=== block 1 ===
`src/rtl/led_sequencer.sv`:
```
// Multi-channel LED sequencer: per-channel OFF / ON / BLINK / BURST modes
// driven from a shared millisecond-style tick prescaler.
module led_sequencer #(
    parameter int NUM_LEDS   = 4,
    parameter int TICK_LIMIT = 49999,
    parameter int CNT_W      = 16,
    localparam int CH_W      = (NUM_LEDS > 1) ? $clog2(NUM_LEDS) : 1
) (
    input  logic                i_clk,
    input  logic                i_rst,
    input  logic                i_cfg_valid,
    input  logic [CH_W-1:0]     i_cfg_ch,
    input  logic [1:0]          i_cfg_mode,
    input  logic [CNT_W-1:0]    i_cfg_period,
    input  logic [7:0]          i_cfg_count,
    output logic                o_cfg_ready,
    output logic [NUM_LEDS-1:0] o_led,
    output logic [NUM_LEDS-1:0] o_busy
);

    localparam int PW = (TICK_LIMIT > 0) ? $clog2(TICK_LIMIT + 1) : 1;

    localparam logic [1:0] MODE_OFF   = 2'b00;
    localparam logic [1:0] MODE_ON    = 2'b01;
    localparam logic [1:0] MODE_BLINK = 2'b10;
    localparam logic [1:0] MODE_BURST = 2'b11;

    logic [PW-1:0]       presc_q, presc_d;
    logic                tick;
    logic                ready_q;
    logic                wr_en;

    logic [1:0]          mode_q   [NUM_LEDS];
    logic [1:0]          mode_d   [NUM_LEDS];
    logic [CNT_W-1:0]    period_q [NUM_LEDS];
    logic [CNT_W-1:0]    period_d [NUM_LEDS];
    logic [CNT_W-1:0]    phase_q  [NUM_LEDS];
    logic [CNT_W-1:0]    phase_d  [NUM_LEDS];
    logic [7:0]          count_q  [NUM_LEDS];
    logic [7:0]          count_d  [NUM_LEDS];
    logic [NUM_LEDS-1:0] led_q, led_d;
    logic [NUM_LEDS-1:0] busy_q, busy_d;

    assign tick    = (presc_q == PW'(TICK_LIMIT));
    assign presc_d = tick ? '0 : presc_q + PW'(1);
    assign wr_en   = i_cfg_valid && ready_q;

    always_comb begin
        mode_d   = mode_q;
        period_d = period_q;
        phase_d  = phase_q;
        count_d  = count_q;
        led_d    = led_q;
        busy_d   = busy_q;
        for (int n = 0; n < NUM_LEDS; n++) begin
            if (tick && (mode_q[n] == MODE_BLINK || mode_q[n] == MODE_BURST)) begin
                if (phase_q[n] == period_q[n]) begin
                    phase_d[n] = '0;
                    led_d[n]   = ~led_q[n];
                    // Only falling toggles consume a burst pulse.
                    if (mode_q[n] == MODE_BURST && led_q[n]) begin
                        count_d[n] = count_q[n] - 8'd1;
                        if (count_q[n] == 8'd1) begin
                            mode_d[n] = MODE_OFF;
                            busy_d[n] = 1'b0;
                        end
                    end
                end else begin
                    phase_d[n] = phase_q[n] + CNT_W'(1);
                end
            end
            // A write overrides whatever the tick decided this cycle.
            if (wr_en && i_cfg_ch == CH_W'(n)) begin
                phase_d[n]  = '0;
                period_d[n] = i_cfg_period;
                count_d[n]  = i_cfg_count;
                case (i_cfg_mode)
                    MODE_ON: begin
                        mode_d[n] = MODE_ON;
                        led_d[n]  = 1'b1;
                        busy_d[n] = 1'b0;
                    end
                    MODE_BLINK: begin
                        mode_d[n] = MODE_BLINK;
                        led_d[n]  = 1'b1;
                        busy_d[n] = 1'b0;
                    end
                    MODE_BURST: begin
                        if (i_cfg_count != 8'd0) begin
                            mode_d[n] = MODE_BURST;
                            led_d[n]  = 1'b1;
                            busy_d[n] = 1'b1;
                        end else begin
                            mode_d[n] = MODE_OFF;
                            led_d[n]  = 1'b0;
                            busy_d[n] = 1'b0;
                        end
                    end
                    default: begin
                        mode_d[n] = MODE_OFF;
                        led_d[n]  = 1'b0;
                        busy_d[n] = 1'b0;
                    end
                endcase
            end
        end
    end

    always_ff @(posedge i_clk) begin
        if (i_rst) begin
            presc_q <= '0;
            ready_q <= 1'b0;
            led_q   <= '0;
            busy_q  <= '0;
            for (int n = 0; n < NUM_LEDS; n++) begin
                mode_q[n]   <= MODE_OFF;
                period_q[n] <= '0;
                phase_q[n]  <= '0;
                count_q[n]  <= '0;
            end
        end else begin
            presc_q  <= presc_d;
            ready_q  <= 1'b1;
            led_q    <= led_d;
            busy_q   <= busy_d;
            mode_q   <= mode_d;
            period_q <= period_d;
            phase_q  <= phase_d;
            count_q  <= count_d;
        end
    end

    assign o_cfg_ready = ready_q;
    assign o_led       = led_q;
    assign o_busy      = busy_q;

endmodule

```
`config.mk`:
```
export PLATFORM = sky130hd
export DESIGN_NAME = led_sequencer
export DESIGN_NICKNAME = d
export VERILOG_FILES = /design/src/rtl/led_sequencer.sv
export SDC_FILE = /design/constraint.sdc
export NUM_CORES = 1
export LEC_CHECK = 0
export CAP_MARGIN = 10
export CORE_MARGIN = 10
export CORE_UTILIZATION = 42
export CTS_CLUSTER_DIAMETER = 40
export DETAILED_ROUTE_END_ITERATION = 10
export PLACE_DENSITY = 0.7
export SYNTH_ARGS = -nofsm -noshare
export SYNTH_HDL_FRONTEND = slang
export SYNTH_SLANG_ARGS = --single-unit
```
`constraint.sdc`:
```
create_clock -name i_clk -period 2.74 [get_ports i_clk]
set_input_delay 0.685 -clock i_clk [delete_from_list [all_inputs] [get_ports i_clk]]
set_output_delay 0.685 -clock i_clk [all_outputs]
set_load 0.01 [all_outputs]
```
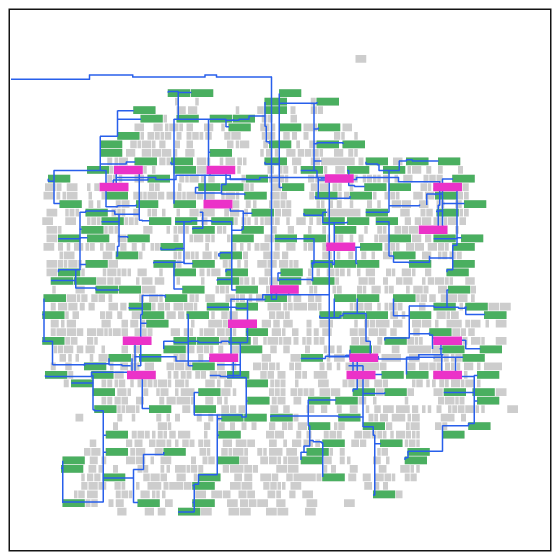
block_1/clock_map.png
- green: flip-flops (count 193)
- magenta: cells driving clock nets (count 17)
- blue: clock wires (length 2360 um)
- routed clock nets: 18

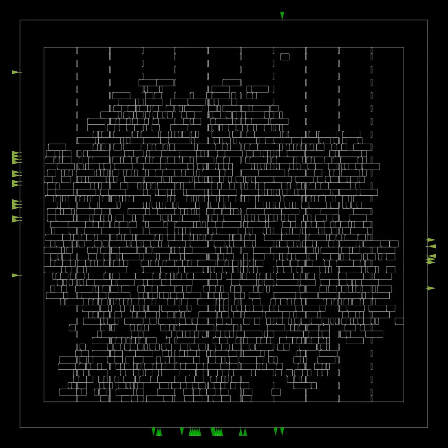
block_1/final_placement.png
post-layout instance count excluding filler cells: 1547
area of the core: 22700 um^2

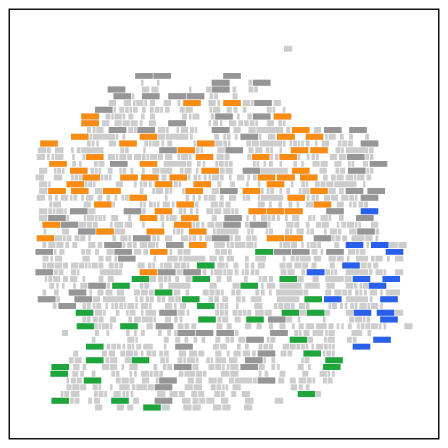
block_1/registers.png
Other sequential cells in the stronger gray, the rest of the logic in the fainter gray.
- orange: `period_q` (sequential cells 64)
- blue: `presc_q` (sequential cells 16)
- green: `count_q` (sequential cells 32)
- not colored: 81

==> qor.log <==
INFO  critical_path  critical_path.cell_chain=ha_1 -> and3_1 -> nand3_2 -> buf_4 -> or3_1 -> nor3_1 -> o22ai_1
INFO  status         status=complete, no violations
INFO  clocking       clockBufferDepth=2
INFO  timing         worst_pin_slew=760ps
INFO  synth          synth_flop_count=193
INFO  timing         maxClockFrequency=396MHz
INFO  drt            drt_drc_violations_left=0
INFO  synth          synth.cells.most_frequent=dfxtp_1, nand2_1, nor2_1
INFO  critical_path  critical_path.slowest_cell=or3_1
INFO  synth          synth_top_cell_by_count=dfxtp_1
INFO  timing         finalSetupViolCount=0
INFO  critical_path  crit_path_start_kind=flip-flop
INFO  placed_design  routabilityCongestion=0.896
INFO  critical_path  worstPathBufferInverterCount=1
INFO  placed_design  place_inst=1515
INFO  grt            grt.met3_usage=3.74%
INFO  synth          fp_nets=1259
INFO  timing         unrepaired_setup_endpoints_after_global_routing=no
INFO  final_layout   clock_buffers=18
INFO  critical_path  crit_path_max_fanout=14
INFO  clocking       holdBufCountCts=0
INFO  die            design.die.area=29600um^2
[power by group through the flow]
stage | logic (W) | registers [W] | clock network, W
finish | 0.000491 | 0.00289 | 0.00263
CTS | 0.000485 | 0.00289 | 0.00267
global placement | 0.000475 | 0.00295 | 0
detailed placement | 0.000482 | 0.00295 | 0
floorplan | 0.000275 | 0.00294 | 0
global route | 0.000536 | 0.00289 | 0.00277
[worst paths after layout]
path                                                 from                   endpoint  slack (ps)  cells past startpoint
worst max-delay path                presc_q[0]$_SDFF_PP0_     mode_q[1]$_SDFFE_PP0P_         220                      7
worst min-delay path            period_q[61]$_SDFFE_PP0P_  period_q[61]$_SDFFE_PP0P_         470                      2
worst max register to register      presc_q[0]$_SDFF_PP0_     mode_q[1]$_SDFFE_PP0P_         220                      7
worst min register to register  period_q[61]$_SDFFE_PP0P_  period_q[61]$_SDFFE_PP0P_         470                      2
[metal layers]
metal | share of wire, % | up-vias
met5 | 0 | -
met4 | 1.3 | 0
met3 | 6.4 | 27
met2 | 47 | 219
met1 | 45 | 4285
li1 | - | 4371
[flip-flops by register name, indices dropped and copies added (netlist names)]
signal       flops
count_q         32
phase_q         64
presc_q         16
o_led            4
mode_q           8
period_q        64
o_cfg_ready      1
o_busy           4

=== block 2 ===
==> config.mk <==
export PLATFORM = sky130hd
export DESIGN_NAME = pc_ras
export DESIGN_NICKNAME = d
export VERILOG_FILES = /design/src/rtl/pc_ras.sv
export SDC_FILE = /design/constraint.sdc
export NUM_CORES = 1
export LEC_CHECK = 0
export CAP_MARGIN = 40
export CORE_MARGIN = 1.5
export CORE_UTILIZATION = 59
export DETAILED_ROUTE_END_ITERATION = 6
export PLACE_DENSITY_LB_ADDON = 0.12
export SETUP_SLACK_MARGIN = 0.5
export SLEW_MARGIN = 20
export SYNTH_ARGS = -nofsm -noshare
export SYNTH_HDL_FRONTEND = slang
export SYNTH_SLANG_ARGS = --single-unit
==> constraint.sdc <==
create_clock -name clk -period 3.6 [get_ports clk]
set_input_delay 0.36 -clock clk [delete_from_list [all_inputs] [get_ports clk]]
set_output_delay 0.36 -clock clk [all_outputs]
set_load 0.1 [all_outputs]
==> src/rtl/pc_ras.sv <==
// -----------------------------------------------------------------------------
// pc_ras
//
// Program counter with a built-in return-address stack (RAS). Each rising
// edge of clk applies at most one command, chosen by a fixed priority:
// illegal call+ret, call, ret, load, inc, and finally hold.
//
//   call : push out+STEP onto the stack and jump to `in`.
//   ret  : pop the top of the stack into `out`.
//   load : jump to `in`.
//   inc  : out <= out + STEP.
//
// A call on a full stack or a ret on an empty stack is rejected. The machine
// state holds, and a one-cycle ovf or unf pulse is raised. Any fault (ovf, unf
// or call+ret together) also sets the sticky err flag. Only reset clears err.
//
// Parameters
//   WIDTH        : width of in, out and each stack entry
//   DEPTH        : number of stack entries (>= 2)
//   STEP         : increment added by inc and used for the pushed return
//                  address. The sum wraps modulo 2^WIDTH.
//   RESET_VECTOR : value of out while reset is asserted
//
// Ports
//   clk      in   system clock (rising edge)
//   reset_n  in   asynchronous active-low reset
//   in       in   [WIDTH]   jump / call target
//   load     in   jump command
//   inc      in   advance command
//   call     in   subroutine call command
//   ret      in   subroutine return command
//   out      out  [WIDTH]   current program counter (registered)
//   count    out  [$clog2(DEPTH+1)] number of valid stack entries
//   ovf      out  one-cycle pulse: call rejected, stack full
//   unf      out  one-cycle pulse: ret rejected, stack empty
//   err      out  sticky fault flag
// -----------------------------------------------------------------------------
module pc_ras #(
    parameter int               WIDTH        = 16,
    parameter int               DEPTH        = 8,
    parameter int               STEP         = 1,
    parameter logic [WIDTH-1:0] RESET_VECTOR = '0
) (
    input  logic                       clk,
    input  logic                       reset_n,
    input  logic [WIDTH-1:0]           in,
    input  logic                       load,
    input  logic                       inc,
    input  logic                       call,
    input  logic                       ret,
    output logic [WIDTH-1:0]           out,
    output logic [$clog2(DEPTH+1)-1:0] count,
    output logic                       ovf,
    output logic                       unf,
    output logic                       err
);

    // CW holds the values 0..DEPTH. IW addresses entries 0..DEPTH-1.
    localparam int CW = $clog2(DEPTH + 1);
    localparam int IW = $clog2(DEPTH);

    localparam logic [CW-1:0]    DEPTH_C = CW'(DEPTH);
    localparam logic [CW-1:0]    ONE_C   = CW'(1);
    localparam logic [WIDTH-1:0] STEP_C  = WIDTH'(STEP);

    // Stack storage. Reset does not clear these entries. Entries at or above
    // count_q can never be observed, so stale contents are harmless.
    logic [WIDTH-1:0] stackMem [DEPTH];

    logic [WIDTH-1:0] pc_q,    pc_d;
    logic [CW-1:0]    count_q, count_d;
    logic             ovf_q,   ovf_d;
    logic             unf_q,   unf_d;
    logic             err_q,   err_d;

    logic [WIDTH-1:0] pcPlusStep;
    logic [CW-1:0]    countDec;
    logic [IW-1:0]    pushIdx;
    logic [IW-1:0]    popIdx;
    logic             stackFull;
    logic             stackEmpty;
    logic             illegalCmd;
    logic             pushEn;

    // Values derived from the current state that several commands share.
    // pcPlusStep is both the inc target and the pushed return address, so a
    // call made at the top of the address space pushes the wrapped value.
    // When a push is allowed (count < DEPTH) or a pop is allowed
    // (count > 0), the index fits in IW bits. Slicing therefore loses
    // nothing on the paths that are used.
    always_comb begin
        pcPlusStep = pc_q + STEP_C;
        countDec   = count_q - ONE_C;
        pushIdx    = count_q[IW-1:0];
        popIdx     = countDec[IW-1:0];
        stackFull  = (count_q == DEPTH_C);
        stackEmpty = (count_q == '0);
        illegalCmd = call && ret;
    end

    // Next-state selection in priority order. call and ret together are
    // illegal: they only set err, and they block load and inc. A rejected
    // call or ret also leaves the PC alone instead of falling through to a
    // lower-priority command. ovf and unf default low, so each one lasts a
    // single cycle after the edge that raised it.
    always_comb begin
        pc_d    = pc_q;
        count_d = count_q;
        ovf_d   = 1'b0;
        unf_d   = 1'b0;
        err_d   = err_q;
        pushEn  = 1'b0;

        if (illegalCmd) begin
            err_d = 1'b1;
        end else if (call) begin
            if (!stackFull) begin
                pushEn  = 1'b1;
                count_d = count_q + ONE_C;
                pc_d    = in;
            end else begin
                ovf_d = 1'b1;
                err_d = 1'b1;
            end
        end else if (ret) begin
            if (!stackEmpty) begin
                pc_d    = stackMem[popIdx];
                count_d = countDec;
            end else begin
                unf_d = 1'b1;
                err_d = 1'b1;
            end
        end else if (load) begin
            pc_d = in;
        end else if (inc) begin
            pc_d = pcPlusStep;
        end
    end

    // Architectural state. While reset_n is low the asynchronous clear holds
    // every control register at its reset value, whatever the inputs do.
    always_ff @(posedge clk or negedge reset_n) begin
        if (!reset_n) begin
            pc_q    <= RESET_VECTOR;
            count_q <= '0;
            ovf_q   <= 1'b0;
            unf_q   <= 1'b0;
            err_q   <= 1'b0;
        end else begin
            pc_q    <= pc_d;
            count_q <= count_d;
            ovf_q   <= ovf_d;
            unf_q   <= unf_d;
            err_q   <= err_d;
        end
    end

    // Stack write port. It has no reset because the contents only matter
    // below count_q. A push while reset is low can only write a slot that
    // count_q (held at zero) already marks as invalid. A ret on the next
    // edge reads the entry written by a call on the edge before, which is
    // what allows back-to-back call/ret at full rate.
    always_ff @(posedge clk) begin
        if (pushEn) begin
            stackMem[pushIdx] <= pcPlusStep;
        end
    end

    assign out   = pc_q;
    assign count = count_q;
    assign ovf   = ovf_q;
    assign unf   = unf_q;
    assign err   = err_q;

endmodule

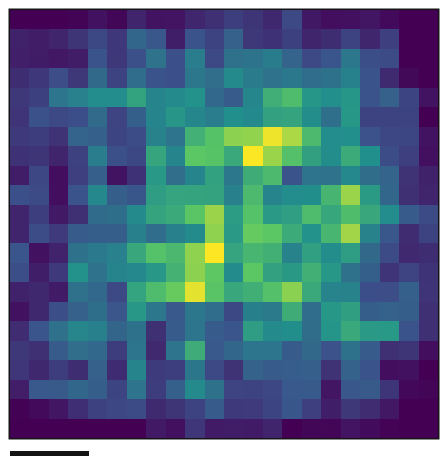
block_2/wire_density.png
Bar = 20 um. 22 x 22 tiles, from dark purple (low) to yellow (high), scaled to the fullest tile. Values are wire area over tile area, all layers added.
- nearly empty tiles: 6.4%
- densest ninth of the die: center
- tiles over half the peak: 20%

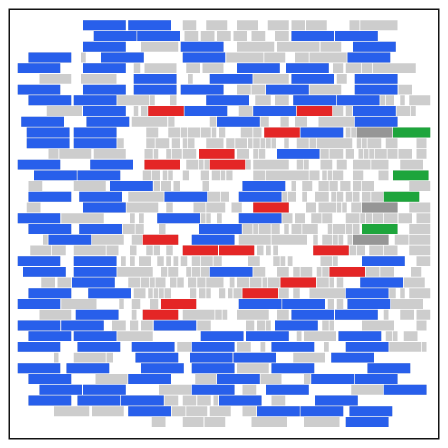
block_2/registers.png
Other sequential cells in the stronger gray, the rest of the logic in the fainter gray.
- red: `out` (sequential cells 16)
- green: `count` (sequential cells 4; where middle right)
- blue: `stackMem` (sequential cells 128; where widely spread)
- not colored: 3

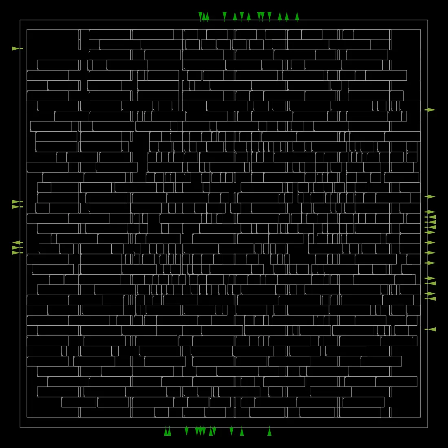
block_2/final_placement.png
count of sequential standard cells: 151
flop share of the area: 53.9%

[worst max-delay path by stage]
stage	to	slack, ps
2_1_floorplan	out[13]$_DFFE_PN0P_	520
3_3_place_gp	stackMem[7][7]$_DFFE_PP_	600
3_5_place_dp	stackMem[7][9]$_DFFE_PP_	550
4_1_cts	out[11]$_DFFE_PN0P_	890
5_1_grt	out[11]$_DFFE_PN0P_	730
6_report	out[11]$_DFFE_PN0P_	890
[power groups by stage]
stage	clock network [W]	registers [W]	logic, W
floorplan	0	0.00344	0.00172
global placement	0	0.00272	0.00326
detailed placement	0	0.00273	0.00369
CTS	0.00180	0.00269	0.00372
global route	0.00188	0.00273	0.00392
finish	0.00179	0.00271	0.00371
[metal layers]
layer  vias up  routed length (um)  global-route usage (%)
met3        39                1490                    6.81
met1      2174                6320                    41.4
met5         -                   0                       0
met4         0                 430                    14.3
met2       281                7860                    45.8
li1       1883                   -                       -
[registers in the layout, summed over array words and instances (netlist names)]
name and flops:
out 16, err 1, stackMem 128, unf 1, count 4, ovf 1
[worst register-to-register path, cell delays in order, from the launching register on]
cell and delay (ps):
dfrtp_1 540, inv_1 140, ha_1 280, xor2_2 160, buf_4 360, mux4_1 620, mux2_2 300, nand2_1 70
nand4_1 90
==> qor.log <==
INFO  status         status=complete, no violations
INFO  final_layout   lay_top_count=edfxtp_1
INFO  die            floorplan.core_util=60.7%
INFO  power_and_ir_drop net-switching-power=0.00327W
INFO  timing         timing.slew.headroom=50.5%
INFO  placed_design  dp_hpwl=10300um
INFO  clocking       cts-resized-gates=0
INFO  critical_path  cp_data_arrival_time=3100ps
INFO  synth          netlist_area=6580um^2
INFO  critical_path  worstPathBufferInverterCount=2
INFO  critical_path  crit_path_max_fanout=23
INFO  synth          synth-adder-area-share=0.761%
INFO  timing         unrepaired_setup_endpoints_after_global_routing=no
INFO  drt            routed_via_density=6.48
INFO  placed_design  place.port_buffers=44
INFO  timing         final.period_utilization=75.2%
INFO  synth          synth.lib_cells_used.distinct=49
INFO  final_layout   fin_area=8200um^2
INFO  critical_path  register_to_register_setup_slack=890ps

=== block 3 ===
block_3/registers.png
Other sequential cells in the stronger gray, the rest of the logic in the fainter gray.
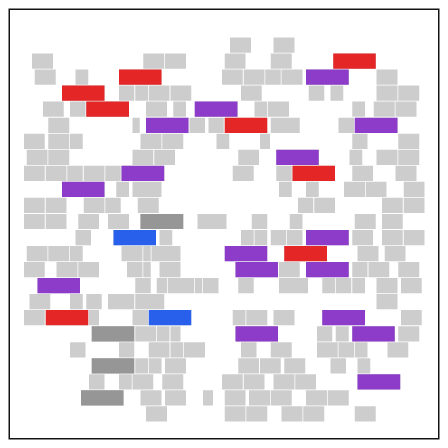
block_3/wire_density.png
Bar = 20 um. 15 x 15 tiles, from dark purple (low) to yellow (high), scaled to the fullest tile. Values are wire area over tile area, all layers added.
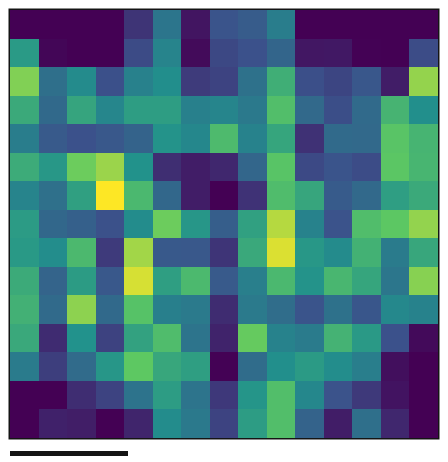
block_3/met4.png
Bar = 20 um. Supply wires on this layer in gray.
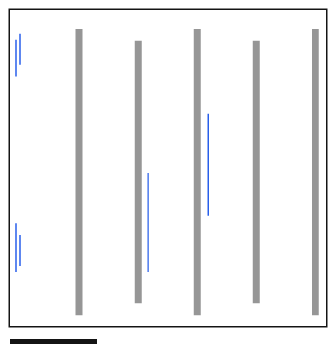
### src/rtl/nano_mem_arbiter.sv
// Round-robin arbiter sharing one single-port synchronous-read memory between
// two req/gnt requesters. Define ARB_LOCK_EN to add lock0/lock1 ownership.
module nano_mem_arbiter #(
  parameter int AW = 8,
  parameter int DW = 16
) (
  input  logic          ck,
  input  logic          rst,
  input  logic          req0,
  input  logic          we0,
  input  logic [AW-1:0] addr0,
  input  logic [DW-1:0] wdata0,
  output logic          gnt0,
  output logic          rvalid0,
  output logic [DW-1:0] rdata0,
  input  logic          req1,
  input  logic          we1,
  input  logic [AW-1:0] addr1,
  input  logic [DW-1:0] wdata1,
  output logic          gnt1,
  output logic          rvalid1,
  output logic [DW-1:0] rdata1,
`ifdef ARB_LOCK_EN
  input  logic          lock0,
  input  logic          lock1,
`endif
  output logic          mem_ce,
  output logic          mem_we,
  output logic [AW-1:0] mem_addr,
  output logic [DW-1:0] mem_wdata,
  input  logic [DW-1:0] mem_rdata,
  output logic [1:0]    dbg_state
);

  // Handshake: a requester holds req_i with stable we/addr/wdata until the
  // cycle gnt_i pulses; that cycle is the memory access. It drops req_i or
  // presents its next access in the following cycle. Reads return with
  // rvalid_i one cycle after gnt_i.
  typedef enum logic [1:0] {IDLE = 2'd0, G0 = 2'd1, G1 = 2'd2} state_t;

  state_t state, next_state;
  logic   last_grant;
  logic   r0, r1;

`ifdef ARB_LOCK_EN
  logic owner_vld, owner_id;
  logic hold0, hold1;

  // The locked owner shuts out the other port until it drops lock.
  assign hold0 = owner_vld && !owner_id && lock0;
  assign hold1 = owner_vld &&  owner_id && lock1;
  assign r0    = req0 && !hold1;
  assign r1    = req1 && !hold0;

  always_ff @(posedge ck) begin
    if (rst) begin
      owner_vld <= 1'b0;
      owner_id  <= 1'b0;
    end else if (next_state == G0 && lock0) begin
      owner_vld <= 1'b1;
      owner_id  <= 1'b0;
    end else if (next_state == G1 && lock1) begin
      owner_vld <= 1'b1;
      owner_id  <= 1'b1;
    end else if (owner_vld && !(owner_id ? lock1 : lock0)) begin
      owner_vld <= 1'b0;
    end
  end
`else
  assign r0 = req0;
  assign r1 = req1;
`endif

  // A port just granted is masked for one cycle so its held req is not
  // counted twice.
  always_comb begin
    next_state = IDLE;
    case (state)
      IDLE: begin
        if (r0 && r1)  next_state = last_grant ? G0 : G1;
        else if (r0)   next_state = G0;
        else if (r1)   next_state = G1;
      end
      G0:      next_state = r1 ? G1 : IDLE;
      G1:      next_state = r0 ? G0 : IDLE;
      default: next_state = IDLE;
    endcase
  end

  always_ff @(posedge ck) begin
    if (rst) begin
      state      <= IDLE;
      last_grant <= 1'b1;
      mem_we     <= 1'b0;
      mem_addr   <= '0;
      mem_wdata  <= '0;
      rvalid0    <= 1'b0;
      rvalid1    <= 1'b0;
    end else begin
      state   <= next_state;
      rvalid0 <= (state == G0) && !mem_we;
      rvalid1 <= (state == G1) && !mem_we;
      case (next_state)
        G0: begin
          last_grant <= 1'b0;
          mem_we     <= we0;
          mem_addr   <= addr0;
          mem_wdata  <= wdata0;
        end
        G1: begin
          last_grant <= 1'b1;
          mem_we     <= we1;
          mem_addr   <= addr1;
          mem_wdata  <= wdata1;
        end
        default: mem_we <= 1'b0;
      endcase
    end
  end

  assign gnt0      = (state == G0);
  assign gnt1      = (state == G1);
  assign mem_ce    = (state != IDLE);
  assign rdata0    = mem_rdata;
  assign rdata1    = mem_rdata;
  assign dbg_state = state;

endmodule

### config.mk
export PLATFORM = sky130hd
export DESIGN_NAME = nano_mem_arbiter
export DESIGN_NICKNAME = d
export VERILOG_FILES = /design/src/rtl/nano_mem_arbiter.sv
export SDC_FILE = /design/constraint.sdc
export NUM_CORES = 1
export LEC_CHECK = 0
export CAP_MARGIN = 0
export CORE_MARGIN = 2
export CORE_UTILIZATION = 35
export CTS_CLUSTER_SIZE = 28
export DETAILED_ROUTE_END_ITERATION = 12
export MAX_ROUTING_LAYER = met4
export PLACE_DENSITY_LB_ADDON = 0.2
export SLEW_MARGIN = 20
export SYNTH_ARGS = -nofsm -noshare
export SYNTH_HDL_FRONTEND = slang
export SYNTH_SLANG_ARGS = --single-unit
export TNS_END_PERCENT = 100
### constraint.sdc
create_clock -name ck -period 3.95 [get_ports ck]
set_clock_uncertainty 0.05 [all_clocks]
set_input_delay 0.79 -clock ck [delete_from_list [all_inputs] [get_ports ck]]
set_output_delay 0.79 -clock ck [all_outputs]
set_load 0.1 [all_outputs]
==> qor.log <==
INFO  synth          yosys-dominant-comb-family=buffers and inverters
INFO  final_layout   post_route_cells_drive_above_1_share=5.05%
INFO  synth          ys_async_sr_fraction=0%
INFO  grt            groute.usage.overall=16.5%
INFO  timing         unrepaired_setup_endpoints_after_global_routing=no
INFO  final_layout   lay_top_count=clkdlybuf4s50_1
INFO  synth          fp_nets=238
INFO  clocking       clock_sinks=30
INFO  clocking       holdBufCountCts=0
INFO  flow_run       tool_warnings=27
INFO  synth          post_synth_ao_oa_area_fraction=14.0%
INFO  clocking       cts_made_buffers=5
INFO  final_layout   fin_area=2340um^2
INFO  final_layout   comb_area_share=30.4%
INFO  grt            grt_max_degree=30
INFO  placed_design  dp_hpwl=3030um
INFO  timing         timing_max_transition_violations_final=0
INFO  drt            met3_length=333um
INFO  critical_path  data_required_time_at_the_worst_endpoint=4020ps
INFO  drt            drt.antenna.violating_nets=0
INFO  clocking       clock_latency=270ps
INFO  power_and_ir_drop p_int=0.000682W
INFO  synth          syn-instance-count=166
INFO  grt            grt-busiest-layer=met2
INFO  drt            wl_met2=2060um
INFO  synth          yosys-mux-area-fraction=15.2%
INFO  status         status=complete, no violations
INFO  drt            routed_wl=4110um
INFO  die            die_height=72.6um
INFO  final_layout   num-nonclk-inverters=2
INFO  final_layout   flop_share_of_the_area=25.7%
INFO  placed_design  post_dp_cell_area=2250um^2
INFO  timing         timing_hold_violations_final=0
INFO  drt            initialDrtViolationCount=44
Notes on block_3/registers.png above:
- blue: `dbg_state` (sequential cells 2)
- red: `mem_addr` (sequential cells 8)
- purple: `mem_wdata` (sequential cells 16)
- not colored: 4

Notes on block_3/wire_density.png above:
- fullest tile: 0.33
- mean over tiles: 0.13
- nearly empty tiles: 10%
- tiles over half the peak: 34%
- emptiest ninth of the die: upper right

Notes on block_3/met4.png above:
- main direction: vertical
- wire length on this layer: 78.2 um
- share of all routed wire: 1.9%
- longest straight run: 23.1 um
- nets with wire on the layer: 6

[synthesized netlist by cell type, drive strengths merged, types with 2 or more instances]
library cell / n / area [um^2]
a211oi: 25 / 188
buf: 41 / 320
clkbuf: 2 / 7.51
dfxtp: 30 / 601
ha: 2 / 25.0
inv: 2 / 7.51
mux2i: 25 / 250
nor2b: 27 / 169
nor3b: 2 / 15.0
[worst paths after layout]
| check | from | to | slack (ps) | depth (start not counted) |
|---|---|---|---|---|
| worst max-delay path | req1 | mem_wdata[6]$_SDFFE_PP0P_ | 970 | 7 |
| worst min-delay path | mem_we$_SDFF_PP0_ | rvalid1$_SDFF_PP0_ | 400 | 1 |
| worst max register to register | dbg_state[1]$_SDFF_PP0_ | mem_wdata[6]$_SDFFE_PP0P_ | 1510 | 6 |
| worst min register to register | mem_we$_SDFF_PP0_ | rvalid1$_SDFF_PP0_ | 400 | 1 |
[worst max-delay path, cell delays in order]
cell and delay, ps:
clkdlybuf4s50_1 460, nand2b_1 130, o21ai_0 200, ha_1 710, buf_4 380, mux2i_1 270, a211oi_1 110
[state kept, by name (all words and copies together) (netlist names)]
register and count:
last_grant 1, rvalid1 1, mem_addr 8, rvalid0 1
mem_we 1, mem_wdata 16, dbg_state 2

=== block 4 ===
### src/rtl/imem_boot_loader_pkg.sv
// Shared types and defaults for the boot-time instruction memory loader.
package imem_boot_loader_pkg;
    localparam int IMEM_DEPTH_WORDS_DEF = 256;
    localparam int ADDR_WIDTH_DEF       = 32;
    localparam int WORD_BYTES           = 4;

    typedef enum logic [2:0] {
        S_LEN,
        S_DATA,
        S_CSUM,
        S_DONE,
        S_ERR
    } loader_state_t;

    // States in which the loader still consumes stream bytes.
    function automatic logic accepts_bytes(input loader_state_t s);
        return (s == S_LEN) || (s == S_DATA) || (s == S_CSUM);
    endfunction
endpackage

### src/rtl/imem_boot_loader_if.sv
// Byte-stream handshake and instruction-memory write port of the boot loader.
interface imem_boot_loader_if #(
    parameter int ADDR_WIDTH = 32
);
    logic [7:0]            byte_data_i;
    logic                  byte_valid_i;
    logic                  byte_ready_o;
    logic                  imem_we_o;
    logic [ADDR_WIDTH-1:0] imem_addr_o;
    logic [31:0]           imem_wdata_o;

    modport slave (
        input  byte_data_i, byte_valid_i,
        output byte_ready_o, imem_we_o, imem_addr_o, imem_wdata_o
    );

    modport master (
        output byte_data_i, byte_valid_i,
        input  byte_ready_o, imem_we_o, imem_addr_o, imem_wdata_o
    );
endinterface

### src/rtl/imem_boot_loader_byte_word_assembler.sv
// Packs accepted stream bytes little-endian into 32-bit words; word_valid_o
// pulses combinationally in the cycle the 4th byte is handshaken.
module byte_word_assembler
    import imem_boot_loader_pkg::*;
(
    input  logic        clk,
    input  logic        rst,
    input  logic [7:0]  byte_i,
    input  logic        valid_i,
    input  logic        ready_i,
    output logic [31:0] word_o,
    output logic        word_valid_o
);
    logic [1:0]  cnt_q, cnt_d;
    logic [31:0] sr_q, sr_d;
    logic        accept;

    assign accept = valid_i & ready_i;

    always_comb begin
        cnt_d = cnt_q;
        sr_d  = sr_q;
        if (accept) begin
            cnt_d = cnt_q + 2'd1;
            case (cnt_q)
                2'd0:    sr_d[7:0]   = byte_i;
                2'd1:    sr_d[15:8]  = byte_i;
                2'd2:    sr_d[23:16] = byte_i;
                default: sr_d[31:24] = byte_i;
            endcase
        end
    end

    // The word is taken from the next-state value so it is usable on the 4th byte.
    assign word_o       = sr_d;
    assign word_valid_o = accept && (cnt_q == 2'(WORD_BYTES - 1));

    always_ff @(posedge clk) begin
        if (rst) begin
            cnt_q <= '0;
            sr_q  <= '0;
        end else begin
            cnt_q <= cnt_d;
            sr_q  <= sr_d;
        end
    end
endmodule

### src/rtl/imem_boot_loader.sv
// Boot loader: receives LEN, N data words and an XOR checksum, writes the words
// to instruction memory and releases the core only after the checksum matches.
module imem_boot_loader
    import imem_boot_loader_pkg::*;
#(
    parameter int IMEM_DEPTH_WORDS = IMEM_DEPTH_WORDS_DEF,
    parameter int ADDR_WIDTH       = ADDR_WIDTH_DEF
) (
    input  logic               clk,
    input  logic               rst,
    imem_boot_loader_if.slave  bus,
    output logic               core_rst_o,
    output logic               done_o,
    output logic               error_o
);
    // One extra bit so N == depth is representable.
    localparam int IDXW = $clog2(IMEM_DEPTH_WORDS) + 1;

    loader_state_t         state_q, state_d;
    logic [IDXW-1:0]       len_q, len_d;
    logic [IDXW-1:0]       idx_q, idx_d;
    logic [31:0]           acc_q, acc_d;
    logic                  we_q, we_d;
    logic [ADDR_WIDTH-1:0] addr_q, addr_d;
    logic [31:0]           wdata_q, wdata_d;
    logic                  ready_q, ready_d;
    logic                  done_q, done_d;
    logic                  err_q, err_d;
    logic                  core_rst_q, core_rst_d;

    logic [31:0] word;
    logic        word_valid;

    byte_word_assembler u_asm (
        .clk          (clk),
        .rst          (rst),
        .byte_i       (bus.byte_data_i),
        .valid_i      (bus.byte_valid_i),
        .ready_i      (ready_q),
        .word_o       (word),
        .word_valid_o (word_valid)
    );

    always_comb begin
        state_d = state_q;
        len_d   = len_q;
        idx_d   = idx_q;
        acc_d   = acc_q;
        we_d    = 1'b0;
        addr_d  = addr_q;
        wdata_d = wdata_q;
        case (state_q)
            S_LEN: if (word_valid) begin
                len_d = word[IDXW-1:0];
                idx_d = '0;
                acc_d = '0;
                if (word == 32'd0)                  state_d = S_CSUM;
                else if (word > IMEM_DEPTH_WORDS)   state_d = S_ERR;
                else                                state_d = S_DATA;
            end
            S_DATA: if (word_valid) begin
                we_d    = 1'b1;
                addr_d  = ADDR_WIDTH'({idx_q, 2'b00});
                wdata_d = word;
                acc_d   = acc_q ^ word;
                idx_d   = idx_q + 1'b1;
                if (idx_q == len_q - 1'b1) state_d = S_CSUM;
            end
            S_CSUM: if (word_valid) begin
                state_d = (word == acc_q) ? S_DONE : S_ERR;
            end
            default: ;
        endcase
        // Status outputs are registered from the next state so they change together.
        ready_d    = accepts_bytes(state_d);
        done_d     = (state_d == S_DONE);
        err_d      = (state_d == S_ERR);
        core_rst_d = (state_d != S_DONE);
    end

    always_ff @(posedge clk) begin
        if (rst) begin
            state_q    <= S_LEN;
            len_q      <= '0;
            idx_q      <= '0;
            acc_q      <= '0;
            we_q       <= 1'b0;
            addr_q     <= '0;
            wdata_q    <= '0;
            ready_q    <= 1'b0;
            done_q     <= 1'b0;
            err_q      <= 1'b0;
            core_rst_q <= 1'b1;
        end else begin
            state_q    <= state_d;
            len_q      <= len_d;
            idx_q      <= idx_d;
            acc_q      <= acc_d;
            we_q       <= we_d;
            addr_q     <= addr_d;
            wdata_q    <= wdata_d;
            ready_q    <= ready_d;
            done_q     <= done_d;
            err_q      <= err_d;
            core_rst_q <= core_rst_d;
        end
    end

    assign bus.byte_ready_o = ready_q;
    assign bus.imem_we_o    = we_q;
    assign bus.imem_addr_o  = addr_q;
    assign bus.imem_wdata_o = wdata_q;
    assign core_rst_o       = core_rst_q;
    assign done_o           = done_q;
    assign error_o          = err_q;
endmodule
### src/flat_wrapper.sv
// flat-port wrapper written by rule: the top's interface ports become plain ports
module imem_boot_loader_flat import imem_boot_loader_pkg::*;
#(
    parameter int IMEM_DEPTH_WORDS = IMEM_DEPTH_WORDS_DEF,
    parameter int ADDR_WIDTH       = ADDR_WIDTH_DEF
)
  (clk, rst, core_rst_o, done_o, error_o, bus_byte_data_i, bus_byte_valid_i, bus_byte_ready_o, bus_imem_we_o, bus_imem_addr_o, bus_imem_wdata_o);
  imem_boot_loader_if #(.ADDR_WIDTH(ADDR_WIDTH)) bus_i ();
  input  logic clk;
  input  logic rst;
  output logic core_rst_o;
  output logic done_o;
  output logic error_o;
  input wire logic [$bits(bus_i.byte_data_i)-1:0] bus_byte_data_i;
  input wire logic [$bits(bus_i.byte_valid_i)-1:0] bus_byte_valid_i;
  output wire logic [$bits(bus_i.byte_ready_o)-1:0] bus_byte_ready_o;
  output wire logic [$bits(bus_i.imem_we_o)-1:0] bus_imem_we_o;
  output wire logic [$bits(bus_i.imem_addr_o)-1:0] bus_imem_addr_o;
  output wire logic [$bits(bus_i.imem_wdata_o)-1:0] bus_imem_wdata_o;
  assign bus_i.byte_data_i = bus_byte_data_i;
  assign bus_i.byte_valid_i = bus_byte_valid_i;
  assign bus_byte_ready_o = bus_i.byte_ready_o;
  assign bus_imem_we_o = bus_i.imem_we_o;
  assign bus_imem_addr_o = bus_i.imem_addr_o;
  assign bus_imem_wdata_o = bus_i.imem_wdata_o;
  imem_boot_loader #(.IMEM_DEPTH_WORDS(IMEM_DEPTH_WORDS), .ADDR_WIDTH(ADDR_WIDTH)) u_core (.clk(clk), .rst(rst), .bus(bus_i), .core_rst_o(core_rst_o), .done_o(done_o), .error_o(error_o));
endmodule
### config.mk
export PLATFORM = sky130hd
export DESIGN_NAME = imem_boot_loader_flat
export DESIGN_NICKNAME = d
export VERILOG_FILES = /design/src/rtl/imem_boot_loader_pkg.sv /design/src/rtl/imem_boot_loader_if.sv /design/src/rtl/imem_boot_loader_byte_word_assembler.sv /design/src/rtl/imem_boot_loader.sv /design/src/flat_wrapper.sv
export SDC_FILE = /design/constraint.sdc
export NUM_CORES = 1
export LEC_CHECK = 0
export ABC_AREA = 1
export CAP_MARGIN = 10
export CORE_MARGIN = 2
export CORE_UTILIZATION = 56
export CTS_CLUSTER_DIAMETER = 80
export DETAILED_ROUTE_END_ITERATION = 6
export PLACE_DENSITY = 0.8
export SYNTH_ARGS = -nofsm -noshare
export SYNTH_HDL_FRONTEND = slang
export SYNTH_HIERARCHICAL = 1
export SYNTH_SLANG_ARGS = --single-unit
### constraint.sdc
create_clock -name clk -period 2.6 [get_ports clk]
set_clock_uncertainty 0.1 [all_clocks]
set_input_delay 0.39 -clock clk [delete_from_list [all_inputs] [get_ports clk]]
set_output_delay 0.39 -clock clk [all_outputs]
set_load 0.05 [all_outputs]
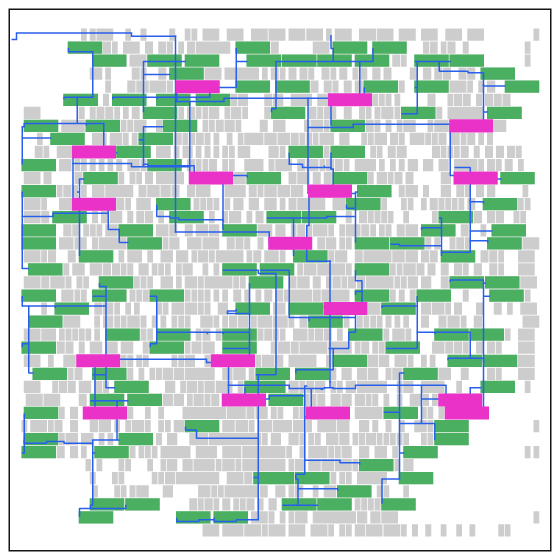
block_4/clock_map.png
- green: flip-flops (count 133)
- blue: clock wires (length 1510 um)
- magenta: cells driving clock nets (count 17)
- flops lie: widely spread

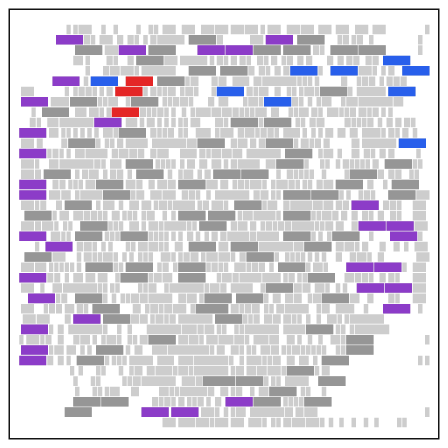
block_4/registers.png
Other sequential cells in the stronger gray, the rest of the logic in the fainter gray.
- blue: `u_core/idx_q` (sequential cells 9)
- purple: `u_core/bus.imem_wdata_o` (sequential cells 32; where widely spread)
- red: `u_core/state_q` (sequential cells 3)
- not colored: 89

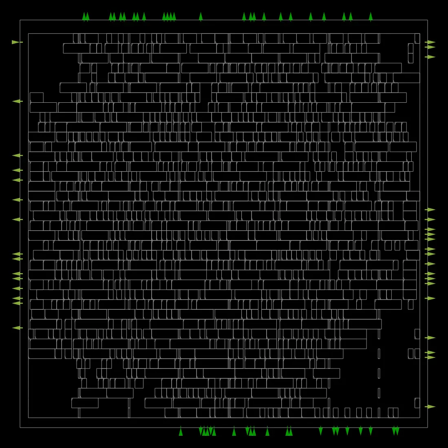
block_4/final_placement.png
flop share of the area: 31.2%
placement row count: 39
area of the core: 11500 um^2
number of well taps: 143

==> qor.log <==
INFO  final_layout   post_route_cells_drive_above_1_share=20.1%
INFO  timing         finalSetupViolCount=3
INFO  die            design.die.area=12700um^2
INFO  status         status=complete, but fails checks
INFO  synth          ys_async_sr_fraction=0%
INFO  timing         hold_slack=356ps
INFO  timing         finalWorstSetupSlack=-20.3ps
INFO  synth          yosys_area=6600um^2
INFO  synth          yosys.area_share.xor_xnor=2.79%
INFO  synth          ys_cells=947
INFO  status         failed_checks=setup timing
INFO  synth          yosysTopAreaCell=dfxtp_1
INFO  synth          synth_top_cell_by_count=nand2_1
INFO  timing         final.period_utilization=101%
INFO  clocking       clock_latency=410ps
INFO  drt            drt.antenna.violating_nets=0
INFO  final_layout   fin_area=8550um^2
INFO  critical_path  end_kind=flip-flop
[layout make-up]
class,instances,area [um^2]
multi-input combinational,625,3290
fill,842,2910
sequential,133,2670
timing repair buffer,150,1340
inverter,141,539
clock buffer,24,492
tap,143,179
clock inverter,5,50.0
[kinds of logic (layout without fill, tap and decap cells)]
family | Yosys count | count (layout)
XOR/XNOR | 21 | 21
AND/OR/NAND/NOR | 469 | 469
flip-flops | 133 | 133
AND-OR/OR-AND | 104 | 104
buffers and inverters | 211 | 320
other | 1 | 23
adder cells (fa/ha/maj) | 8 | 8
[final timing paths]
path,startpoint,endpoint,slack (ps),cells after the start
max,u_core/u_asm/cnt_q[1]$_SDFFE_PP0P_,u_core/core_rst_o$_SDFF_PP1_,-20,16
min,u_core/bus.imem_wdata_o[8]$_SDFFE_PP0P_,u_core/bus.imem_wdata_o[8]$_SDFFE_PP0P_,360,2
max reg2reg,u_core/u_asm/cnt_q[1]$_SDFFE_PP0P_,u_core/core_rst_o$_SDFF_PP1_,-20,16
min reg2reg,u_core/bus.imem_wdata_o[8]$_SDFFE_PP0P_,u_core/bus.imem_wdata_o[8]$_SDFFE_PP0P_,360,2

=== block 5 ===
block_5/wire_density.png
Bar = 20 um. 19 x 24 tiles, from dark purple (low) to yellow (high), scaled to the fullest tile. Values are wire area over tile area, all layers added.
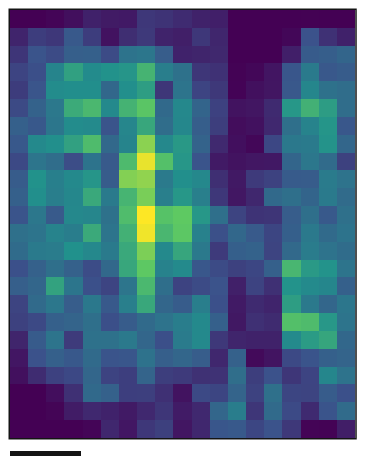
block_5/registers.png
Other sequential cells in the stronger gray, the rest of the logic in the fainter gray.
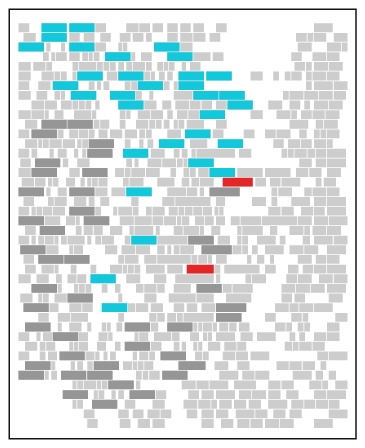
===== src/rtl/mem_arbiter.sv =====
// mem_arbiter
// Shares one single-port, 256-word synchronous RAM between the instruction
// fetch port and the load/store port of the RV32I core. A request is granted
// in IDLE and its address goes straight to the RAM. The arbiter then spends
// one WAIT cycle while the RAM read port delivers the word. The formatted
// result is registered into the owning port's response outputs.
//
// Build option:
//   MEM_ARB_RR_EN  defined   -> round-robin arbitration between the two ports
//   MEM_ARB_RR_EN  undefined -> fixed priority, the data port wins conflicts
module mem_arbiter #(
  parameter int ADDR_W = 10
) (
  input  logic              clk,
  input  logic              rst,

  input  logic              i_req_valid,
  output logic              i_req_ready,
  input  logic [ADDR_W-1:0] i_req_addr,
  output logic              i_rsp_valid,
  output logic [31:0]       i_rsp_rdata,
  output logic              i_rsp_err,

  input  logic              d_req_valid,
  output logic              d_req_ready,
  input  logic              d_req_we,
  input  logic [ADDR_W-1:0] d_req_addr,
  input  logic [1:0]        d_req_size,
  input  logic              d_req_unsigned,
  input  logic [31:0]       d_req_wdata,
  output logic              d_rsp_valid,
  output logic [31:0]       d_rsp_rdata,
  output logic              d_rsp_err,

  output logic              ram_w_en,
  output logic [ADDR_W-3:0] ram_address,
  output logic [3:0]        ram_masking,
  output logic [31:0]       ram_write_data,
  input  logic [31:0]       ram_read_data
);

  localparam logic [0:0] ST_IDLE = 1'b0;
  localparam logic [0:0] ST_WAIT = 1'b1;

  localparam logic [1:0] SZ_BYTE = 2'b00;
  localparam logic [1:0] SZ_HALF = 2'b01;
  localparam logic [1:0] SZ_WORD = 2'b10;

  logic [0:0]  state;
  logic        rst_q;
  logic        can_grant;
  logic        d_wins;
  logic        grant_i;
  logic        grant_d;

  logic        i_err;
  logic        d_err;
  logic [3:0]  store_mask;
  logic [31:0] store_data;

  logic        cap_is_d;
  logic        cap_err;
  logic        cap_we;
  logic        cap_unsigned;
  logic [1:0]  cap_size;
  logic [1:0]  cap_offset;

  logic [7:0]  load_byte;
  logic [15:0] load_half;
  logic [31:0] load_value;

  // Grants are held off while reset is high and for one cycle after it drops,
  // so the RAM interface stays quiet across the whole reset window.
  always_ff @(posedge clk) begin
    rst_q <= rst;
  end

  assign can_grant = (state == ST_IDLE) && !rst && !rst_q;

`ifdef MEM_ARB_RR_EN
  logic last_grant_i;

  // Remember which port won the most recent grant so conflicts alternate.
  always_ff @(posedge clk) begin
    if (rst) begin
      last_grant_i <= 1'b1;
    end else if (grant_i || grant_d) begin
      last_grant_i <= grant_i;
    end
  end

  assign d_wins = last_grant_i;
`else
  assign d_wins = 1'b1;
`endif

  // Pick at most one port per IDLE cycle.
  always_comb begin
    grant_i = 1'b0;
    grant_d = 1'b0;
    if (can_grant) begin
      if (d_req_valid && (!i_req_valid || d_wins)) begin
        grant_d = 1'b1;
      end else if (i_req_valid) begin
        grant_i = 1'b1;
      end
    end
  end

  assign i_req_ready = grant_i;
  assign d_req_ready = grant_d;

  // Classify requests that may not touch memory.
  always_comb begin
    i_err = (i_req_addr[1:0] != 2'b00);
    d_err = 1'b0;
    unique case (d_req_size)
      SZ_BYTE: d_err = 1'b0;
      SZ_HALF: d_err = d_req_addr[0];
      SZ_WORD: d_err = (d_req_addr[1:0] != 2'b00);
      default: d_err = 1'b1;
    endcase
  end

  // Build the byte mask and lane-replicated write data for a store.
  always_comb begin
    store_mask = 4'b0000;
    store_data = 32'h0000_0000;
    unique case (d_req_size)
      SZ_BYTE: begin
        store_mask = 4'b0001 << d_req_addr[1:0];
        store_data = {4{d_req_wdata[7:0]}};
      end
      SZ_HALF: begin
        store_mask = d_req_addr[1] ? 4'b1100 : 4'b0011;
        store_data = {2{d_req_wdata[15:0]}};
      end
      SZ_WORD: begin
        store_mask = 4'b1111;
        store_data = d_req_wdata;
      end
      default: begin
        store_mask = 4'b0000;
        store_data = 32'h0000_0000;
      end
    endcase
  end

  // Drive the RAM only in the grant cycle; everything else leaves it at zero.
  always_comb begin
    ram_w_en       = 1'b0;
    ram_address    = '0;
    ram_masking    = 4'b0000;
    ram_write_data = 32'h0000_0000;
    if (grant_d) begin
      ram_address = d_req_addr[ADDR_W-1:2];
      if (d_req_we && !d_err) begin
        ram_w_en       = 1'b1;
        ram_masking    = store_mask;
        ram_write_data = store_data;
      end
    end else if (grant_i) begin
      ram_address = i_req_addr[ADDR_W-1:2];
    end
  end

  // Two-state sequencing: IDLE grants, WAIT collects the RAM read data.
  always_ff @(posedge clk) begin
    if (rst) begin
      state <= ST_IDLE;
    end else begin
      unique case (state)
        ST_IDLE: if (grant_i || grant_d) state <= ST_WAIT;
        ST_WAIT: state <= ST_IDLE;
        default: state <= ST_IDLE;
      endcase
    end
  end

  // Capture the granted request so WAIT knows how to format the answer.
  always_ff @(posedge clk) begin
    if (rst) begin
      cap_is_d     <= 1'b0;
      cap_err      <= 1'b0;
      cap_we       <= 1'b0;
      cap_unsigned <= 1'b0;
      cap_size     <= 2'b00;
      cap_offset   <= 2'b00;
    end else if (grant_d) begin
      cap_is_d     <= 1'b1;
      cap_err      <= d_err;
      cap_we       <= d_req_we;
      cap_unsigned <= d_req_unsigned;
      cap_size     <= d_req_size;
      cap_offset   <= d_req_addr[1:0];
    end else if (grant_i) begin
      cap_is_d     <= 1'b0;
      cap_err      <= i_err;
      cap_we       <= 1'b0;
      cap_unsigned <= 1'b0;
      cap_size     <= SZ_WORD;
      cap_offset   <= 2'b00;
    end
  end

  // Select the addressed lane of the read word and extend it to 32 bits.
  always_comb begin
    load_byte  = 8'h00;
    load_half  = 16'h0000;
    load_value = ram_read_data;
    unique case (cap_offset)
      2'd0: load_byte = ram_read_data[7:0];
      2'd1: load_byte = ram_read_data[15:8];
      2'd2: load_byte = ram_read_data[23:16];
      default: load_byte = ram_read_data[31:24];
    endcase
    load_half = cap_offset[1] ? ram_read_data[31:16] : ram_read_data[15:0];
    unique case (cap_size)
      SZ_BYTE: load_value = cap_unsigned ? {24'h000000, load_byte}
                                         : {{24{load_byte[7]}}, load_byte};
      SZ_HALF: load_value = cap_unsigned ? {16'h0000, load_half}
                                         : {{16{load_half[15]}}, load_half};
      default: load_value = ram_read_data;
    endcase
  end

  // Register the response for the port that owns the access in WAIT.
  always_ff @(posedge clk) begin
    if (rst) begin
      i_rsp_valid <= 1'b0;
      i_rsp_rdata <= 32'h0000_0000;
      i_rsp_err   <= 1'b0;
      d_rsp_valid <= 1'b0;
      d_rsp_rdata <= 32'h0000_0000;
      d_rsp_err   <= 1'b0;
    end else begin
      i_rsp_valid <= 1'b0;
      d_rsp_valid <= 1'b0;
      if (state == ST_WAIT) begin
        if (cap_is_d) begin
          d_rsp_valid <= 1'b1;
          d_rsp_err   <= cap_err;
          d_rsp_rdata <= (cap_err || cap_we) ? 32'h0000_0000 : load_value;
        end else begin
          i_rsp_valid <= 1'b1;
          i_rsp_err   <= cap_err;
          i_rsp_rdata <= cap_err ? 32'h0000_0000 : ram_read_data;
        end
      end
    end
  end

endmodule

===== config.mk =====
export PLATFORM = sky130hd
export DESIGN_NAME = mem_arbiter
export DESIGN_NICKNAME = d
export VERILOG_FILES = /design/src/rtl/mem_arbiter.sv
export SDC_FILE = /design/constraint.sdc
export NUM_CORES = 1
export LEC_CHECK = 0
export CORE_ASPECT_RATIO = 1.25
export CORE_MARGIN = 2
export CORE_UTILIZATION = 37
export CTS_BUF_LIST = sky130_fd_sc_hd__clkbuf_8
export DETAILED_ROUTE_END_ITERATION = 8
export GPL_TIMING_DRIVEN = 0
export MAX_ROUTING_LAYER = met4
export PLACE_DENSITY = 0.77
export SLEW_MARGIN = 20
export SYNTH_ARGS = -nofsm -noshare
export SYNTH_HDL_FRONTEND = slang
export SYNTH_SLANG_ARGS = --single-unit

===== constraint.sdc =====
create_clock -name clk -period 1.66 [get_ports clk]
set_clock_uncertainty 0.05 [all_clocks]
set_input_delay 0.332 -clock clk [delete_from_list [all_inputs] [get_ports clk]]
set_output_delay 0.332 -clock clk [all_outputs]
set_load 0.05 [all_outputs]

==> qor.log <==
INFO  flow_run       timing.max_cap.violations=0
INFO  critical_path  critical_path.endpoint=ram_write_data[15]
INFO  timing         timing_hold_violations_final=0
INFO  min_path       hold_depth=1
INFO  clocking       cts.root.buffer_cell=clkbuf_8
INFO  clocking       clock_latency=350ps
INFO  clocking       tritoncts=built
INFO  timing         timing.slew.headroom=59.2%
INFO  power_and_ir_drop clk-power=0.00155W
INFO  clocking       cts_max_level=3
INFO  final_layout   n_all_buffers=260
INFO  power_and_ir_drop power.ir.vdd_worst=539uV
INFO  critical_path  data_required_time_at_the_worst_endpoint=1280ps
INFO  critical_path  cp_data_arrival_time=1950ps
INFO  power_and_ir_drop power.share.switching=30.4%
INFO  timing         setup-tns-final=-25530ps
INFO  status         status=complete, but fails checks
INFO  timing         finalSetupViolCount=48
INFO  timing         finalWorstSetupSlack=-667ps
INFO  synth          ys_cells=503
INFO  clocking       cts_made_buffers=9
INFO  clocking       clock_sinks=78
INFO  synth          synth-adder-area-share=0%
INFO  critical_path  crit_path_start_kind=input pin
INFO  synth          yosys-dominant-comb-family=AND-OR/OR-AND gates
INFO  timing         post-route-min-period=2330ps
INFO  final_layout   regArea=1580um^2
INFO  grt            total_congestion_overflow=0
INFO  status         failed_checks=setup timing
INFO  drt            drt_drc_violations_left=0
INFO  synth          postSynthSeqShare=38.8%
INFO  die            die_w=97.3um
INFO  synth          edf_count=0
INFO  final_layout   num-fill-cells=836
INFO  final_layout   mostFrequentLayoutCells=clkdlybuf4s50_1, a21oi_1, dfxtp_1, dlygate4sd2_1, nor2_1
INFO  synth          yosysTopAreaCell=dfxtp_1
INFO  die            fp-row-count=42
About block_5/wire_density.png:
- fullest tile: 0.80
- densest ninth of the die: center
- tiles over half the peak: 13%
- mean over tiles: 0.24
- nearly empty tiles: 7.2%

About block_5/registers.png:
- red: `cap_size` (sequential cells 2)
- cyan: `d_rsp_rdata` (sequential cells 32)
- not colored: 44

## Yosys cell counts, drive strengths merged, types with 7 or more instances
cell / count
nor2b: 15
buf: 18
and2: 8
clkbuf: 26
mux2i: 7
nand2: 32
a21oi: 78
a2bb2oi: 16
nor3b: 32
o21ai: 44
mux2: 9
a21boi: 7
dfxtp: 78
inv: 7
a22o: 16
nor2: 68
## sequential cells by signal, indices dropped and copies added (netlist names)
signal / count
i_rsp_err: 1
cap_size: 2
cap_we: 1
cap_offset: 2
i_rsp_rdata: 32
rst_q: 1
d_rsp_valid: 1
cap_unsigned: 1
d_rsp_rdata: 32
cap_err: 1
i_rsp_valid: 1
state: 1
d_rsp_err: 1
cap_is_d: 1
## timing repair
| action | CTS | global route |
|---|---|---|
| cloned | 2 | 1 |
| resized | 476 | 103 |
| endpoints found under the setup margin | 183 | 130 |
| setup buffers | 12 | 4 |
| pin swaps | 19 | 11 |
## per-stage QoR
stage	area (um^2)	setup slack (ps)
final	7230	-667
after global routing	7230	-717
after CTS	7020	-694
after detailed placement	6550	-1820
after global placement	6550	-1830
after floorplan	4340	-459

=== block 6 ===
$ cat src/rtl/load_store_unit.sv
// Memory-access stage: single-outstanding load/store engine for a word-organised data memory.
// Sub-word stores are read-modify-write because the memory only has a full-word write enable.
module load_store_unit #(
  parameter int MEM_WORDS = 8,
  parameter int IDX_W     = 5
) (
  input  logic        clk,
  input  logic        rst_n,
  input  logic        req_valid,
  output logic        req_ready,
  input  logic        req_is_store,
  input  logic [2:0]  req_funct3,
  input  logic [31:0] req_addr,
  input  logic [31:0] req_wdata,
  input  logic [4:0]  req_rd,
  output logic        resp_valid,
  output logic [31:0] resp_data,
  output logic [4:0]  resp_rd,
  output logic        resp_wb_en,
  output logic        resp_err,
  output logic [31:0] mem_access_addr,
  output logic [31:0] mem_write_data,
  output logic        mem_write_en,
  output logic        mem_read,
  input  logic [31:0] mem_read_data
);

  typedef enum logic [2:0] {IDLE, LOAD, RMW_RD, WRITE, RESP} state_t;

  localparam int          AW         = IDX_W + 2;
  localparam logic [31:0] ADDR_LIMIT = 32'(4 * MEM_WORDS);

  state_t        state_q, state_d;
  logic [AW-1:0] addr_q, addr_d;
  logic [2:0]    funct3_q, funct3_d;
  logic [31:0]   wdata_q, wdata_d;
  logic [4:0]    rd_q, rd_d;
  logic [31:0]   resp_data_q, resp_data_d;
  logic [4:0]    resp_rd_q, resp_rd_d;
  logic          resp_wb_en_q, resp_wb_en_d;
  logic          resp_err_q, resp_err_d;

  logic          illegal, misaligned, out_of_range;
  logic [7:0]    byte_sel;
  logic [15:0]   half_sel;
  logic [31:0]   load_ext;
  logic [31:0]   merged;

  always_comb begin
    illegal      = req_is_store ? (req_funct3 >= 3'd3)
                                : (req_funct3 == 3'd3 || req_funct3 == 3'd6 || req_funct3 == 3'd7);
    misaligned   = ((req_funct3[1:0] == 2'd1) && req_addr[0]) ||
                   ((req_funct3[1:0] == 2'd2) && (req_addr[1:0] != 2'b00));
    out_of_range = (req_addr >= ADDR_LIMIT);
  end

  always_comb begin
    byte_sel = mem_read_data[{addr_q[1:0], 3'b000} +: 8];
    half_sel = addr_q[1] ? mem_read_data[31:16] : mem_read_data[15:0];
    case (funct3_q)
      3'd0:    load_ext = {{24{byte_sel[7]}}, byte_sel};
      3'd1:    load_ext = {{16{half_sel[15]}}, half_sel};
      3'd4:    load_ext = {24'd0, byte_sel};
      3'd5:    load_ext = {16'd0, half_sel};
      default: load_ext = mem_read_data;
    endcase
  end

  // wdata_q doubles as the merge register: store data on accept, merged word after RMW_RD.
  always_comb begin
    merged = mem_read_data;
    if (funct3_q[0]) begin
      if (addr_q[1]) merged[31:16] = wdata_q[15:0];
      else           merged[15:0]  = wdata_q[15:0];
    end else begin
      merged[{addr_q[1:0], 3'b000} +: 8] = wdata_q[7:0];
    end
  end

  always_comb begin
    state_d      = state_q;
    addr_d       = addr_q;
    funct3_d     = funct3_q;
    wdata_d      = wdata_q;
    rd_d         = rd_q;
    resp_data_d  = resp_data_q;
    resp_rd_d    = resp_rd_q;
    resp_wb_en_d = resp_wb_en_q;
    resp_err_d   = resp_err_q;
    case (state_q)
      IDLE: begin
        if (req_valid) begin
          addr_d   = req_addr[AW-1:0];
          funct3_d = req_funct3;
          wdata_d  = req_wdata;
          rd_d     = req_rd;
          if (illegal || misaligned || out_of_range) begin
            resp_data_d  = '0;
            resp_rd_d    = req_rd;
            resp_wb_en_d = 1'b0;
            resp_err_d   = 1'b1;
            state_d      = RESP;
          end else if (!req_is_store) begin
            state_d = LOAD;
          end else if (req_funct3 == 3'd2) begin
            state_d = WRITE;
          end else begin
            state_d = RMW_RD;
          end
        end
      end
      LOAD: begin
        resp_data_d  = load_ext;
        resp_rd_d    = rd_q;
        resp_wb_en_d = 1'b1;
        resp_err_d   = 1'b0;
        state_d      = RESP;
      end
      RMW_RD: begin
        wdata_d = merged;
        state_d = WRITE;
      end
      WRITE: begin
        resp_data_d  = '0;
        resp_rd_d    = rd_q;
        resp_wb_en_d = 1'b0;
        resp_err_d   = 1'b0;
        state_d      = RESP;
      end
      RESP:    state_d = IDLE;
      default: state_d = IDLE;
    endcase
  end

  always_ff @(posedge clk) begin
    if (!rst_n) begin
      state_q      <= IDLE;
      addr_q       <= '0;
      funct3_q     <= '0;
      wdata_q      <= '0;
      rd_q         <= '0;
      resp_data_q  <= '0;
      resp_rd_q    <= '0;
      resp_wb_en_q <= 1'b0;
      resp_err_q   <= 1'b0;
    end else begin
      state_q      <= state_d;
      addr_q       <= addr_d;
      funct3_q     <= funct3_d;
      wdata_q      <= wdata_d;
      rd_q         <= rd_d;
      resp_data_q  <= resp_data_d;
      resp_rd_q    <= resp_rd_d;
      resp_wb_en_q <= resp_wb_en_d;
      resp_err_q   <= resp_err_d;
    end
  end

  always_comb begin
    req_ready       = (state_q == IDLE);
    resp_valid      = (state_q == RESP);
    resp_data       = resp_data_q;
    resp_rd         = resp_rd_q;
    resp_wb_en      = resp_wb_en_q;
    resp_err        = resp_err_q;
    mem_access_addr = 32'(addr_q[AW-1:2]);
    mem_write_data  = wdata_q;
    mem_read        = rst_n && (state_q == LOAD || state_q == RMW_RD);
    mem_write_en    = rst_n && (state_q == WRITE);
  end

endmodule

$ cat config.mk
export PLATFORM = sky130hd
export DESIGN_NAME = load_store_unit
export DESIGN_NICKNAME = d
export VERILOG_FILES = /design/src/rtl/load_store_unit.sv
export SDC_FILE = /design/constraint.sdc
export NUM_CORES = 1
export LEC_CHECK = 0
export CORE_ASPECT_RATIO = 0.5
export CORE_MARGIN = 4
export CORE_UTILIZATION = 40
export DETAILED_ROUTE_END_ITERATION = 7
export PLACE_DENSITY = 0.81
export SYNTH_ARGS = -nofsm -noshare
export SYNTH_HDL_FRONTEND = slang
export SYNTH_SLANG_ARGS = --single-unit
$ cat constraint.sdc
create_clock -name clk -period 5.1 [get_ports clk]
set_input_delay 1.275 -clock clk [delete_from_list [all_inputs] [get_ports clk]]
set_output_delay 1.275 -clock clk [all_outputs]
set_load 0.1 [all_outputs]
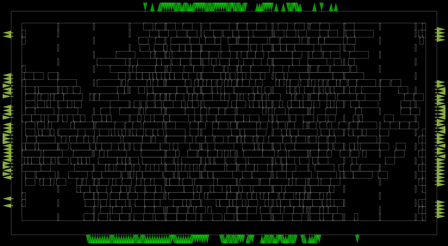
block_6/final_placement.png
Core Util, Final: 59.0%
post-layout instance count excluding filler cells: 919
final-layout fill cell count: 1051
area of the core: 11900 um^2

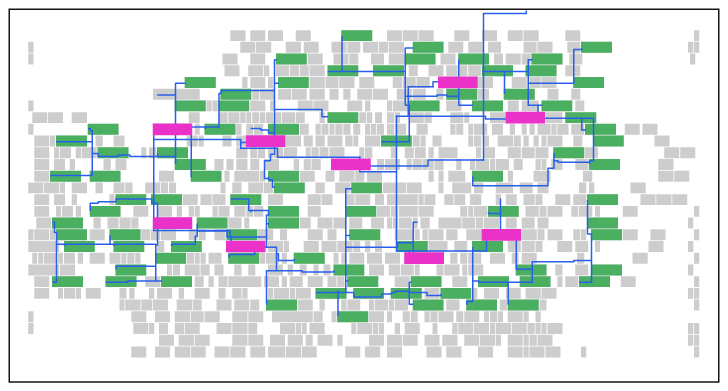
block_6/clock_map.png
- blue: clock wires (length 1080 um)
- green: flip-flops (count 89)
- magenta: cells driving clock nets (count 9)
- routed clock nets: 10

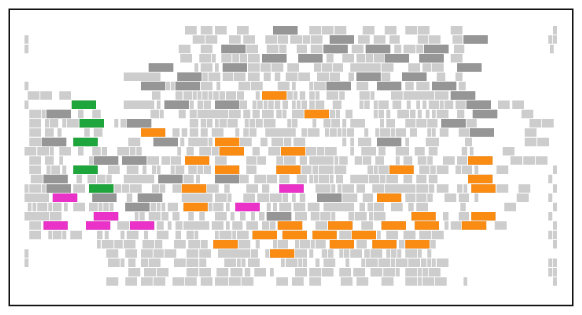
block_6/registers.png
Other sequential cells in the stronger gray, the rest of the logic in the fainter gray.
- orange: `mem_write_data` (sequential cells 32)
- magenta: `addr_q` (sequential cells 7)
- green: `resp_rd` (sequential cells 5; where middle left)

==> qor.log <==
INFO  power_and_ir_drop cellLeakagePower=2.81nW
INFO  synth          ys_cells=591
INFO  power_and_ir_drop clock_power_share=32.7%
INFO  final_layout   fin_area=7000um^2
INFO  clocking       cts-resized-gates=0
INFO  critical_path  critical_path.cell_chain=clkdlybuf4s50_1 -> buf_4 -> nand2b_1 -> nor2_1 -> buf_12
INFO  drt            route.layer.met1.wl=6840um
INFO  timing         setup-tns-final=0ps
INFO  final_layout   mostFrequentLayoutCells=clkdlybuf4s50_1, nand2_1, dfxtp_1, nor2b_1, o21ai_0
INFO  die            floorplan.core_util=41.2%
INFO  final_layout   regArea=1780um^2
INFO  clocking       clockBufferDepth=2
INFO  power_and_ir_drop comb_power_share=28.8%
INFO  flow_run       timing.max_cap.violations=0
INFO  final_layout   post_route_cells_drive_above_1_share=5.04%
INFO  min_path       holdCritPathClass=flip-flop to flip-flop
INFO  power_and_ir_drop power.ir.vdd_worst=179uV
INFO  power_and_ir_drop net-switching-power=0.000683W
INFO  power_and_ir_drop power.combinational.total=0.000564W
INFO  final_layout   fin_nets=863
INFO  power_and_ir_drop pwr.group.sequential=0.000752W
INFO  synth          edf_count=0
INFO  status         status=complete, no violations
INFO  grt            number_of_global_route_vias_before_repair=4854
INFO  final_layout   logic_area=2730um^2
INFO  final_layout   synthToLayoutAreaGrowth=43.2%
INFO  timing         maxClockFrequency=254MHz
INFO  final_layout   flop_share_of_the_area=25.4%
INFO  die            floorplan.tapcells=165
INFO  power_and_ir_drop seq_power_share=38.5%
INFO  drt            highest-signal-layer=met4
INFO  timing         post-route-min-period=3930ps
INFO  critical_path  data_required_time_at_the_worst_endpoint=3830ps
INFO  synth          postSynthSeqShare=36.4%
INFO  clocking       holdBufCountCts=0
==> per-layer routing <==
layer	vias up	GRT usage, %
li1	2374	-
met1	2345	28.3
met2	227	37.9
met3	35	5.65
met4	0	6.70
met5	-	0
==> Yosys cell counts, drive strengths merged (6+ instances only) <==
master,number,area [um^2]
a21boi,7,52.6
nand3,11,55.1
nand2b,8,50.1
a22oi,9,67.6
nand2,109,409
buf,46,319
nor2b,29,181
nor3,14,81.3
nor2,19,71.3
a311oi,7,61.3
o21ai,29,145
dfxtp,89,1780
mux2i,26,260
clkbuf,27,101
inv,13,48.8
o211a,8,80.1
a22o,8,70.1
a21oi,25,129
a31oi,6,52.6
nor4,6,37.5
a221oi,24,228
o2bb2ai,17,149
a21o,8,60.1
==> worst min-delay path by stage <==
stage / end / slack, ps / cells after the start
6_report: resp_data[11]$_SDFFE_PN0P_ / 460 / 1
5_1_grt: resp_data[7]$_SDFFE_PN0P_ / 480 / 1
4_1_cts: resp_data[9]$_SDFFE_PN0P_ / 460 / 1
3_5_place_dp: resp_data[9]$_SDFFE_PN0P_ / 440 / 1
3_3_place_gp: resp_data[8]$_SDFFE_PN0P_ / 440 / 1
2_1_floorplan: rd_q[4]$_SDFFE_PN0P_ / 440 / 2

=== block 7 ===
## src/rtl/sram_port_arbiter_if.sv

```systemverilog
// Signal bundle between the fetch/mem requesters, the arbiter and the shared SRAM-like bus.
// The master view belongs to the arbiter, which is the single master on the memory bus.
interface sram_port_arbiter_if #(
  parameter int AW = 32,
  parameter int DW = 32
) ();
  logic          inst_req;
  logic [AW-1:0] inst_addr;
  logic          inst_addr_ok;
  logic          inst_data_ok;
  logic [DW-1:0] inst_rdata;

  logic          data_req;
  logic          data_wr;
  logic [1:0]    data_size;
  logic [AW-1:0] data_addr;
  logic [DW-1:0] data_wdata;
  logic          data_addr_ok;
  logic          data_data_ok;
  logic [DW-1:0] data_rdata;

  logic          bus_req;
  logic          bus_wr;
  logic [1:0]    bus_size;
  logic [AW-1:0] bus_addr;
  logic [DW-1:0] bus_wdata;
  logic          bus_addr_ok;
  logic          bus_data_ok;
  logic [DW-1:0] bus_rdata;

  modport master (
    input  inst_req, inst_addr,
    output inst_addr_ok, inst_data_ok, inst_rdata,
    input  data_req, data_wr, data_size, data_addr, data_wdata,
    output data_addr_ok, data_data_ok, data_rdata,
    output bus_req, bus_wr, bus_size, bus_addr, bus_wdata,
    input  bus_addr_ok, bus_data_ok, bus_rdata
  );

  modport slave (
    output inst_req, inst_addr,
    input  inst_addr_ok, inst_data_ok, inst_rdata,
    output data_req, data_wr, data_size, data_addr, data_wdata,
    input  data_addr_ok, data_data_ok, data_rdata,
    input  bus_req, bus_wr, bus_size, bus_addr, bus_wdata,
    output bus_addr_ok, bus_data_ok, bus_rdata
  );
endinterface

```

## src/rtl/sram_port_arbiter.sv

```systemverilog
// Shares one SRAM-like port between fetch (read-only) and mem stage (read/write), one
// transaction at a time; data has priority but fetch wins after STARVE_MAX data grants.
module sram_port_arbiter #(
  parameter int AW         = 32,
  parameter int DW         = 32,
  parameter int STARVE_MAX = 4
) (
  input  logic                 clk,
  input  logic                 reset,
  sram_port_arbiter_if.master  port
);

  localparam int SW = $clog2(STARVE_MAX + 1);

  typedef enum logic [1:0] {IDLE, ADDR, DATA} state_e;

  state_e        state_q;
  logic          ownerData_q;
  logic [SW-1:0] starveCnt_q;
  logic          busReq_q;
  logic          busWr_q;
  logic [1:0]    busSize_q;
  logic [AW-1:0] busAddr_q;
  logic [DW-1:0] busWdata_q;

  logic          starveHit_d;
  logic          grantData_d;
  logic [SW-1:0] starveCnt_d;

  // Fetch only overrides data once it has waited through STARVE_MAX data grants.
  always_comb begin
    starveHit_d = port.inst_req && (starveCnt_q == SW'(STARVE_MAX));
    grantData_d = port.data_req && !starveHit_d;
    starveCnt_d = '0;
    if (grantData_d && port.inst_req) begin
      starveCnt_d = starveCnt_q + SW'(1);
    end
  end

  always_ff @(posedge clk) begin
    if (!reset) begin
      state_q     <= IDLE;
      ownerData_q <= 1'b0;
      starveCnt_q <= '0;
      busReq_q    <= 1'b0;
      busWr_q     <= 1'b0;
      busSize_q   <= 2'd0;
      busAddr_q   <= '0;
      busWdata_q  <= '0;
    end else begin
      case (state_q)
        IDLE: begin
          if (port.data_req || port.inst_req) begin
            ownerData_q <= grantData_d;
            starveCnt_q <= starveCnt_d;
            busReq_q    <= 1'b1;
            state_q     <= ADDR;
            if (grantData_d) begin
              busWr_q    <= port.data_wr;
              busSize_q  <= port.data_size;
              busAddr_q  <= port.data_addr;
              busWdata_q <= port.data_wdata;
            end else begin
              busWr_q    <= 1'b0;
              busSize_q  <= 2'd2;
              busAddr_q  <= port.inst_addr;
              busWdata_q <= '0;
            end
          end else begin
            busReq_q <= 1'b0;
          end
        end
        ADDR: begin
          if (port.bus_addr_ok) begin
            busReq_q <= 1'b0;
            state_q  <= DATA;
          end
        end
        DATA: begin
          if (port.bus_data_ok) begin
            state_q <= IDLE;
          end
        end
        default: state_q <= IDLE;
      endcase
    end
  end

  // Handshakes are also masked while reset is asserted so an aborted transaction never completes.
  assign port.inst_addr_ok = reset && (state_q == ADDR) && !ownerData_q && port.bus_addr_ok;
  assign port.data_addr_ok = reset && (state_q == ADDR) &&  ownerData_q && port.bus_addr_ok;
  assign port.inst_data_ok = reset && (state_q == DATA) && !ownerData_q && port.bus_data_ok;
  assign port.data_data_ok = reset && (state_q == DATA) &&  ownerData_q && port.bus_data_ok;
  assign port.inst_rdata   = port.bus_rdata;
  assign port.data_rdata   = port.bus_rdata;

  assign port.bus_req   = busReq_q;
  assign port.bus_wr    = busWr_q;
  assign port.bus_size  = busSize_q;
  assign port.bus_addr  = busAddr_q;
  assign port.bus_wdata = busWdata_q;

endmodule

```

## src/flat_wrapper.sv

```systemverilog
// flat-port wrapper written by rule: the top's interface ports become plain ports
module sram_port_arbiter_flat 
#(
  parameter int AW         = 32,
  parameter int DW         = 32,
  parameter int STARVE_MAX = 4
)
  (clk, reset, port_inst_req, port_inst_addr, port_inst_addr_ok, port_inst_data_ok, port_inst_rdata, port_data_req, port_data_wr, port_data_size, port_data_addr, port_data_wdata, port_data_addr_ok, port_data_data_ok, port_data_rdata, port_bus_req, port_bus_wr, port_bus_size, port_bus_addr, port_bus_wdata, port_bus_addr_ok, port_bus_data_ok, port_bus_rdata);
  sram_port_arbiter_if #(.AW(AW), .DW(DW)) port_i ();
  input  logic clk;
  input  logic reset;
  input wire logic [$bits(port_i.inst_req)-1:0] port_inst_req;
  input wire logic [$bits(port_i.inst_addr)-1:0] port_inst_addr;
  output wire logic [$bits(port_i.inst_addr_ok)-1:0] port_inst_addr_ok;
  output wire logic [$bits(port_i.inst_data_ok)-1:0] port_inst_data_ok;
  output wire logic [$bits(port_i.inst_rdata)-1:0] port_inst_rdata;
  input wire logic [$bits(port_i.data_req)-1:0] port_data_req;
  input wire logic [$bits(port_i.data_wr)-1:0] port_data_wr;
  input wire logic [$bits(port_i.data_size)-1:0] port_data_size;
  input wire logic [$bits(port_i.data_addr)-1:0] port_data_addr;
  input wire logic [$bits(port_i.data_wdata)-1:0] port_data_wdata;
  output wire logic [$bits(port_i.data_addr_ok)-1:0] port_data_addr_ok;
  output wire logic [$bits(port_i.data_data_ok)-1:0] port_data_data_ok;
  output wire logic [$bits(port_i.data_rdata)-1:0] port_data_rdata;
  output wire logic [$bits(port_i.bus_req)-1:0] port_bus_req;
  output wire logic [$bits(port_i.bus_wr)-1:0] port_bus_wr;
  output wire logic [$bits(port_i.bus_size)-1:0] port_bus_size;
  output wire logic [$bits(port_i.bus_addr)-1:0] port_bus_addr;
  output wire logic [$bits(port_i.bus_wdata)-1:0] port_bus_wdata;
  input wire logic [$bits(port_i.bus_addr_ok)-1:0] port_bus_addr_ok;
  input wire logic [$bits(port_i.bus_data_ok)-1:0] port_bus_data_ok;
  input wire logic [$bits(port_i.bus_rdata)-1:0] port_bus_rdata;
  assign port_i.inst_req = port_inst_req;
  assign port_i.inst_addr = port_inst_addr;
  assign port_inst_addr_ok = port_i.inst_addr_ok;
  assign port_inst_data_ok = port_i.inst_data_ok;
  assign port_inst_rdata = port_i.inst_rdata;
  assign port_i.data_req = port_data_req;
  assign port_i.data_wr = port_data_wr;
  assign port_i.data_size = port_data_size;
  assign port_i.data_addr = port_data_addr;
  assign port_i.data_wdata = port_data_wdata;
  assign port_data_addr_ok = port_i.data_addr_ok;
  assign port_data_data_ok = port_i.data_data_ok;
  assign port_data_rdata = port_i.data_rdata;
  assign port_bus_req = port_i.bus_req;
  assign port_bus_wr = port_i.bus_wr;
  assign port_bus_size = port_i.bus_size;
  assign port_bus_addr = port_i.bus_addr;
  assign port_bus_wdata = port_i.bus_wdata;
  assign port_i.bus_addr_ok = port_bus_addr_ok;
  assign port_i.bus_data_ok = port_bus_data_ok;
  assign port_i.bus_rdata = port_bus_rdata;
  sram_port_arbiter #(.AW(AW), .DW(DW), .STARVE_MAX(STARVE_MAX)) u_core (.clk(clk), .reset(reset), .port(port_i));
endmodule
```

## config.mk

```make
export PLATFORM = sky130hd
export DESIGN_NAME = sram_port_arbiter_flat
export DESIGN_NICKNAME = d
export VERILOG_FILES = /design/src/rtl/sram_port_arbiter_if.sv /design/src/rtl/sram_port_arbiter.sv /design/src/flat_wrapper.sv
export SDC_FILE = /design/constraint.sdc
export NUM_CORES = 1
export LEC_CHECK = 0
export CAP_MARGIN = 20
export CELL_PAD_IN_SITES_DETAIL_PLACEMENT = 2
export CELL_PAD_IN_SITES_GLOBAL_PLACEMENT = 2
export CORE_MARGIN = 2
export CORE_UTILIZATION = 17
export CTS_BUF_LIST = sky130_fd_sc_hd__clkbuf_8
export CTS_CLUSTER_DIAMETER = 60
export DETAILED_ROUTE_END_ITERATION = 7
export PLACE_DENSITY_LB_ADDON = 0.1
export SYNTH_ARGS = -nofsm -noshare
export SYNTH_HDL_FRONTEND = slang
export SYNTH_SLANG_ARGS = --single-unit
```

## constraint.sdc

```tcl
create_clock -name clk -period 1.6 [get_ports clk]
set_clock_uncertainty 0.2 [all_clocks]
set_input_delay 0.32 -clock clk [delete_from_list [all_inputs] [get_ports clk]]
set_output_delay 0.32 -clock clk [all_outputs]
set_load 0.005 [all_outputs]
```

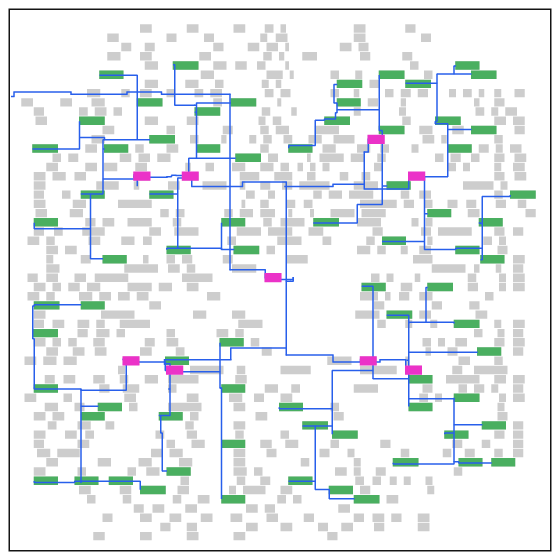
block_7/clock_map.png
- green: flip-flops (count 74)
- magenta: cells driving clock nets (count 9)
- blue: clock wires (length 1480 um)
- flops lie: widely spread

==> qor.log <==
INFO  critical_path  cp_data_arrival_time=1900ps
INFO  clocking       number_of_buffers_inserted_by_post_cts_setup_repair=16
INFO  synth          postSynthSeqShare=36.2%
INFO  flow_run       tool_warnings=30
INFO  die            floorplan.core_util=17.4%
INFO  timing         post-route-min-period=1840ps
INFO  die            fp-row-count=56
INFO  drt            drt_drc_violations_left=0
INFO  grt            grt-busiest-layer=met2
INFO  placed_design  place.port_buffers=176
INFO  power_and_ir_drop report.power.total=0.00561W
INFO  clocking       cts.root.buffer_cell=clkbuf_8
INFO  status         failed_checks=setup timing
INFO  critical_path  regToRegStartpoint=u_core.starveCnt_q[0]$_SDFFE_PN0P_
INFO  final_layout   synthToLayoutAreaGrowth=77.4%
INFO  synth          fp_nets=599
INFO  synth          synth_flop_count=74
INFO  drt            routed_via_density=4.49
INFO  final_layout   fin_area=7260um^2
INFO  critical_path  max_stage_delay=340ps
INFO  drt            drt.antenna.violating_nets=0
INFO  drt            via_count=4188
INFO  clocking       clockBufferDepth=2
INFO  critical_path  register_to_register_setup_slack=-240ps
INFO  critical_path  crit_path_start_kind=flip-flop
INFO  final_layout   lay_top_count=clkdlybuf4s50_1
INFO  critical_path  crit_path_max_fanout=7
INFO  timing         finalWorstSetupSlack=-242ps
INFO  grt            grtUsageMet2=26.7%
INFO  synth          synth.lib_cells_used.distinct=32
INFO  synth          avgSynthCellArea=8.89um^2
INFO  die            die_w=159um
INFO  critical_path  r2r_worst_path_depth=7
INFO  drt            met3_length=1430um
INFO  critical_path  critical_path.top_delay_family=buffers and inverters
INFO  grt            grt_util_met1=17.8%
INFO  grt            grt_max_degree=46
INFO  clocking       clock_sinks=74
INFO  final_layout   num-fill-cells=2581
INFO  final_layout   post_route_cells_drive_above_1_share=34.6%
INFO  critical_path  critical_path_start_end_classification=flip-flop to flip-flop
INFO  timing         timing_max_transition_violations_final=0
INFO  power_and_ir_drop power.ir.vdd_worst=376uV
INFO  synth          ys_cells=460
INFO  min_path       worstHoldStart=u_core.port.bus_wdata[16]$_SDFFE_PN0P_
INFO  synth          synth_top_cell_by_count=dfxtp_1
INFO  timing         hold_slack=262ps
INFO  timing         final.period_utilization=115%
INFO  die            design.die.area=25300um^2
INFO  synth          edf_count=0
INFO  synth          yosys_area=4090um^2
INFO  critical_path  critical_r2r_capture=u_core.port.bus_addr[21]$_SDFFE_PN0P_
INFO  synth          post_synth_ao_oa_area_fraction=32.7%
INFO  critical_path  critical_path_depth=7
INFO  synth          synth.cells.most_frequent=dfxtp_1, a21boi_0, buf_4
INFO  drt            routed_wire_length_per_instance=21.2um
INFO  power_and_ir_drop cellLeakagePower=3.03nW
INFO  status         status=complete, but fails checks
INFO  drt            route.layer.met1.wl=8430um
INFO  timing         finalSetupViolCount=74
INFO  placed_design  routabilityCongestion=0.694
INFO  timing         timing.slew.headroom=63.0%
flip-flops by register name, summed over array words and instances, names as in the netlist:
name                   count
u_core.port.bus_wr         1
u_core.port.bus_size       2
u_core.port.bus_req        1
u_core.ownerData_q         1
u_core.port.bus_addr      32
u_core.starveCnt_q         3
u_core.state_q             2
u_core.port.bus_wdata     32
report_power, final:
part           total [W]  switching, W  internal [W]  leakage (nW)
logic            0.00178      0.000740       0.00104          2.30
registers        0.00211     0.0000915       0.00202         0.621
clock network    0.00172      0.000806      0.000911         0.113
per-stage QoR:
stage | utilization (%) | instances | setup TNS [ps] | setup slack (ps)
floorplan | - | 460 | -15.3 | -0.554
global placement | 25.4 | 882 | -32680 | -468
detailed placement | 25.4 | 882 | -34190 | -548
CTS | 29.7 | 930 | -9120 | -249
global route | 30.8 | 932 | -13230 | -301
finish | 30.8 | 933 | -8220 | -242
cell type report:
class / count / area (um^2) / area share, %
sequential: 74 / 1520 / 20.9
multi-input combinational: 270 / 2330 / 32.1
clock inverter: 6 / 81.3 / 1.12
antenna: 1 / 2.50 / 0.0345
timing repair buffer: 250 / 2780 / 38.3
inverter: 3 / 11.3 / 0.155
clock buffer: 10 / 138 / 1.90
tap: 319 / 399 / 5.50

=== block 8 ===
block_8/drive_strength.png
Bar = 20 um.
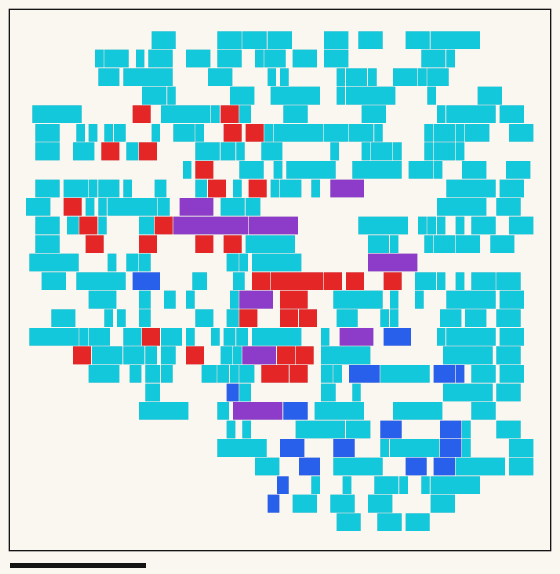
block_8/wire_density.png
Bar = 20 um. 16 x 16 tiles, from dark purple (low) to yellow (high), scaled to the fullest tile. Values are wire area over tile area, all layers added.
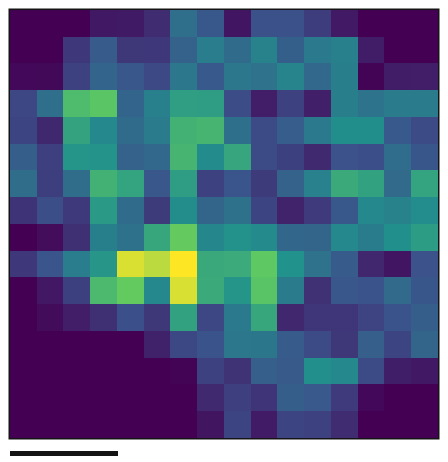
block_8/final_placement.png
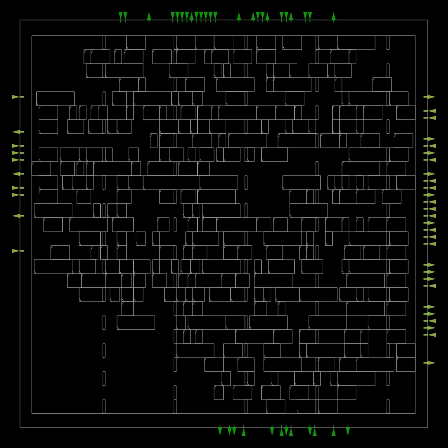
File: src/rtl/csr_arbiter.sv
// ----------------------------------------------------------------------------
// csr_arbiter
//
// Two-requester front end for a simple CSR register map. Requests are
// arbitrated round-robin, one transaction is in flight at a time, and the
// register-map strobes are generated with fixed hold times:
//   - write: write_en_o high for WR_HOLD cycles, then low for WR_HOLD cycles,
//            then a one-cycle response;
//   - read : read_en_o high for RD_HOLD cycles, data captured on the last of
//            them, then a one-cycle response carrying that data;
//   - out-of-range access: no strobe, immediate error response with all-ones
//            read data.
//
// Ports
//   clk_i          single clock, rising edge
//   rst_i          synchronous active-high reset
//   req_valid_i    [1:0] per-requester request valid
//   req_ready_o    [1:0] per-requester accept strobe (combinational, IDLE only)
//   req_write_i    [1:0] per-requester op, 1 = write, 0 = read
//   req_addr_i     [2*ADDR_WIDTH-1:0] requester n uses slice n
//   req_wdata_i    [2*DATA_WIDTH-1:0] requester n uses slice n
//   resp_valid_o   [1:0] one-cycle completion pulse to the owning requester
//   resp_err_o     error flag, meaningful while resp_valid_o is non-zero
//   resp_rdata_o   read data, meaningful while resp_valid_o is non-zero
//   addr_o         registered register-map address
//   write_data_o   registered register-map write data
//   write_en_o     registered register-map write enable
//   read_en_o      registered register-map read enable
//   read_data_i    register-map read data
// ----------------------------------------------------------------------------
module csr_arbiter #(
    parameter int ADDR_WIDTH     = 7,
    parameter int DATA_WIDTH     = 8,
    parameter int NUM_CONFIG_REG = 12,
    parameter int NUM_STATUS_REG = 4,
    parameter int WR_HOLD        = 4,
    parameter int RD_HOLD        = 3
) (
    input  logic                    clk_i,
    input  logic                    rst_i,
    input  logic [1:0]              req_valid_i,
    output logic [1:0]              req_ready_o,
    input  logic [1:0]              req_write_i,
    input  logic [2*ADDR_WIDTH-1:0] req_addr_i,
    input  logic [2*DATA_WIDTH-1:0] req_wdata_i,
    output logic [1:0]              resp_valid_o,
    output logic                    resp_err_o,
    output logic [DATA_WIDTH-1:0]   resp_rdata_o,
    output logic [ADDR_WIDTH-1:0]   addr_o,
    output logic [DATA_WIDTH-1:0]   write_data_o,
    output logic                    write_en_o,
    output logic                    read_en_o,
    input  logic [DATA_WIDTH-1:0]   read_data_i
);

    // Hold counter is sized for the longer of the two hold phases and counts
    // down from HOLD-1 to zero, so a phase lasts exactly HOLD cycles.
    localparam int MAX_HOLD = (WR_HOLD > RD_HOLD) ? WR_HOLD : RD_HOLD;
    localparam int CNT_W    = $clog2(MAX_HOLD + 1);

    localparam logic [CNT_W-1:0] WR_LAST = CNT_W'(WR_HOLD - 1);
    localparam logic [CNT_W-1:0] RD_LAST = CNT_W'(RD_HOLD - 1);

    // Range limits carry one extra bit so a map that fills the whole address
    // space still compares correctly.
    localparam logic [ADDR_WIDTH:0] WR_LIMIT = (ADDR_WIDTH + 1)'(NUM_CONFIG_REG);
    localparam logic [ADDR_WIDTH:0] RD_LIMIT = (ADDR_WIDTH + 1)'(NUM_CONFIG_REG + NUM_STATUS_REG);

    typedef enum logic [2:0] {
        IDLE  = 3'd0,
        WR_HI = 3'd1,
        WR_LO = 3'd2,
        RD    = 3'd3,
        RESP  = 3'd4
    } state_t;

    state_t                state_q,      state_d;
    logic [CNT_W-1:0]      cnt_q,        cnt_d;
    logic                  last_q,       last_d;
    logic                  owner_q,      owner_d;
    logic [ADDR_WIDTH-1:0] addr_q,       addr_d;
    logic [DATA_WIDTH-1:0] wdata_q,      wdata_d;
    logic                  write_en_q,   write_en_d;
    logic                  read_en_q,    read_en_d;
    logic [1:0]            resp_valid_q, resp_valid_d;
    logic                  resp_err_q,   resp_err_d;
    logic [DATA_WIDTH-1:0] resp_rdata_q, resp_rdata_d;

    logic                  grant_valid;
    logic                  grant_idx;
    logic                  sel_write;
    logic [ADDR_WIDTH-1:0] sel_addr;
    logic [DATA_WIDTH-1:0] sel_wdata;
    logic                  sel_wr_ok;
    logic                  sel_rd_ok;

    // Round-robin grant. With both requesters valid the one not served last
    // wins; with a single requester valid it wins outright. Ready is only
    // offered in IDLE and never while reset is being applied, so nothing can
    // be accepted on a reset edge.
    always_comb begin
        grant_valid = (state_q == IDLE) && (|req_valid_i) && !rst_i;
        grant_idx   = (&req_valid_i) ? ~last_q : req_valid_i[1];
        req_ready_o = grant_valid ? (2'b01 << grant_idx) : 2'b00;

        sel_write   = grant_idx ? req_write_i[1] : req_write_i[0];
        sel_addr    = grant_idx ? req_addr_i[2*ADDR_WIDTH-1:ADDR_WIDTH]
                                : req_addr_i[ADDR_WIDTH-1:0];
        sel_wdata   = grant_idx ? req_wdata_i[2*DATA_WIDTH-1:DATA_WIDTH]
                                : req_wdata_i[DATA_WIDTH-1:0];

        sel_wr_ok   = {1'b0, sel_addr} < WR_LIMIT;
        sel_rd_ok   = {1'b0, sel_addr} < RD_LIMIT;
    end

    // Next-state and registered-output logic. The enables and response
    // signals are computed here for the *next* cycle so that every output is
    // driven straight from a flop. Response fields fall back to zero every
    // cycle and are only loaded on the transition into RESP.
    always_comb begin
        state_d      = state_q;
        cnt_d        = cnt_q;
        last_d       = last_q;
        owner_d      = owner_q;
        addr_d       = addr_q;
        wdata_d      = wdata_q;
        write_en_d   = 1'b0;
        read_en_d    = 1'b0;
        resp_valid_d = 2'b00;
        resp_err_d   = 1'b0;
        resp_rdata_d = '0;

        case (state_q)
            IDLE: begin
                if (grant_valid) begin
                    last_d  = grant_idx;
                    owner_d = grant_idx;
                    addr_d  = sel_addr;
                    wdata_d = sel_wdata;
                    if (sel_write && sel_wr_ok) begin
                        state_d    = WR_HI;
                        cnt_d      = WR_LAST;
                        write_en_d = 1'b1;
                    end else if (!sel_write && sel_rd_ok) begin
                        state_d   = RD;
                        cnt_d     = RD_LAST;
                        read_en_d = 1'b1;
                    end else begin
                        // Out-of-range: skip the map entirely and answer
                        // with an error on the very next cycle.
                        state_d      = RESP;
                        resp_valid_d = 2'b01 << grant_idx;
                        resp_err_d   = 1'b1;
                        resp_rdata_d = '1;
                    end
                end
            end

            WR_HI: begin
                if (cnt_q == '0) begin
                    state_d = WR_LO;
                    cnt_d   = WR_LAST;
                end else begin
                    cnt_d      = cnt_q - CNT_W'(1);
                    write_en_d = 1'b1;
                end
            end

            WR_LO: begin
                if (cnt_q == '0) begin
                    state_d      = RESP;
                    resp_valid_d = 2'b01 << owner_q;
                end else begin
                    cnt_d = cnt_q - CNT_W'(1);
                end
            end

            RD: begin
                if (cnt_q == '0) begin
                    // Last strobe cycle: capture the map's data for RESP.
                    state_d      = RESP;
                    resp_valid_d = 2'b01 << owner_q;
                    resp_rdata_d = read_data_i;
                end else begin
                    cnt_d     = cnt_q - CNT_W'(1);
                    read_en_d = 1'b1;
                end
            end

            RESP: begin
                state_d = IDLE;
            end

            default: begin
                state_d = IDLE;
            end
        endcase
    end

    // State and output registers. Reset aborts any transaction in flight:
    // the enables drop on the following cycle and no response is issued.
    always_ff @(posedge clk_i) begin
        if (rst_i) begin
            state_q      <= IDLE;
            cnt_q        <= '0;
            last_q       <= 1'b1;
            owner_q      <= 1'b0;
            addr_q       <= '0;
            wdata_q      <= '0;
            write_en_q   <= 1'b0;
            read_en_q    <= 1'b0;
            resp_valid_q <= 2'b00;
            resp_err_q   <= 1'b0;
            resp_rdata_q <= '0;
        end else begin
            state_q      <= state_d;
            cnt_q        <= cnt_d;
            last_q       <= last_d;
            owner_q      <= owner_d;
            addr_q       <= addr_d;
            wdata_q      <= wdata_d;
            write_en_q   <= write_en_d;
            read_en_q    <= read_en_d;
            resp_valid_q <= resp_valid_d;
            resp_err_q   <= resp_err_d;
            resp_rdata_q <= resp_rdata_d;
        end
    end

    assign addr_o       = addr_q;
    assign write_data_o = wdata_q;
    assign write_en_o   = write_en_q;
    assign read_en_o    = read_en_q;
    assign resp_valid_o = resp_valid_q;
    assign resp_err_o   = resp_err_q;
    assign resp_rdata_o = resp_rdata_q;

endmodule
File: config.mk
export PLATFORM = sky130hd
export DESIGN_NAME = csr_arbiter
export DESIGN_NICKNAME = d
export VERILOG_FILES = /design/src/rtl/csr_arbiter.sv
export SDC_FILE = /design/constraint.sdc
export NUM_CORES = 1
export LEC_CHECK = 0
export CAP_MARGIN = 20
export CELL_PAD_IN_SITES_DETAIL_PLACEMENT = 0
export CELL_PAD_IN_SITES_GLOBAL_PLACEMENT = 1
export CORE_MARGIN = 2
export CORE_UTILIZATION = 29
export DETAILED_ROUTE_END_ITERATION = 8
export PLACE_DENSITY = 0.76
export SYNTH_ARGS = -nofsm -noshare
export SYNTH_HDL_FRONTEND = slang
export SYNTH_SLANG_ARGS = --single-unit
File: constraint.sdc
create_clock -name clk_i -period 2.28 [get_ports clk_i]
set_clock_uncertainty 0.15 [all_clocks]
set_input_delay 0.456 -clock clk_i [delete_from_list [all_inputs] [get_ports clk_i]]
set_output_delay 0.456 -clock clk_i [all_outputs]
set_load 0.01 [all_outputs]
==> qor.log <==
INFO  critical_path  register_to_register_setup_slack=340ps
INFO  die            die_w=79.2um
INFO  timing         finalWorstSetupSlack=107ps
INFO  critical_path  crit_path_start_kind=input pin
INFO  final_layout   buffer_area_share=35.8%
INFO  final_layout   biggestCellCategory=non-clock buffers
INFO  power_and_ir_drop pwr.group.sequential=0.000797W
INFO  synth          synth_flop_count=36
INFO  drt            drt.antenna.violating_nets=0
INFO  grt            grt_util_met1=20.3%
INFO  critical_path  critical_path.top_delay_family=simple AND/OR/NAND/NOR gates
INFO  timing         post-route-min-period=2170ps
INFO  final_layout   fin_nets=346
INFO  placed_design  place.port_buffers=73
INFO  power_and_ir_drop net-switching-power=0.000693W
INFO  critical_path  critical_path.slowest_cell=or4_4
INFO  drt            via_count=1784
INFO  final_layout   finalCoreUtilization=50.9%
INFO  drt            routed_via_density=4.78
INFO  final_layout   post_route_cells_drive_above_1_share=19.3%
INFO  clocking       tritoncts=built
INFO  synth          postSynthSeqShare=43.9%
INFO  grt            grt.met3_usage=4.09%
INFO  synth          syn-instance-count=201
INFO  grt            grt-busiest-layer=met2
INFO  final_layout   regArea=721um^2
INFO  die            io_pins=74
INFO  synth          ys.warnings.count=0
INFO  die            floorplan.tapcells=72
INFO  final_layout   n_all_buffers=105
INFO  timing         unrepaired_setup_endpoints_after_global_routing=no
INFO  drt            routed_wl=4700um
INFO  drt            wl_met2=2130um
INFO  critical_path  cp_data_arrival_time=1570ps
INFO  status         status=complete, no violations
INFO  timing         timing_max_transition_violations_final=0
INFO  clocking       clock_sinks=36
INFO  timing         setup-tns-final=0ps
INFO  timing         timing.slew.headroom=71.0%
INFO  power_and_ir_drop largestPowerGroup=combinational logic
INFO  min_path       hold_depth=1
INFO  critical_path  max_stage_delay=450ps
INFO  synth          netlist_area=1640um^2
INFO  min_path       holdCritPathClass=flip-flop to flip-flop
INFO  final_layout   num-nonclk-inverters=4
INFO  drt            initialDrtViolationCount=67
INFO  critical_path  critical_r2r_capture=cnt_q[0]$_SDFFE_PP0P_
INFO  critical_path  worstPathBufferInverterCount=2
INFO  min_path       whs_endpoint=resp_valid_o[0]$_SDFF_PP0_
INFO  power_and_ir_drop cellLeakagePower=1.08nW
INFO  clocking       cts-resized-gates=12
INFO  timing         maxClockFrequency=460MHz
INFO  synth          synth.lib_cells_used.distinct=36
INFO  clocking       clockBufferDepth=2
INFO  power_and_ir_drop seq_power_share=35.6%
INFO  clocking       clock_latency=290ps
INFO  drt            route.layer.met1.wl=2220um
INFO  final_layout   lay_top_count=clkdlybuf4s50_1
INFO  drt            drt_drc_violations_left=0
About block_8/drive_strength.png:
- cyan: drive 1 or less (cells 243; share 81%)
- red: drive 3 to 4 (cells 32; share 11%)
- purple: drive 6 and up (cells 9; share 3.0%)
- blue: drive 2 (cells 17; share 5.6%)

About block_8/wire_density.png:
- nearly empty tiles: 18%
- emptiest ninth of the die: lower left
- mean over tiles: 0.12
- densest ninth of the die: center
- tiles over half the peak: 15%

About block_8/final_placement.png:
area of the core: 5470 um^2
placement row count: 27
count of sequential standard cells: 36
flop share of the area: 25.9%

==> Yosys cell counts, types with 2 or more instances <==
| cell type | instances | area (um^2) |
|---|---|---|
| clkbuf_1 | 8 | 30.0 |
| a311oi_1 | 16 | 140 |
| nor4_1 | 2 | 12.5 |
| o21a_1 | 2 | 15.0 |
| nand2_1 | 45 | 169 |
| dfxtp_1 | 36 | 721 |
| and2_1 | 2 | 12.5 |
| nand3_1 | 6 | 30.0 |
| inv_1 | 3 | 11.3 |
| o21ai_1 | 3 | 15.0 |
| nor2_1 | 27 | 101 |
| nand2b_1 | 2 | 12.5 |
| a21oi_1 | 8 | 40.0 |
| buf_6 | 3 | 33.8 |
| nor3_1 | 9 | 45.0 |
| a21oi_2 | 8 | 70.1 |
| ha_1 | 2 | 25.0 |
==> cells by family (layout without fill, tap and decap cells) <==
kind of cell             after synthesis  after routing  synth area share [%]
AND-OR/OR-AND                         45             45                  21.3
adder cells (fa/ha/maj)                2              2                  1.53
buffers and inverters                 17            117                  5.34
flip-flops                            36             36                  43.9
multiplexers                           2              2                  1.30
AND/OR/NAND/NOR                       99             99                  26.6

=== block 9 ===
block_9/registers.png
Other sequential cells in the stronger gray, the rest of the logic in the fainter gray.
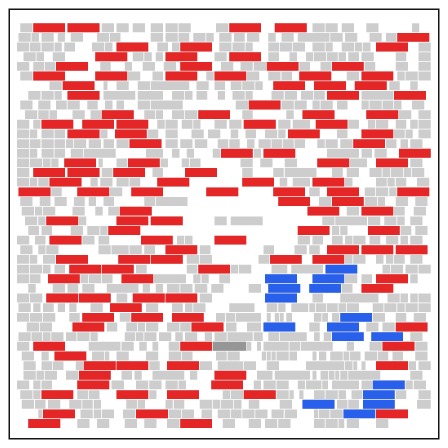
block_9/clock_map.png
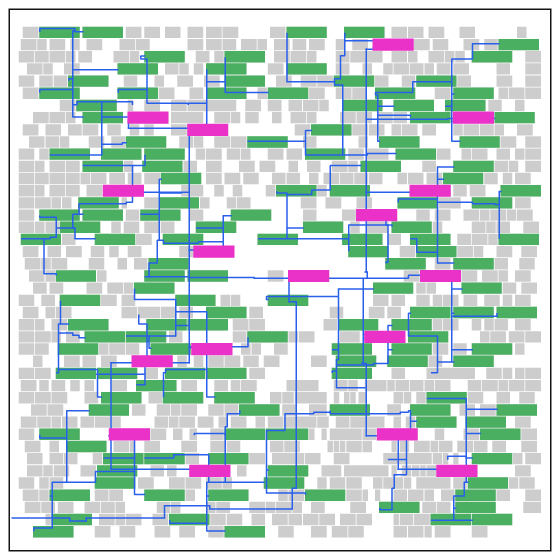
[config.mk]
export PLATFORM = sky130hd
export DESIGN_NAME = pipe_stage_reg
export DESIGN_NICKNAME = d
export VERILOG_FILES = /design/src/rtl/pipe_pkg.sv /design/src/rtl/pipe_sat_cnt.sv /design/src/rtl/pipe_stage_reg.sv
export SDC_FILE = /design/constraint.sdc
export NUM_CORES = 1
export LEC_CHECK = 0
export CORE_MARGIN = 1.5
export CORE_UTILIZATION = 45
export DETAILED_ROUTE_END_ITERATION = 8
export PLACE_DENSITY_LB_ADDON = 0.1
export SLEW_MARGIN = 20
export SYNTH_ARGS = -nofsm -noshare
export SYNTH_HDL_FRONTEND = slang
export SYNTH_SLANG_ARGS = --single-unit
[constraint.sdc]
create_clock -name clock -period 2.46 [get_ports clock]
set_input_delay 0.369 -clock clock [delete_from_list [all_inputs] [get_ports clock]]
set_output_delay 0.369 -clock clock [all_outputs]
set_load 0.02 [all_outputs]
[src/rtl/pipe_pkg.sv]
// Shared constants for pipeline stage registers: default widths and occupancy encoding.
package pipe_pkg;

  localparam int PIPE_W_ID_EX = 128;
  localparam int PIPE_CNT_W   = 16;

  typedef logic [1:0] occ_t;

  localparam occ_t OCC_EMPTY = 2'd0;
  localparam occ_t OCC_ONE   = 2'd1;
  localparam occ_t OCC_TWO   = 2'd2;

  function automatic occ_t occ_count(input logic main_v, input logic skid_v);
    return occ_t'({1'b0, main_v}) + occ_t'({1'b0, skid_v});
  endfunction

endpackage

[src/rtl/pipe_sat_cnt.sv]
// Saturating up-counter used to accumulate downstream stall cycles.
module pipe_sat_cnt
  import pipe_pkg::*;
#(
  parameter int CNT_W = PIPE_CNT_W
) (
  input  logic             clock,
  input  logic             reset,
  input  logic             inc,
  output logic [CNT_W-1:0] count
);

  localparam logic [CNT_W-1:0] CNT_MAX = '1;

  always_ff @(posedge clock or negedge reset) begin
    if (!reset) begin
      count <= '0;
    end else if (inc && (count != CNT_MAX)) begin
      count <= count + CNT_W'(1);
    end
  end

endmodule

[src/rtl/pipe_stage_reg.sv]
// Registered pipeline stage with optional skid entry (macro PIPE_STAGE_SKID_BUF_EN).
// Bubbles present all-zero payload; flush squashes held entries but not the stall count.
module pipe_stage_reg
  import pipe_pkg::*;
#(
  parameter int WIDTH = PIPE_W_ID_EX,
  parameter int CNT_W = PIPE_CNT_W
) (
  input  logic             clock,
  input  logic             reset,
  input  logic             flush,
  input  logic             in_valid,
  output logic             in_ready,
  input  logic [WIDTH-1:0] in_data,
  output logic             out_valid,
  input  logic             out_ready,
  output logic [WIDTH-1:0] out_data,
  output logic [1:0]       occupancy,
  output logic [CNT_W-1:0] stall_cnt
);

  logic             main_valid;
  logic [WIDTH-1:0] main_data;
  logic             push;
  logic             pop;

  assign push      = in_valid & in_ready;
  assign pop       = main_valid & out_ready;
  assign out_valid = main_valid;
  assign out_data  = main_valid ? main_data : '0;

`ifdef PIPE_STAGE_SKID_BUF_EN
  logic             skid_valid;
  logic [WIDTH-1:0] skid_data;

  // Registered ready: upstream never sees a combinational path from out_ready.
  assign in_ready = ~skid_valid;

  always_ff @(posedge clock or negedge reset) begin
    if (!reset) begin
      main_valid <= 1'b0;
      main_data  <= '0;
    end else if (flush) begin
      main_valid <= 1'b0;
      main_data  <= '0;
    end else if (pop) begin
      if (skid_valid) begin
        main_valid <= 1'b1;
        main_data  <= skid_data;
      end else if (push) begin
        main_valid <= 1'b1;
        main_data  <= in_data;
      end else begin
        main_valid <= 1'b0;
        main_data  <= '0;
      end
    end else if (push && !main_valid) begin
      main_valid <= 1'b1;
      main_data  <= in_data;
    end
  end

  always_ff @(posedge clock or negedge reset) begin
    if (!reset) begin
      skid_valid <= 1'b0;
      skid_data  <= '0;
    end else if (flush) begin
      skid_valid <= 1'b0;
      skid_data  <= '0;
    end else if (pop && skid_valid) begin
      skid_valid <= 1'b0;
      skid_data  <= '0;
    end else if (push && main_valid && !pop) begin
      skid_valid <= 1'b1;
      skid_data  <= in_data;
    end
  end

  assign occupancy = occ_count(main_valid, skid_valid);
`else
  // Single entry: accept whenever the held payload leaves this cycle or none is held.
  assign in_ready = out_ready | ~main_valid;

  always_ff @(posedge clock or negedge reset) begin
    if (!reset) begin
      main_valid <= 1'b0;
      main_data  <= '0;
    end else if (flush) begin
      main_valid <= 1'b0;
      main_data  <= '0;
    end else if (push) begin
      main_valid <= 1'b1;
      main_data  <= in_data;
    end else if (pop) begin
      main_valid <= 1'b0;
      main_data  <= '0;
    end
  end

  assign occupancy = occ_count(main_valid, 1'b0);
`endif

  pipe_sat_cnt #(
    .CNT_W(CNT_W)
  ) u_stall_cnt (
    .clock(clock),
    .reset(reset),
    .inc  (main_valid & ~out_ready),
    .count(stall_cnt)
  );

endmodule
==> qor.log <==
INFO  synth          synth_top_cell_by_count=dfrtp_1
INFO  synth          ys_async_sr_fraction=100%
INFO  synth          yosys.area_share.xor_xnor=2.11%
INFO  final_layout   n_multi_input_combinational_cell=318
INFO  critical_path  regToRegStartpoint=out_valid$_DFFE_PN0P_
INFO  synth          top_cell_area_share=58.3%
INFO  power_and_ir_drop power_per_cell_area=641nW/um^2
INFO  clocking       clock_latency=420ps
INFO  drt            routed_wl=17700um
INFO  die            floorplan.core_util=46.6%
INFO  drt            drt_first_pass_iters=5
INFO  status         status=complete, no violations
INFO  flow_run       timing.max_cap.violations=0
INFO  final_layout   synthToLayoutAreaGrowth=57.6%
INFO  die            floorplan.tapcells=176
INFO  synth          avgSynthCellArea=12.2um^2
INFO  min_path       worstHoldStart=main_data[0]$_DFFE_PN0P_
INFO  synth          ys.warnings.count=0
INFO  grt            grt_pass1_wl=27500um
INFO  final_layout   buffer_area_share=30.0%
INFO  grt            grt_max_degree=81
INFO  clocking       cts.root.buffer_cell=clkbuf_16
INFO  critical_path  crit_path_max_fanout=26
INFO  critical_path  end_kind=output pin
INFO  timing         timing.slew.headroom=61.3%
Notes on block_9/registers.png above:
- blue: `u_stall_cnt.count` (sequential cells 16)
- red: `main_data` (sequential cells 128; where widely spread)
- not colored: 1

Notes on block_9/clock_map.png above:
- blue: clock wires (length 1810 um)
- green: flip-flops (count 145)
- magenta: cells driving clock nets (count 17)
- routed clock nets: 18

[logic make-up after synthesis]
kind of cell             count (synthesis)
other                                    1
AND-OR/OR-AND                          130
AND/OR/NAND/NOR                        171
adder cells (fa/ha/maj)                  1
buffers and inverters                   46
flip-flops                             145
XOR/XNOR                                15
[power groups by stage]
stage | Sequential [W] | Clock, W | Combinational [W]
floorplan | 0.00271 | 0 | 0.000384
global placement | 0.00270 | 0 | 0.000916
detailed placement | 0.00271 | 0 | 0.000942
CTS | 0.00267 | 0.00274 | 0.000946
global route | 0.00269 | 0.00284 | 0.000999
finish | 0.00267 | 0.00269 | 0.000933
[metal layers]
metal	vias to the layer above	track usage [%]	part of all wire, %
met1	2474	30.0	41
met2	210	39.1	48
met3	44	8.63	7.9
met4	0	11.7	3.3
met5	-	0	0
li1	2328	-	-
[worst max-delay path, cell delays in order, from the launching register on]
cell and delay [ps]:
dfrtp_2 430, buf_4 220, and2b_4 230, inv_1 90, clkdlybuf4s50_1 600
[flip-flops by register name, summed over array words and instances, names as in the netlist]
name               cells
u_stall_cnt.count     16
main_data            128
out_valid              1

=== block 10 ===
===== config.mk =====
export PLATFORM = sky130hd
export DESIGN_NAME = rec_rx_deframer
export DESIGN_NICKNAME = d
export VERILOG_FILES = /design/src/rtl/rec_rx_pkg.sv /design/src/rtl/rec_rx_shift.sv /design/src/rtl/rec_rx_deframer.sv
export SDC_FILE = /design/constraint.sdc
export NUM_CORES = 1
export LEC_CHECK = 0
export ABC_AREA = 1
export CELL_PAD_IN_SITES_DETAIL_PLACEMENT = 1
export CELL_PAD_IN_SITES_GLOBAL_PLACEMENT = 2
export CORE_ASPECT_RATIO = 0.8
export CORE_UTILIZATION = 36
export DETAILED_ROUTE_END_ITERATION = 12
export PLACE_DENSITY = 0.83
export SLEW_MARGIN = 25
export SYNTH_ARGS = -nofsm -noshare
export SYNTH_HDL_FRONTEND = slang
export SYNTH_HIERARCHICAL = 1
export SYNTH_SLANG_ARGS = --single-unit

===== constraint.sdc =====
create_clock -name clk_i -period 4.5 [get_ports clk_i]
set_input_delay 0.45 -clock clk_i [delete_from_list [all_inputs] [get_ports clk_i]]
set_output_delay 0.45 -clock clk_i [all_outputs]
set_load 0.01 [all_outputs]

===== src/rtl/rec_rx_pkg.sv =====
// Shared types and constants for the REC serial-lane receive deframer.
package rec_rx_pkg;

    localparam int SLOT_LEN = 34;
    localparam int HDR_WIN  = 16;
    localparam int HDR_BITS = 7;
    localparam int CHAN_NUM = 32;
    localparam int CNT_W    = 5;
    localparam int IDX_W    = $clog2(CHAN_NUM);

    typedef enum logic [2:0] {
        IDLE,
        HDR_WAIT,
        HDR_SHIFT,
        GAP,
        DATA_SHIFT
    } state_t;

    // Header field order as it arrives on the lane, MSB first.
    typedef struct packed {
        logic             imp;
        logic [IDX_W-1:0] idx;
        logic             disch;
    } hdr_t;

    function automatic logic [IDX_W-1:0] next_idx(input logic [IDX_W-1:0] idx);
        return IDX_W'((int'(idx) + 1) % CHAN_NUM);
    endfunction

endpackage


===== src/rtl/rec_rx_shift.sv =====
// Serial-in/parallel-out shift register, MSB first, with synchronous clear
// (priority over enable); nxt_o is the value the next enabled shift will load.
module rec_rx_shift #(
    parameter int WIDTH = 8
) (
    input  logic             clk_i,
    input  logic             reset_i,
    input  logic             clr_i,
    input  logic             en_i,
    input  logic             bit_i,
    output logic [WIDTH-1:0] q_o,
    output logic [WIDTH-1:0] nxt_o
);

    assign nxt_o = WIDTH'({q_o, bit_i});

    // NOTE: sequential state uses non-blocking assignment so every register
    // samples pre-edge values regardless of process ordering.
    always_ff @(posedge clk_i or posedge reset_i) begin
        if (reset_i) begin
            q_o <= '0;
        end else if (clr_i) begin
            q_o <= '0;
        end else if (en_i) begin
            q_o <= nxt_o;
        end
    end

endmodule


===== src/rtl/rec_rx_deframer.sv =====
// Deframes one REC serial lane (header + ADC word per 34-cycle slot); one
// instance per ADC lane. Define REC_RX_SEQ_CHECK_EN for the channel-index continuity check.
module rec_rx_deframer
    import rec_rx_pkg::*;
#(
    parameter int ADC_BITS = 16,
    parameter int ADC_LAT  = 1
) (
    input  logic                clk_i,
    input  logic                reset_i,
    input  logic                en_i,
    input  logic                sample_i,
    input  logic                rec_data_i,
    output logic                word_valid_o,
    output logic [IDX_W-1:0]    chan_idx_o,
    output logic                imp_o,
    output logic                disch_o,
    output logic [ADC_BITS-1:0] sample_o,
    output logic                hdr_err_o,
    output logic                len_err_o,
    output logic                seq_err_o
);

    localparam int DATA_WIN = SLOT_LEN - HDR_WIN;

    if (ADC_BITS < 1 || ADC_LAT < 0 || ADC_BITS + ADC_LAT > DATA_WIN) begin : g_bad_cfg
        $error("rec_rx_deframer: ADC_BITS/ADC_LAT outside legal range");
    end

    state_t             state_q, state_d;
    logic [CNT_W-1:0]   cnt_q, cnt_d;
    logic               sample_q;
    logic               rise, fall_or_low;

    logic               hdr_clr, hdr_en;
    logic               dat_clr, dat_en;
    logic               valid_d, hdr_err_d, len_err_d;

    logic [HDR_BITS-1:0] hdr_q;
    logic [HDR_BITS-1:0] hdr_nxt_unused;
    logic [ADC_BITS-1:0] dat_q_unused;
    logic [ADC_BITS-1:0] dat_nxt;
    hdr_t                hdr;

    assign rise        = sample_i & ~sample_q;
    assign fall_or_low = ~sample_i;
    assign hdr         = hdr_t'(hdr_q);

    rec_rx_shift #(.WIDTH(HDR_BITS)) u_hdr_shift (
        .clk_i   (clk_i),
        .reset_i (reset_i),
        .clr_i   (hdr_clr),
        .en_i    (hdr_en),
        .bit_i   (rec_data_i),
        .q_o     (hdr_q),
        .nxt_o   (hdr_nxt_unused)
    );

    rec_rx_shift #(.WIDTH(ADC_BITS)) u_dat_shift (
        .clk_i   (clk_i),
        .reset_i (reset_i),
        .clr_i   (dat_clr),
        .en_i    (dat_en),
        .bit_i   (rec_data_i),
        .q_o     (dat_q_unused),
        .nxt_o   (dat_nxt)
    );

    // NOTE: every signal written here gets a default first, so no path
    // through the case leaves one unassigned and no latch is inferred.
    always_comb begin
        state_d   = state_q;
        cnt_d     = cnt_q;
        hdr_clr   = 1'b0;
        hdr_en    = 1'b0;
        dat_clr   = 1'b0;
        dat_en    = 1'b0;
        valid_d   = 1'b0;
        hdr_err_d = 1'b0;
        len_err_d = 1'b0;

        if (!en_i) begin
            state_d = IDLE;
        end else begin
            unique case (state_q)
                IDLE: begin
                    // The rise cycle is already header bit 0, so it may carry the start bit.
                    if (rise) begin
                        hdr_clr = 1'b1;
                        dat_clr = 1'b1;
                        state_d = rec_data_i ? HDR_SHIFT : HDR_WAIT;
                        cnt_d   = CNT_W'(HDR_BITS);
                    end
                end
                HDR_WAIT: begin
                    if (fall_or_low) begin
                        hdr_err_d = 1'b1;
                        state_d   = IDLE;
                    end else if (rec_data_i) begin
                        state_d = HDR_SHIFT;
                        cnt_d   = CNT_W'(HDR_BITS);
                    end
                end
                HDR_SHIFT: begin
                    if (fall_or_low) begin
                        hdr_err_d = 1'b1;
                        state_d   = IDLE;
                    end else begin
                        hdr_en = 1'b1;
                        if (cnt_q == CNT_W'(1)) begin
                            state_d = GAP;
                            cnt_d   = CNT_W'(ADC_LAT);
                        end else begin
                            cnt_d = cnt_q - 1'b1;
                        end
                    end
                end
                GAP: begin
                    if (rise) begin
                        len_err_d = 1'b1;
                        hdr_clr   = 1'b1;
                        dat_clr   = 1'b1;
                        state_d   = rec_data_i ? HDR_SHIFT : HDR_WAIT;
                        cnt_d     = CNT_W'(HDR_BITS);
                    end else if (fall_or_low) begin
                        // cnt_q counts down the ADC latency from the falling-edge cycle.
                        if (cnt_q == '0) begin
                            dat_en = 1'b1;
                            if (ADC_BITS == 1) begin
                                valid_d = 1'b1;
                                state_d = IDLE;
                            end else begin
                                state_d = DATA_SHIFT;
                                cnt_d   = CNT_W'(ADC_BITS - 1);
                            end
                        end else begin
                            cnt_d = cnt_q - 1'b1;
                        end
                    end
                end
                DATA_SHIFT: begin
                    if (rise) begin
                        len_err_d = 1'b1;
                        hdr_clr   = 1'b1;
                        dat_clr   = 1'b1;
                        state_d   = rec_data_i ? HDR_SHIFT : HDR_WAIT;
                        cnt_d     = CNT_W'(HDR_BITS);
                    end else begin
                        dat_en = 1'b1;
                        if (cnt_q == CNT_W'(1)) begin
                            valid_d = 1'b1;
                            state_d = IDLE;
                        end else begin
                            cnt_d = cnt_q - 1'b1;
                        end
                    end
                end
                default: state_d = IDLE;
            endcase
        end
    end

    // sample_q resets high so a window already in progress at reset release
    // is not mistaken for a slot start.
    always_ff @(posedge clk_i or posedge reset_i) begin
        if (reset_i) begin
            state_q  <= IDLE;
            cnt_q    <= '0;
            sample_q <= 1'b1;
        end else begin
            state_q  <= state_d;
            cnt_q    <= cnt_d;
            sample_q <= sample_i;
        end
    end

    always_ff @(posedge clk_i or posedge reset_i) begin
        if (reset_i) begin
            word_valid_o <= 1'b0;
            hdr_err_o    <= 1'b0;
            len_err_o    <= 1'b0;
            chan_idx_o   <= '0;
            imp_o        <= 1'b0;
            disch_o      <= 1'b0;
            sample_o     <= '0;
        end else begin
            word_valid_o <= valid_d;
            hdr_err_o    <= hdr_err_d;
            len_err_o    <= len_err_d;
            if (valid_d) begin
                chan_idx_o <= hdr.idx;
                imp_o      <= hdr.imp;
                disch_o    <= hdr.disch;
                sample_o   <= dat_nxt;
            end
        end
    end

`ifdef REC_RX_SEQ_CHECK_EN
    logic [IDX_W-1:0] exp_idx_q;
    logic             exp_vld_q;

    always_ff @(posedge clk_i or posedge reset_i) begin
        if (reset_i) begin
            exp_idx_q <= '0;
            exp_vld_q <= 1'b0;
            seq_err_o <= 1'b0;
        end else begin
            seq_err_o <= valid_d && exp_vld_q && (hdr.idx != exp_idx_q);
            if (!en_i) begin
                exp_vld_q <= 1'b0;
            end else if (valid_d) begin
                exp_idx_q <= next_idx(hdr.idx);
                exp_vld_q <= 1'b1;
            end
        end
    end
`else
    assign seq_err_o = 1'b0;
`endif

endmodule


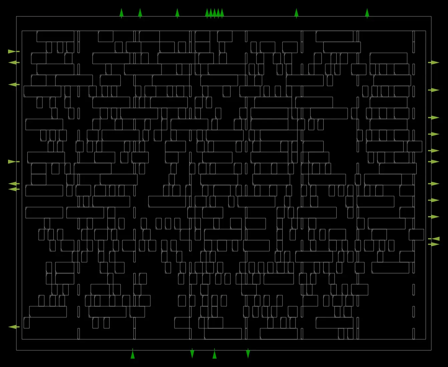
block_10/final_placement.png
post-layout instance count excluding filler cells: 502
Core Util, Final: 44.4%
area of the core: 7600 um^2

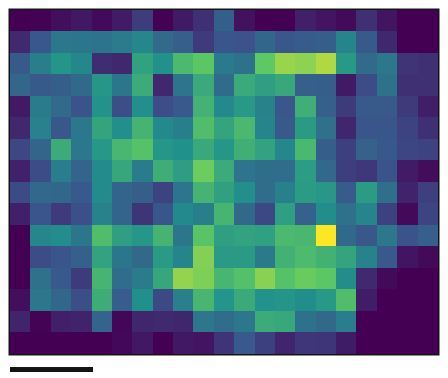
block_10/wire_density.png
Bar = 20 um. 21 x 16 tiles, from dark purple (low) to yellow (high), scaled to the fullest tile. Values are wire area over tile area, all layers added.
- mean over tiles: 0.13
- fullest tile: 0.39
- tiles over half the peak: 26%
- nearly empty tiles: 9.8%

[per-layer routing]
layer  share of wire [%]  GRT usage (%)  vias to the layer above
met5                   0              0                        -
met4                 1.3           6.86                        0
met3                 2.7           4.46                        9
met2                  43           29.3                       31
met1                  53           28.6                     1173
li1                    -              -                     1195
[flip-flops by register name, indices dropped and copies added, names as in the netlist]
register	count
imp_o	1
len_err_o	1
disch_o	1
u_hdr_shift/q_o	7
sample_q	1
state_q	3
hdr_err_o	1
u_dat_shift/q_o	15
cnt_q	5
word_valid_o	1
sample_o	16
chan_idx_o	5
[through the flow]
| stage | hold slack [ps] | instances |
|---|---|---|
| 2_1_floorplan | 253 | 370 |
| 3_3_place_gp | 459 | 486 |
| 3_5_place_dp | 461 | 486 |
| 4_1_cts | 440 | 502 |
| 5_1_grt | 465 | 502 |
| 6_report | 460 | 502 |
[critical path, delay by kind of cell]
| kind | cells | cell delay [ps] |
|---|---|---|
| compound gates | 1 | 190 |
| buf+inv | 3 | 1390 |
| simple gates | 4 | 750 |
[report_power, final]
part,internal [W],switching [W]
Clock,0.000198,0.000219
Sequential,0.000548,0.0000392
Combinational,0.000117,0.000271
Total,0.000863,0.000529
==> qor.log <==
INFO  status         status=complete, no violations
INFO  timing         timing_max_transition_violations_final=0
INFO  clocking       cts.root.buffer_cell=clkbuf_8
INFO  final_layout   fin_nets=400
INFO  synth          avgSynthCellArea=7.87um^2
INFO  final_layout   n_all_buffers=32
INFO  drt            routed_wire_length_per_instance=14.6um
INFO  final_layout   layout.sequential_cells=57
INFO  drt            drt.antenna.violating_nets=0
INFO  drt            routed_via_density=4.80
INFO  die            die_height=82.5um
INFO  final_layout   num-fill-cells=955
INFO  critical_path  critical_path.slowest_cell=inv_1
INFO  drt            drt_first_pass_iters=4
INFO  clocking       cts_made_buffers=9
INFO  clocking       clk_transition_reported_paths=70ps
INFO  critical_path  crit_path_start_kind=input pin
INFO  final_layout   clock_cell_area_share=5.04%
INFO  final_layout   post_route_cells_drive_above_1_share=9.57%
INFO  final_layout   flop_share_of_the_area=42.3%
INFO  clocking       cts_max_level=3
INFO  timing         skew=12.0ps
INFO  clocking       number_of_buffers_inserted_by_post_cts_setup_repair=0
INFO  timing         timing_hold_violations_final=0
INFO  power_and_ir_drop report.power.total=0.00139W
INFO  placed_design  dp_worst_slack=1650ps
INFO  power_and_ir_drop power.ir.vdd_worst=174uV
INFO  grt            total_congestion_overflow=0
INFO  final_layout   lay_top_count=nand2_1
INFO  timing         maxClockFrequency=397MHz
INFO  drt            initialDrtViolationCount=100
INFO  grt            number_of_global_route_vias_before_repair=2525
INFO  grt            number_of_antenna_violations_at_the_first_check_in_global_routing=0
INFO  critical_path  critPathLaunch=en_i
INFO  die            die_w=103um


==> notes/layouts.md <==
Pictures saved along the way, in no particular order.

Cell placement.
image #1
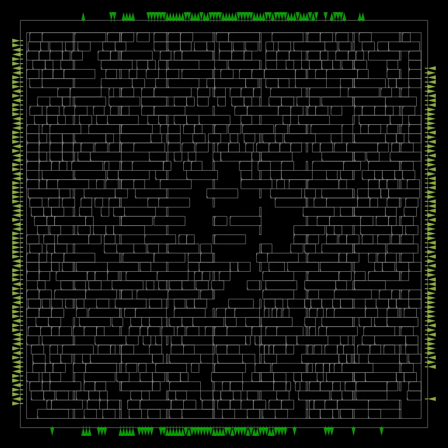
image #2
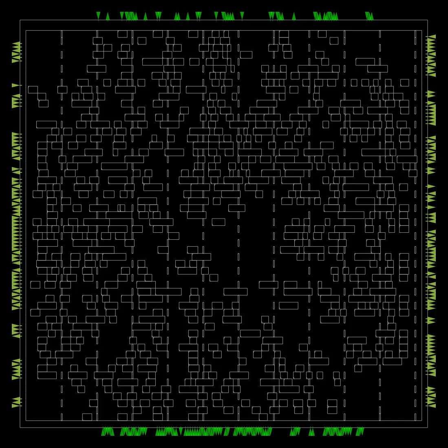
image #3
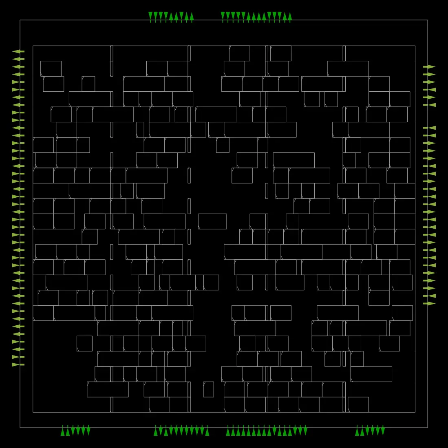
image #4
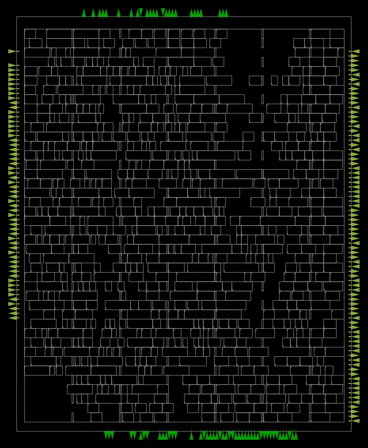
image #4: block 5
image #1: block 9
image #2: block 7
image #3: block 3
Of these, most sequential cells: image #1


==> notes/layouts.md <==
Pictures saved along the way, in no particular order.

Metal 4.
(a)
Bar = 20 um. Supply wires on this layer in gray.
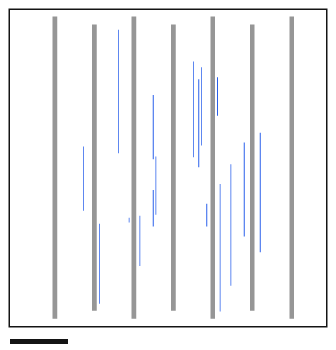
(b)
Bar = 20 um. Supply wires on this layer in gray.
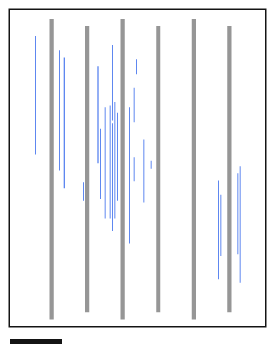
(c)
Bar = 20 um. Supply wires on this layer in gray.
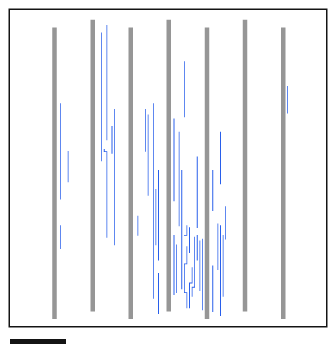
(d)
Bar = 50 um. Supply wires on this layer in gray.
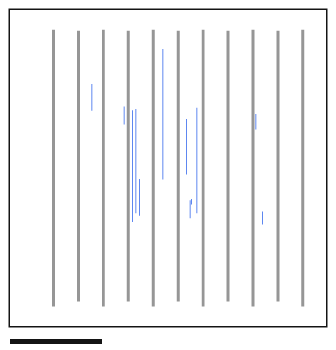
(e)
Bar = 20 um. Supply wires on this layer in gray.
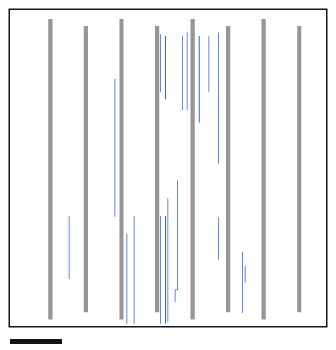
(f)
Bar = 50 um. Supply wires on this layer in gray.
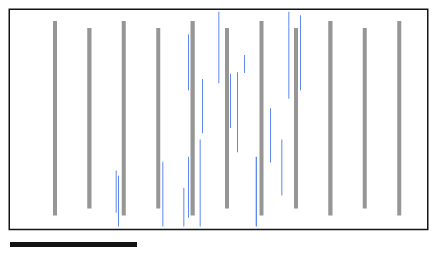
(f) -> block 6
(b) -> block 5
(e) -> block 9
(d) -> block 1
(a) -> block 2
(c) -> block 4
- largest die: (d)

Key to (c):
- main direction: vertical
- wire length on this layer: 868 um
- share of all routed wire: 4.7%
- longest straight run: 69.4 um

Power and IR drop assume default switching activity.
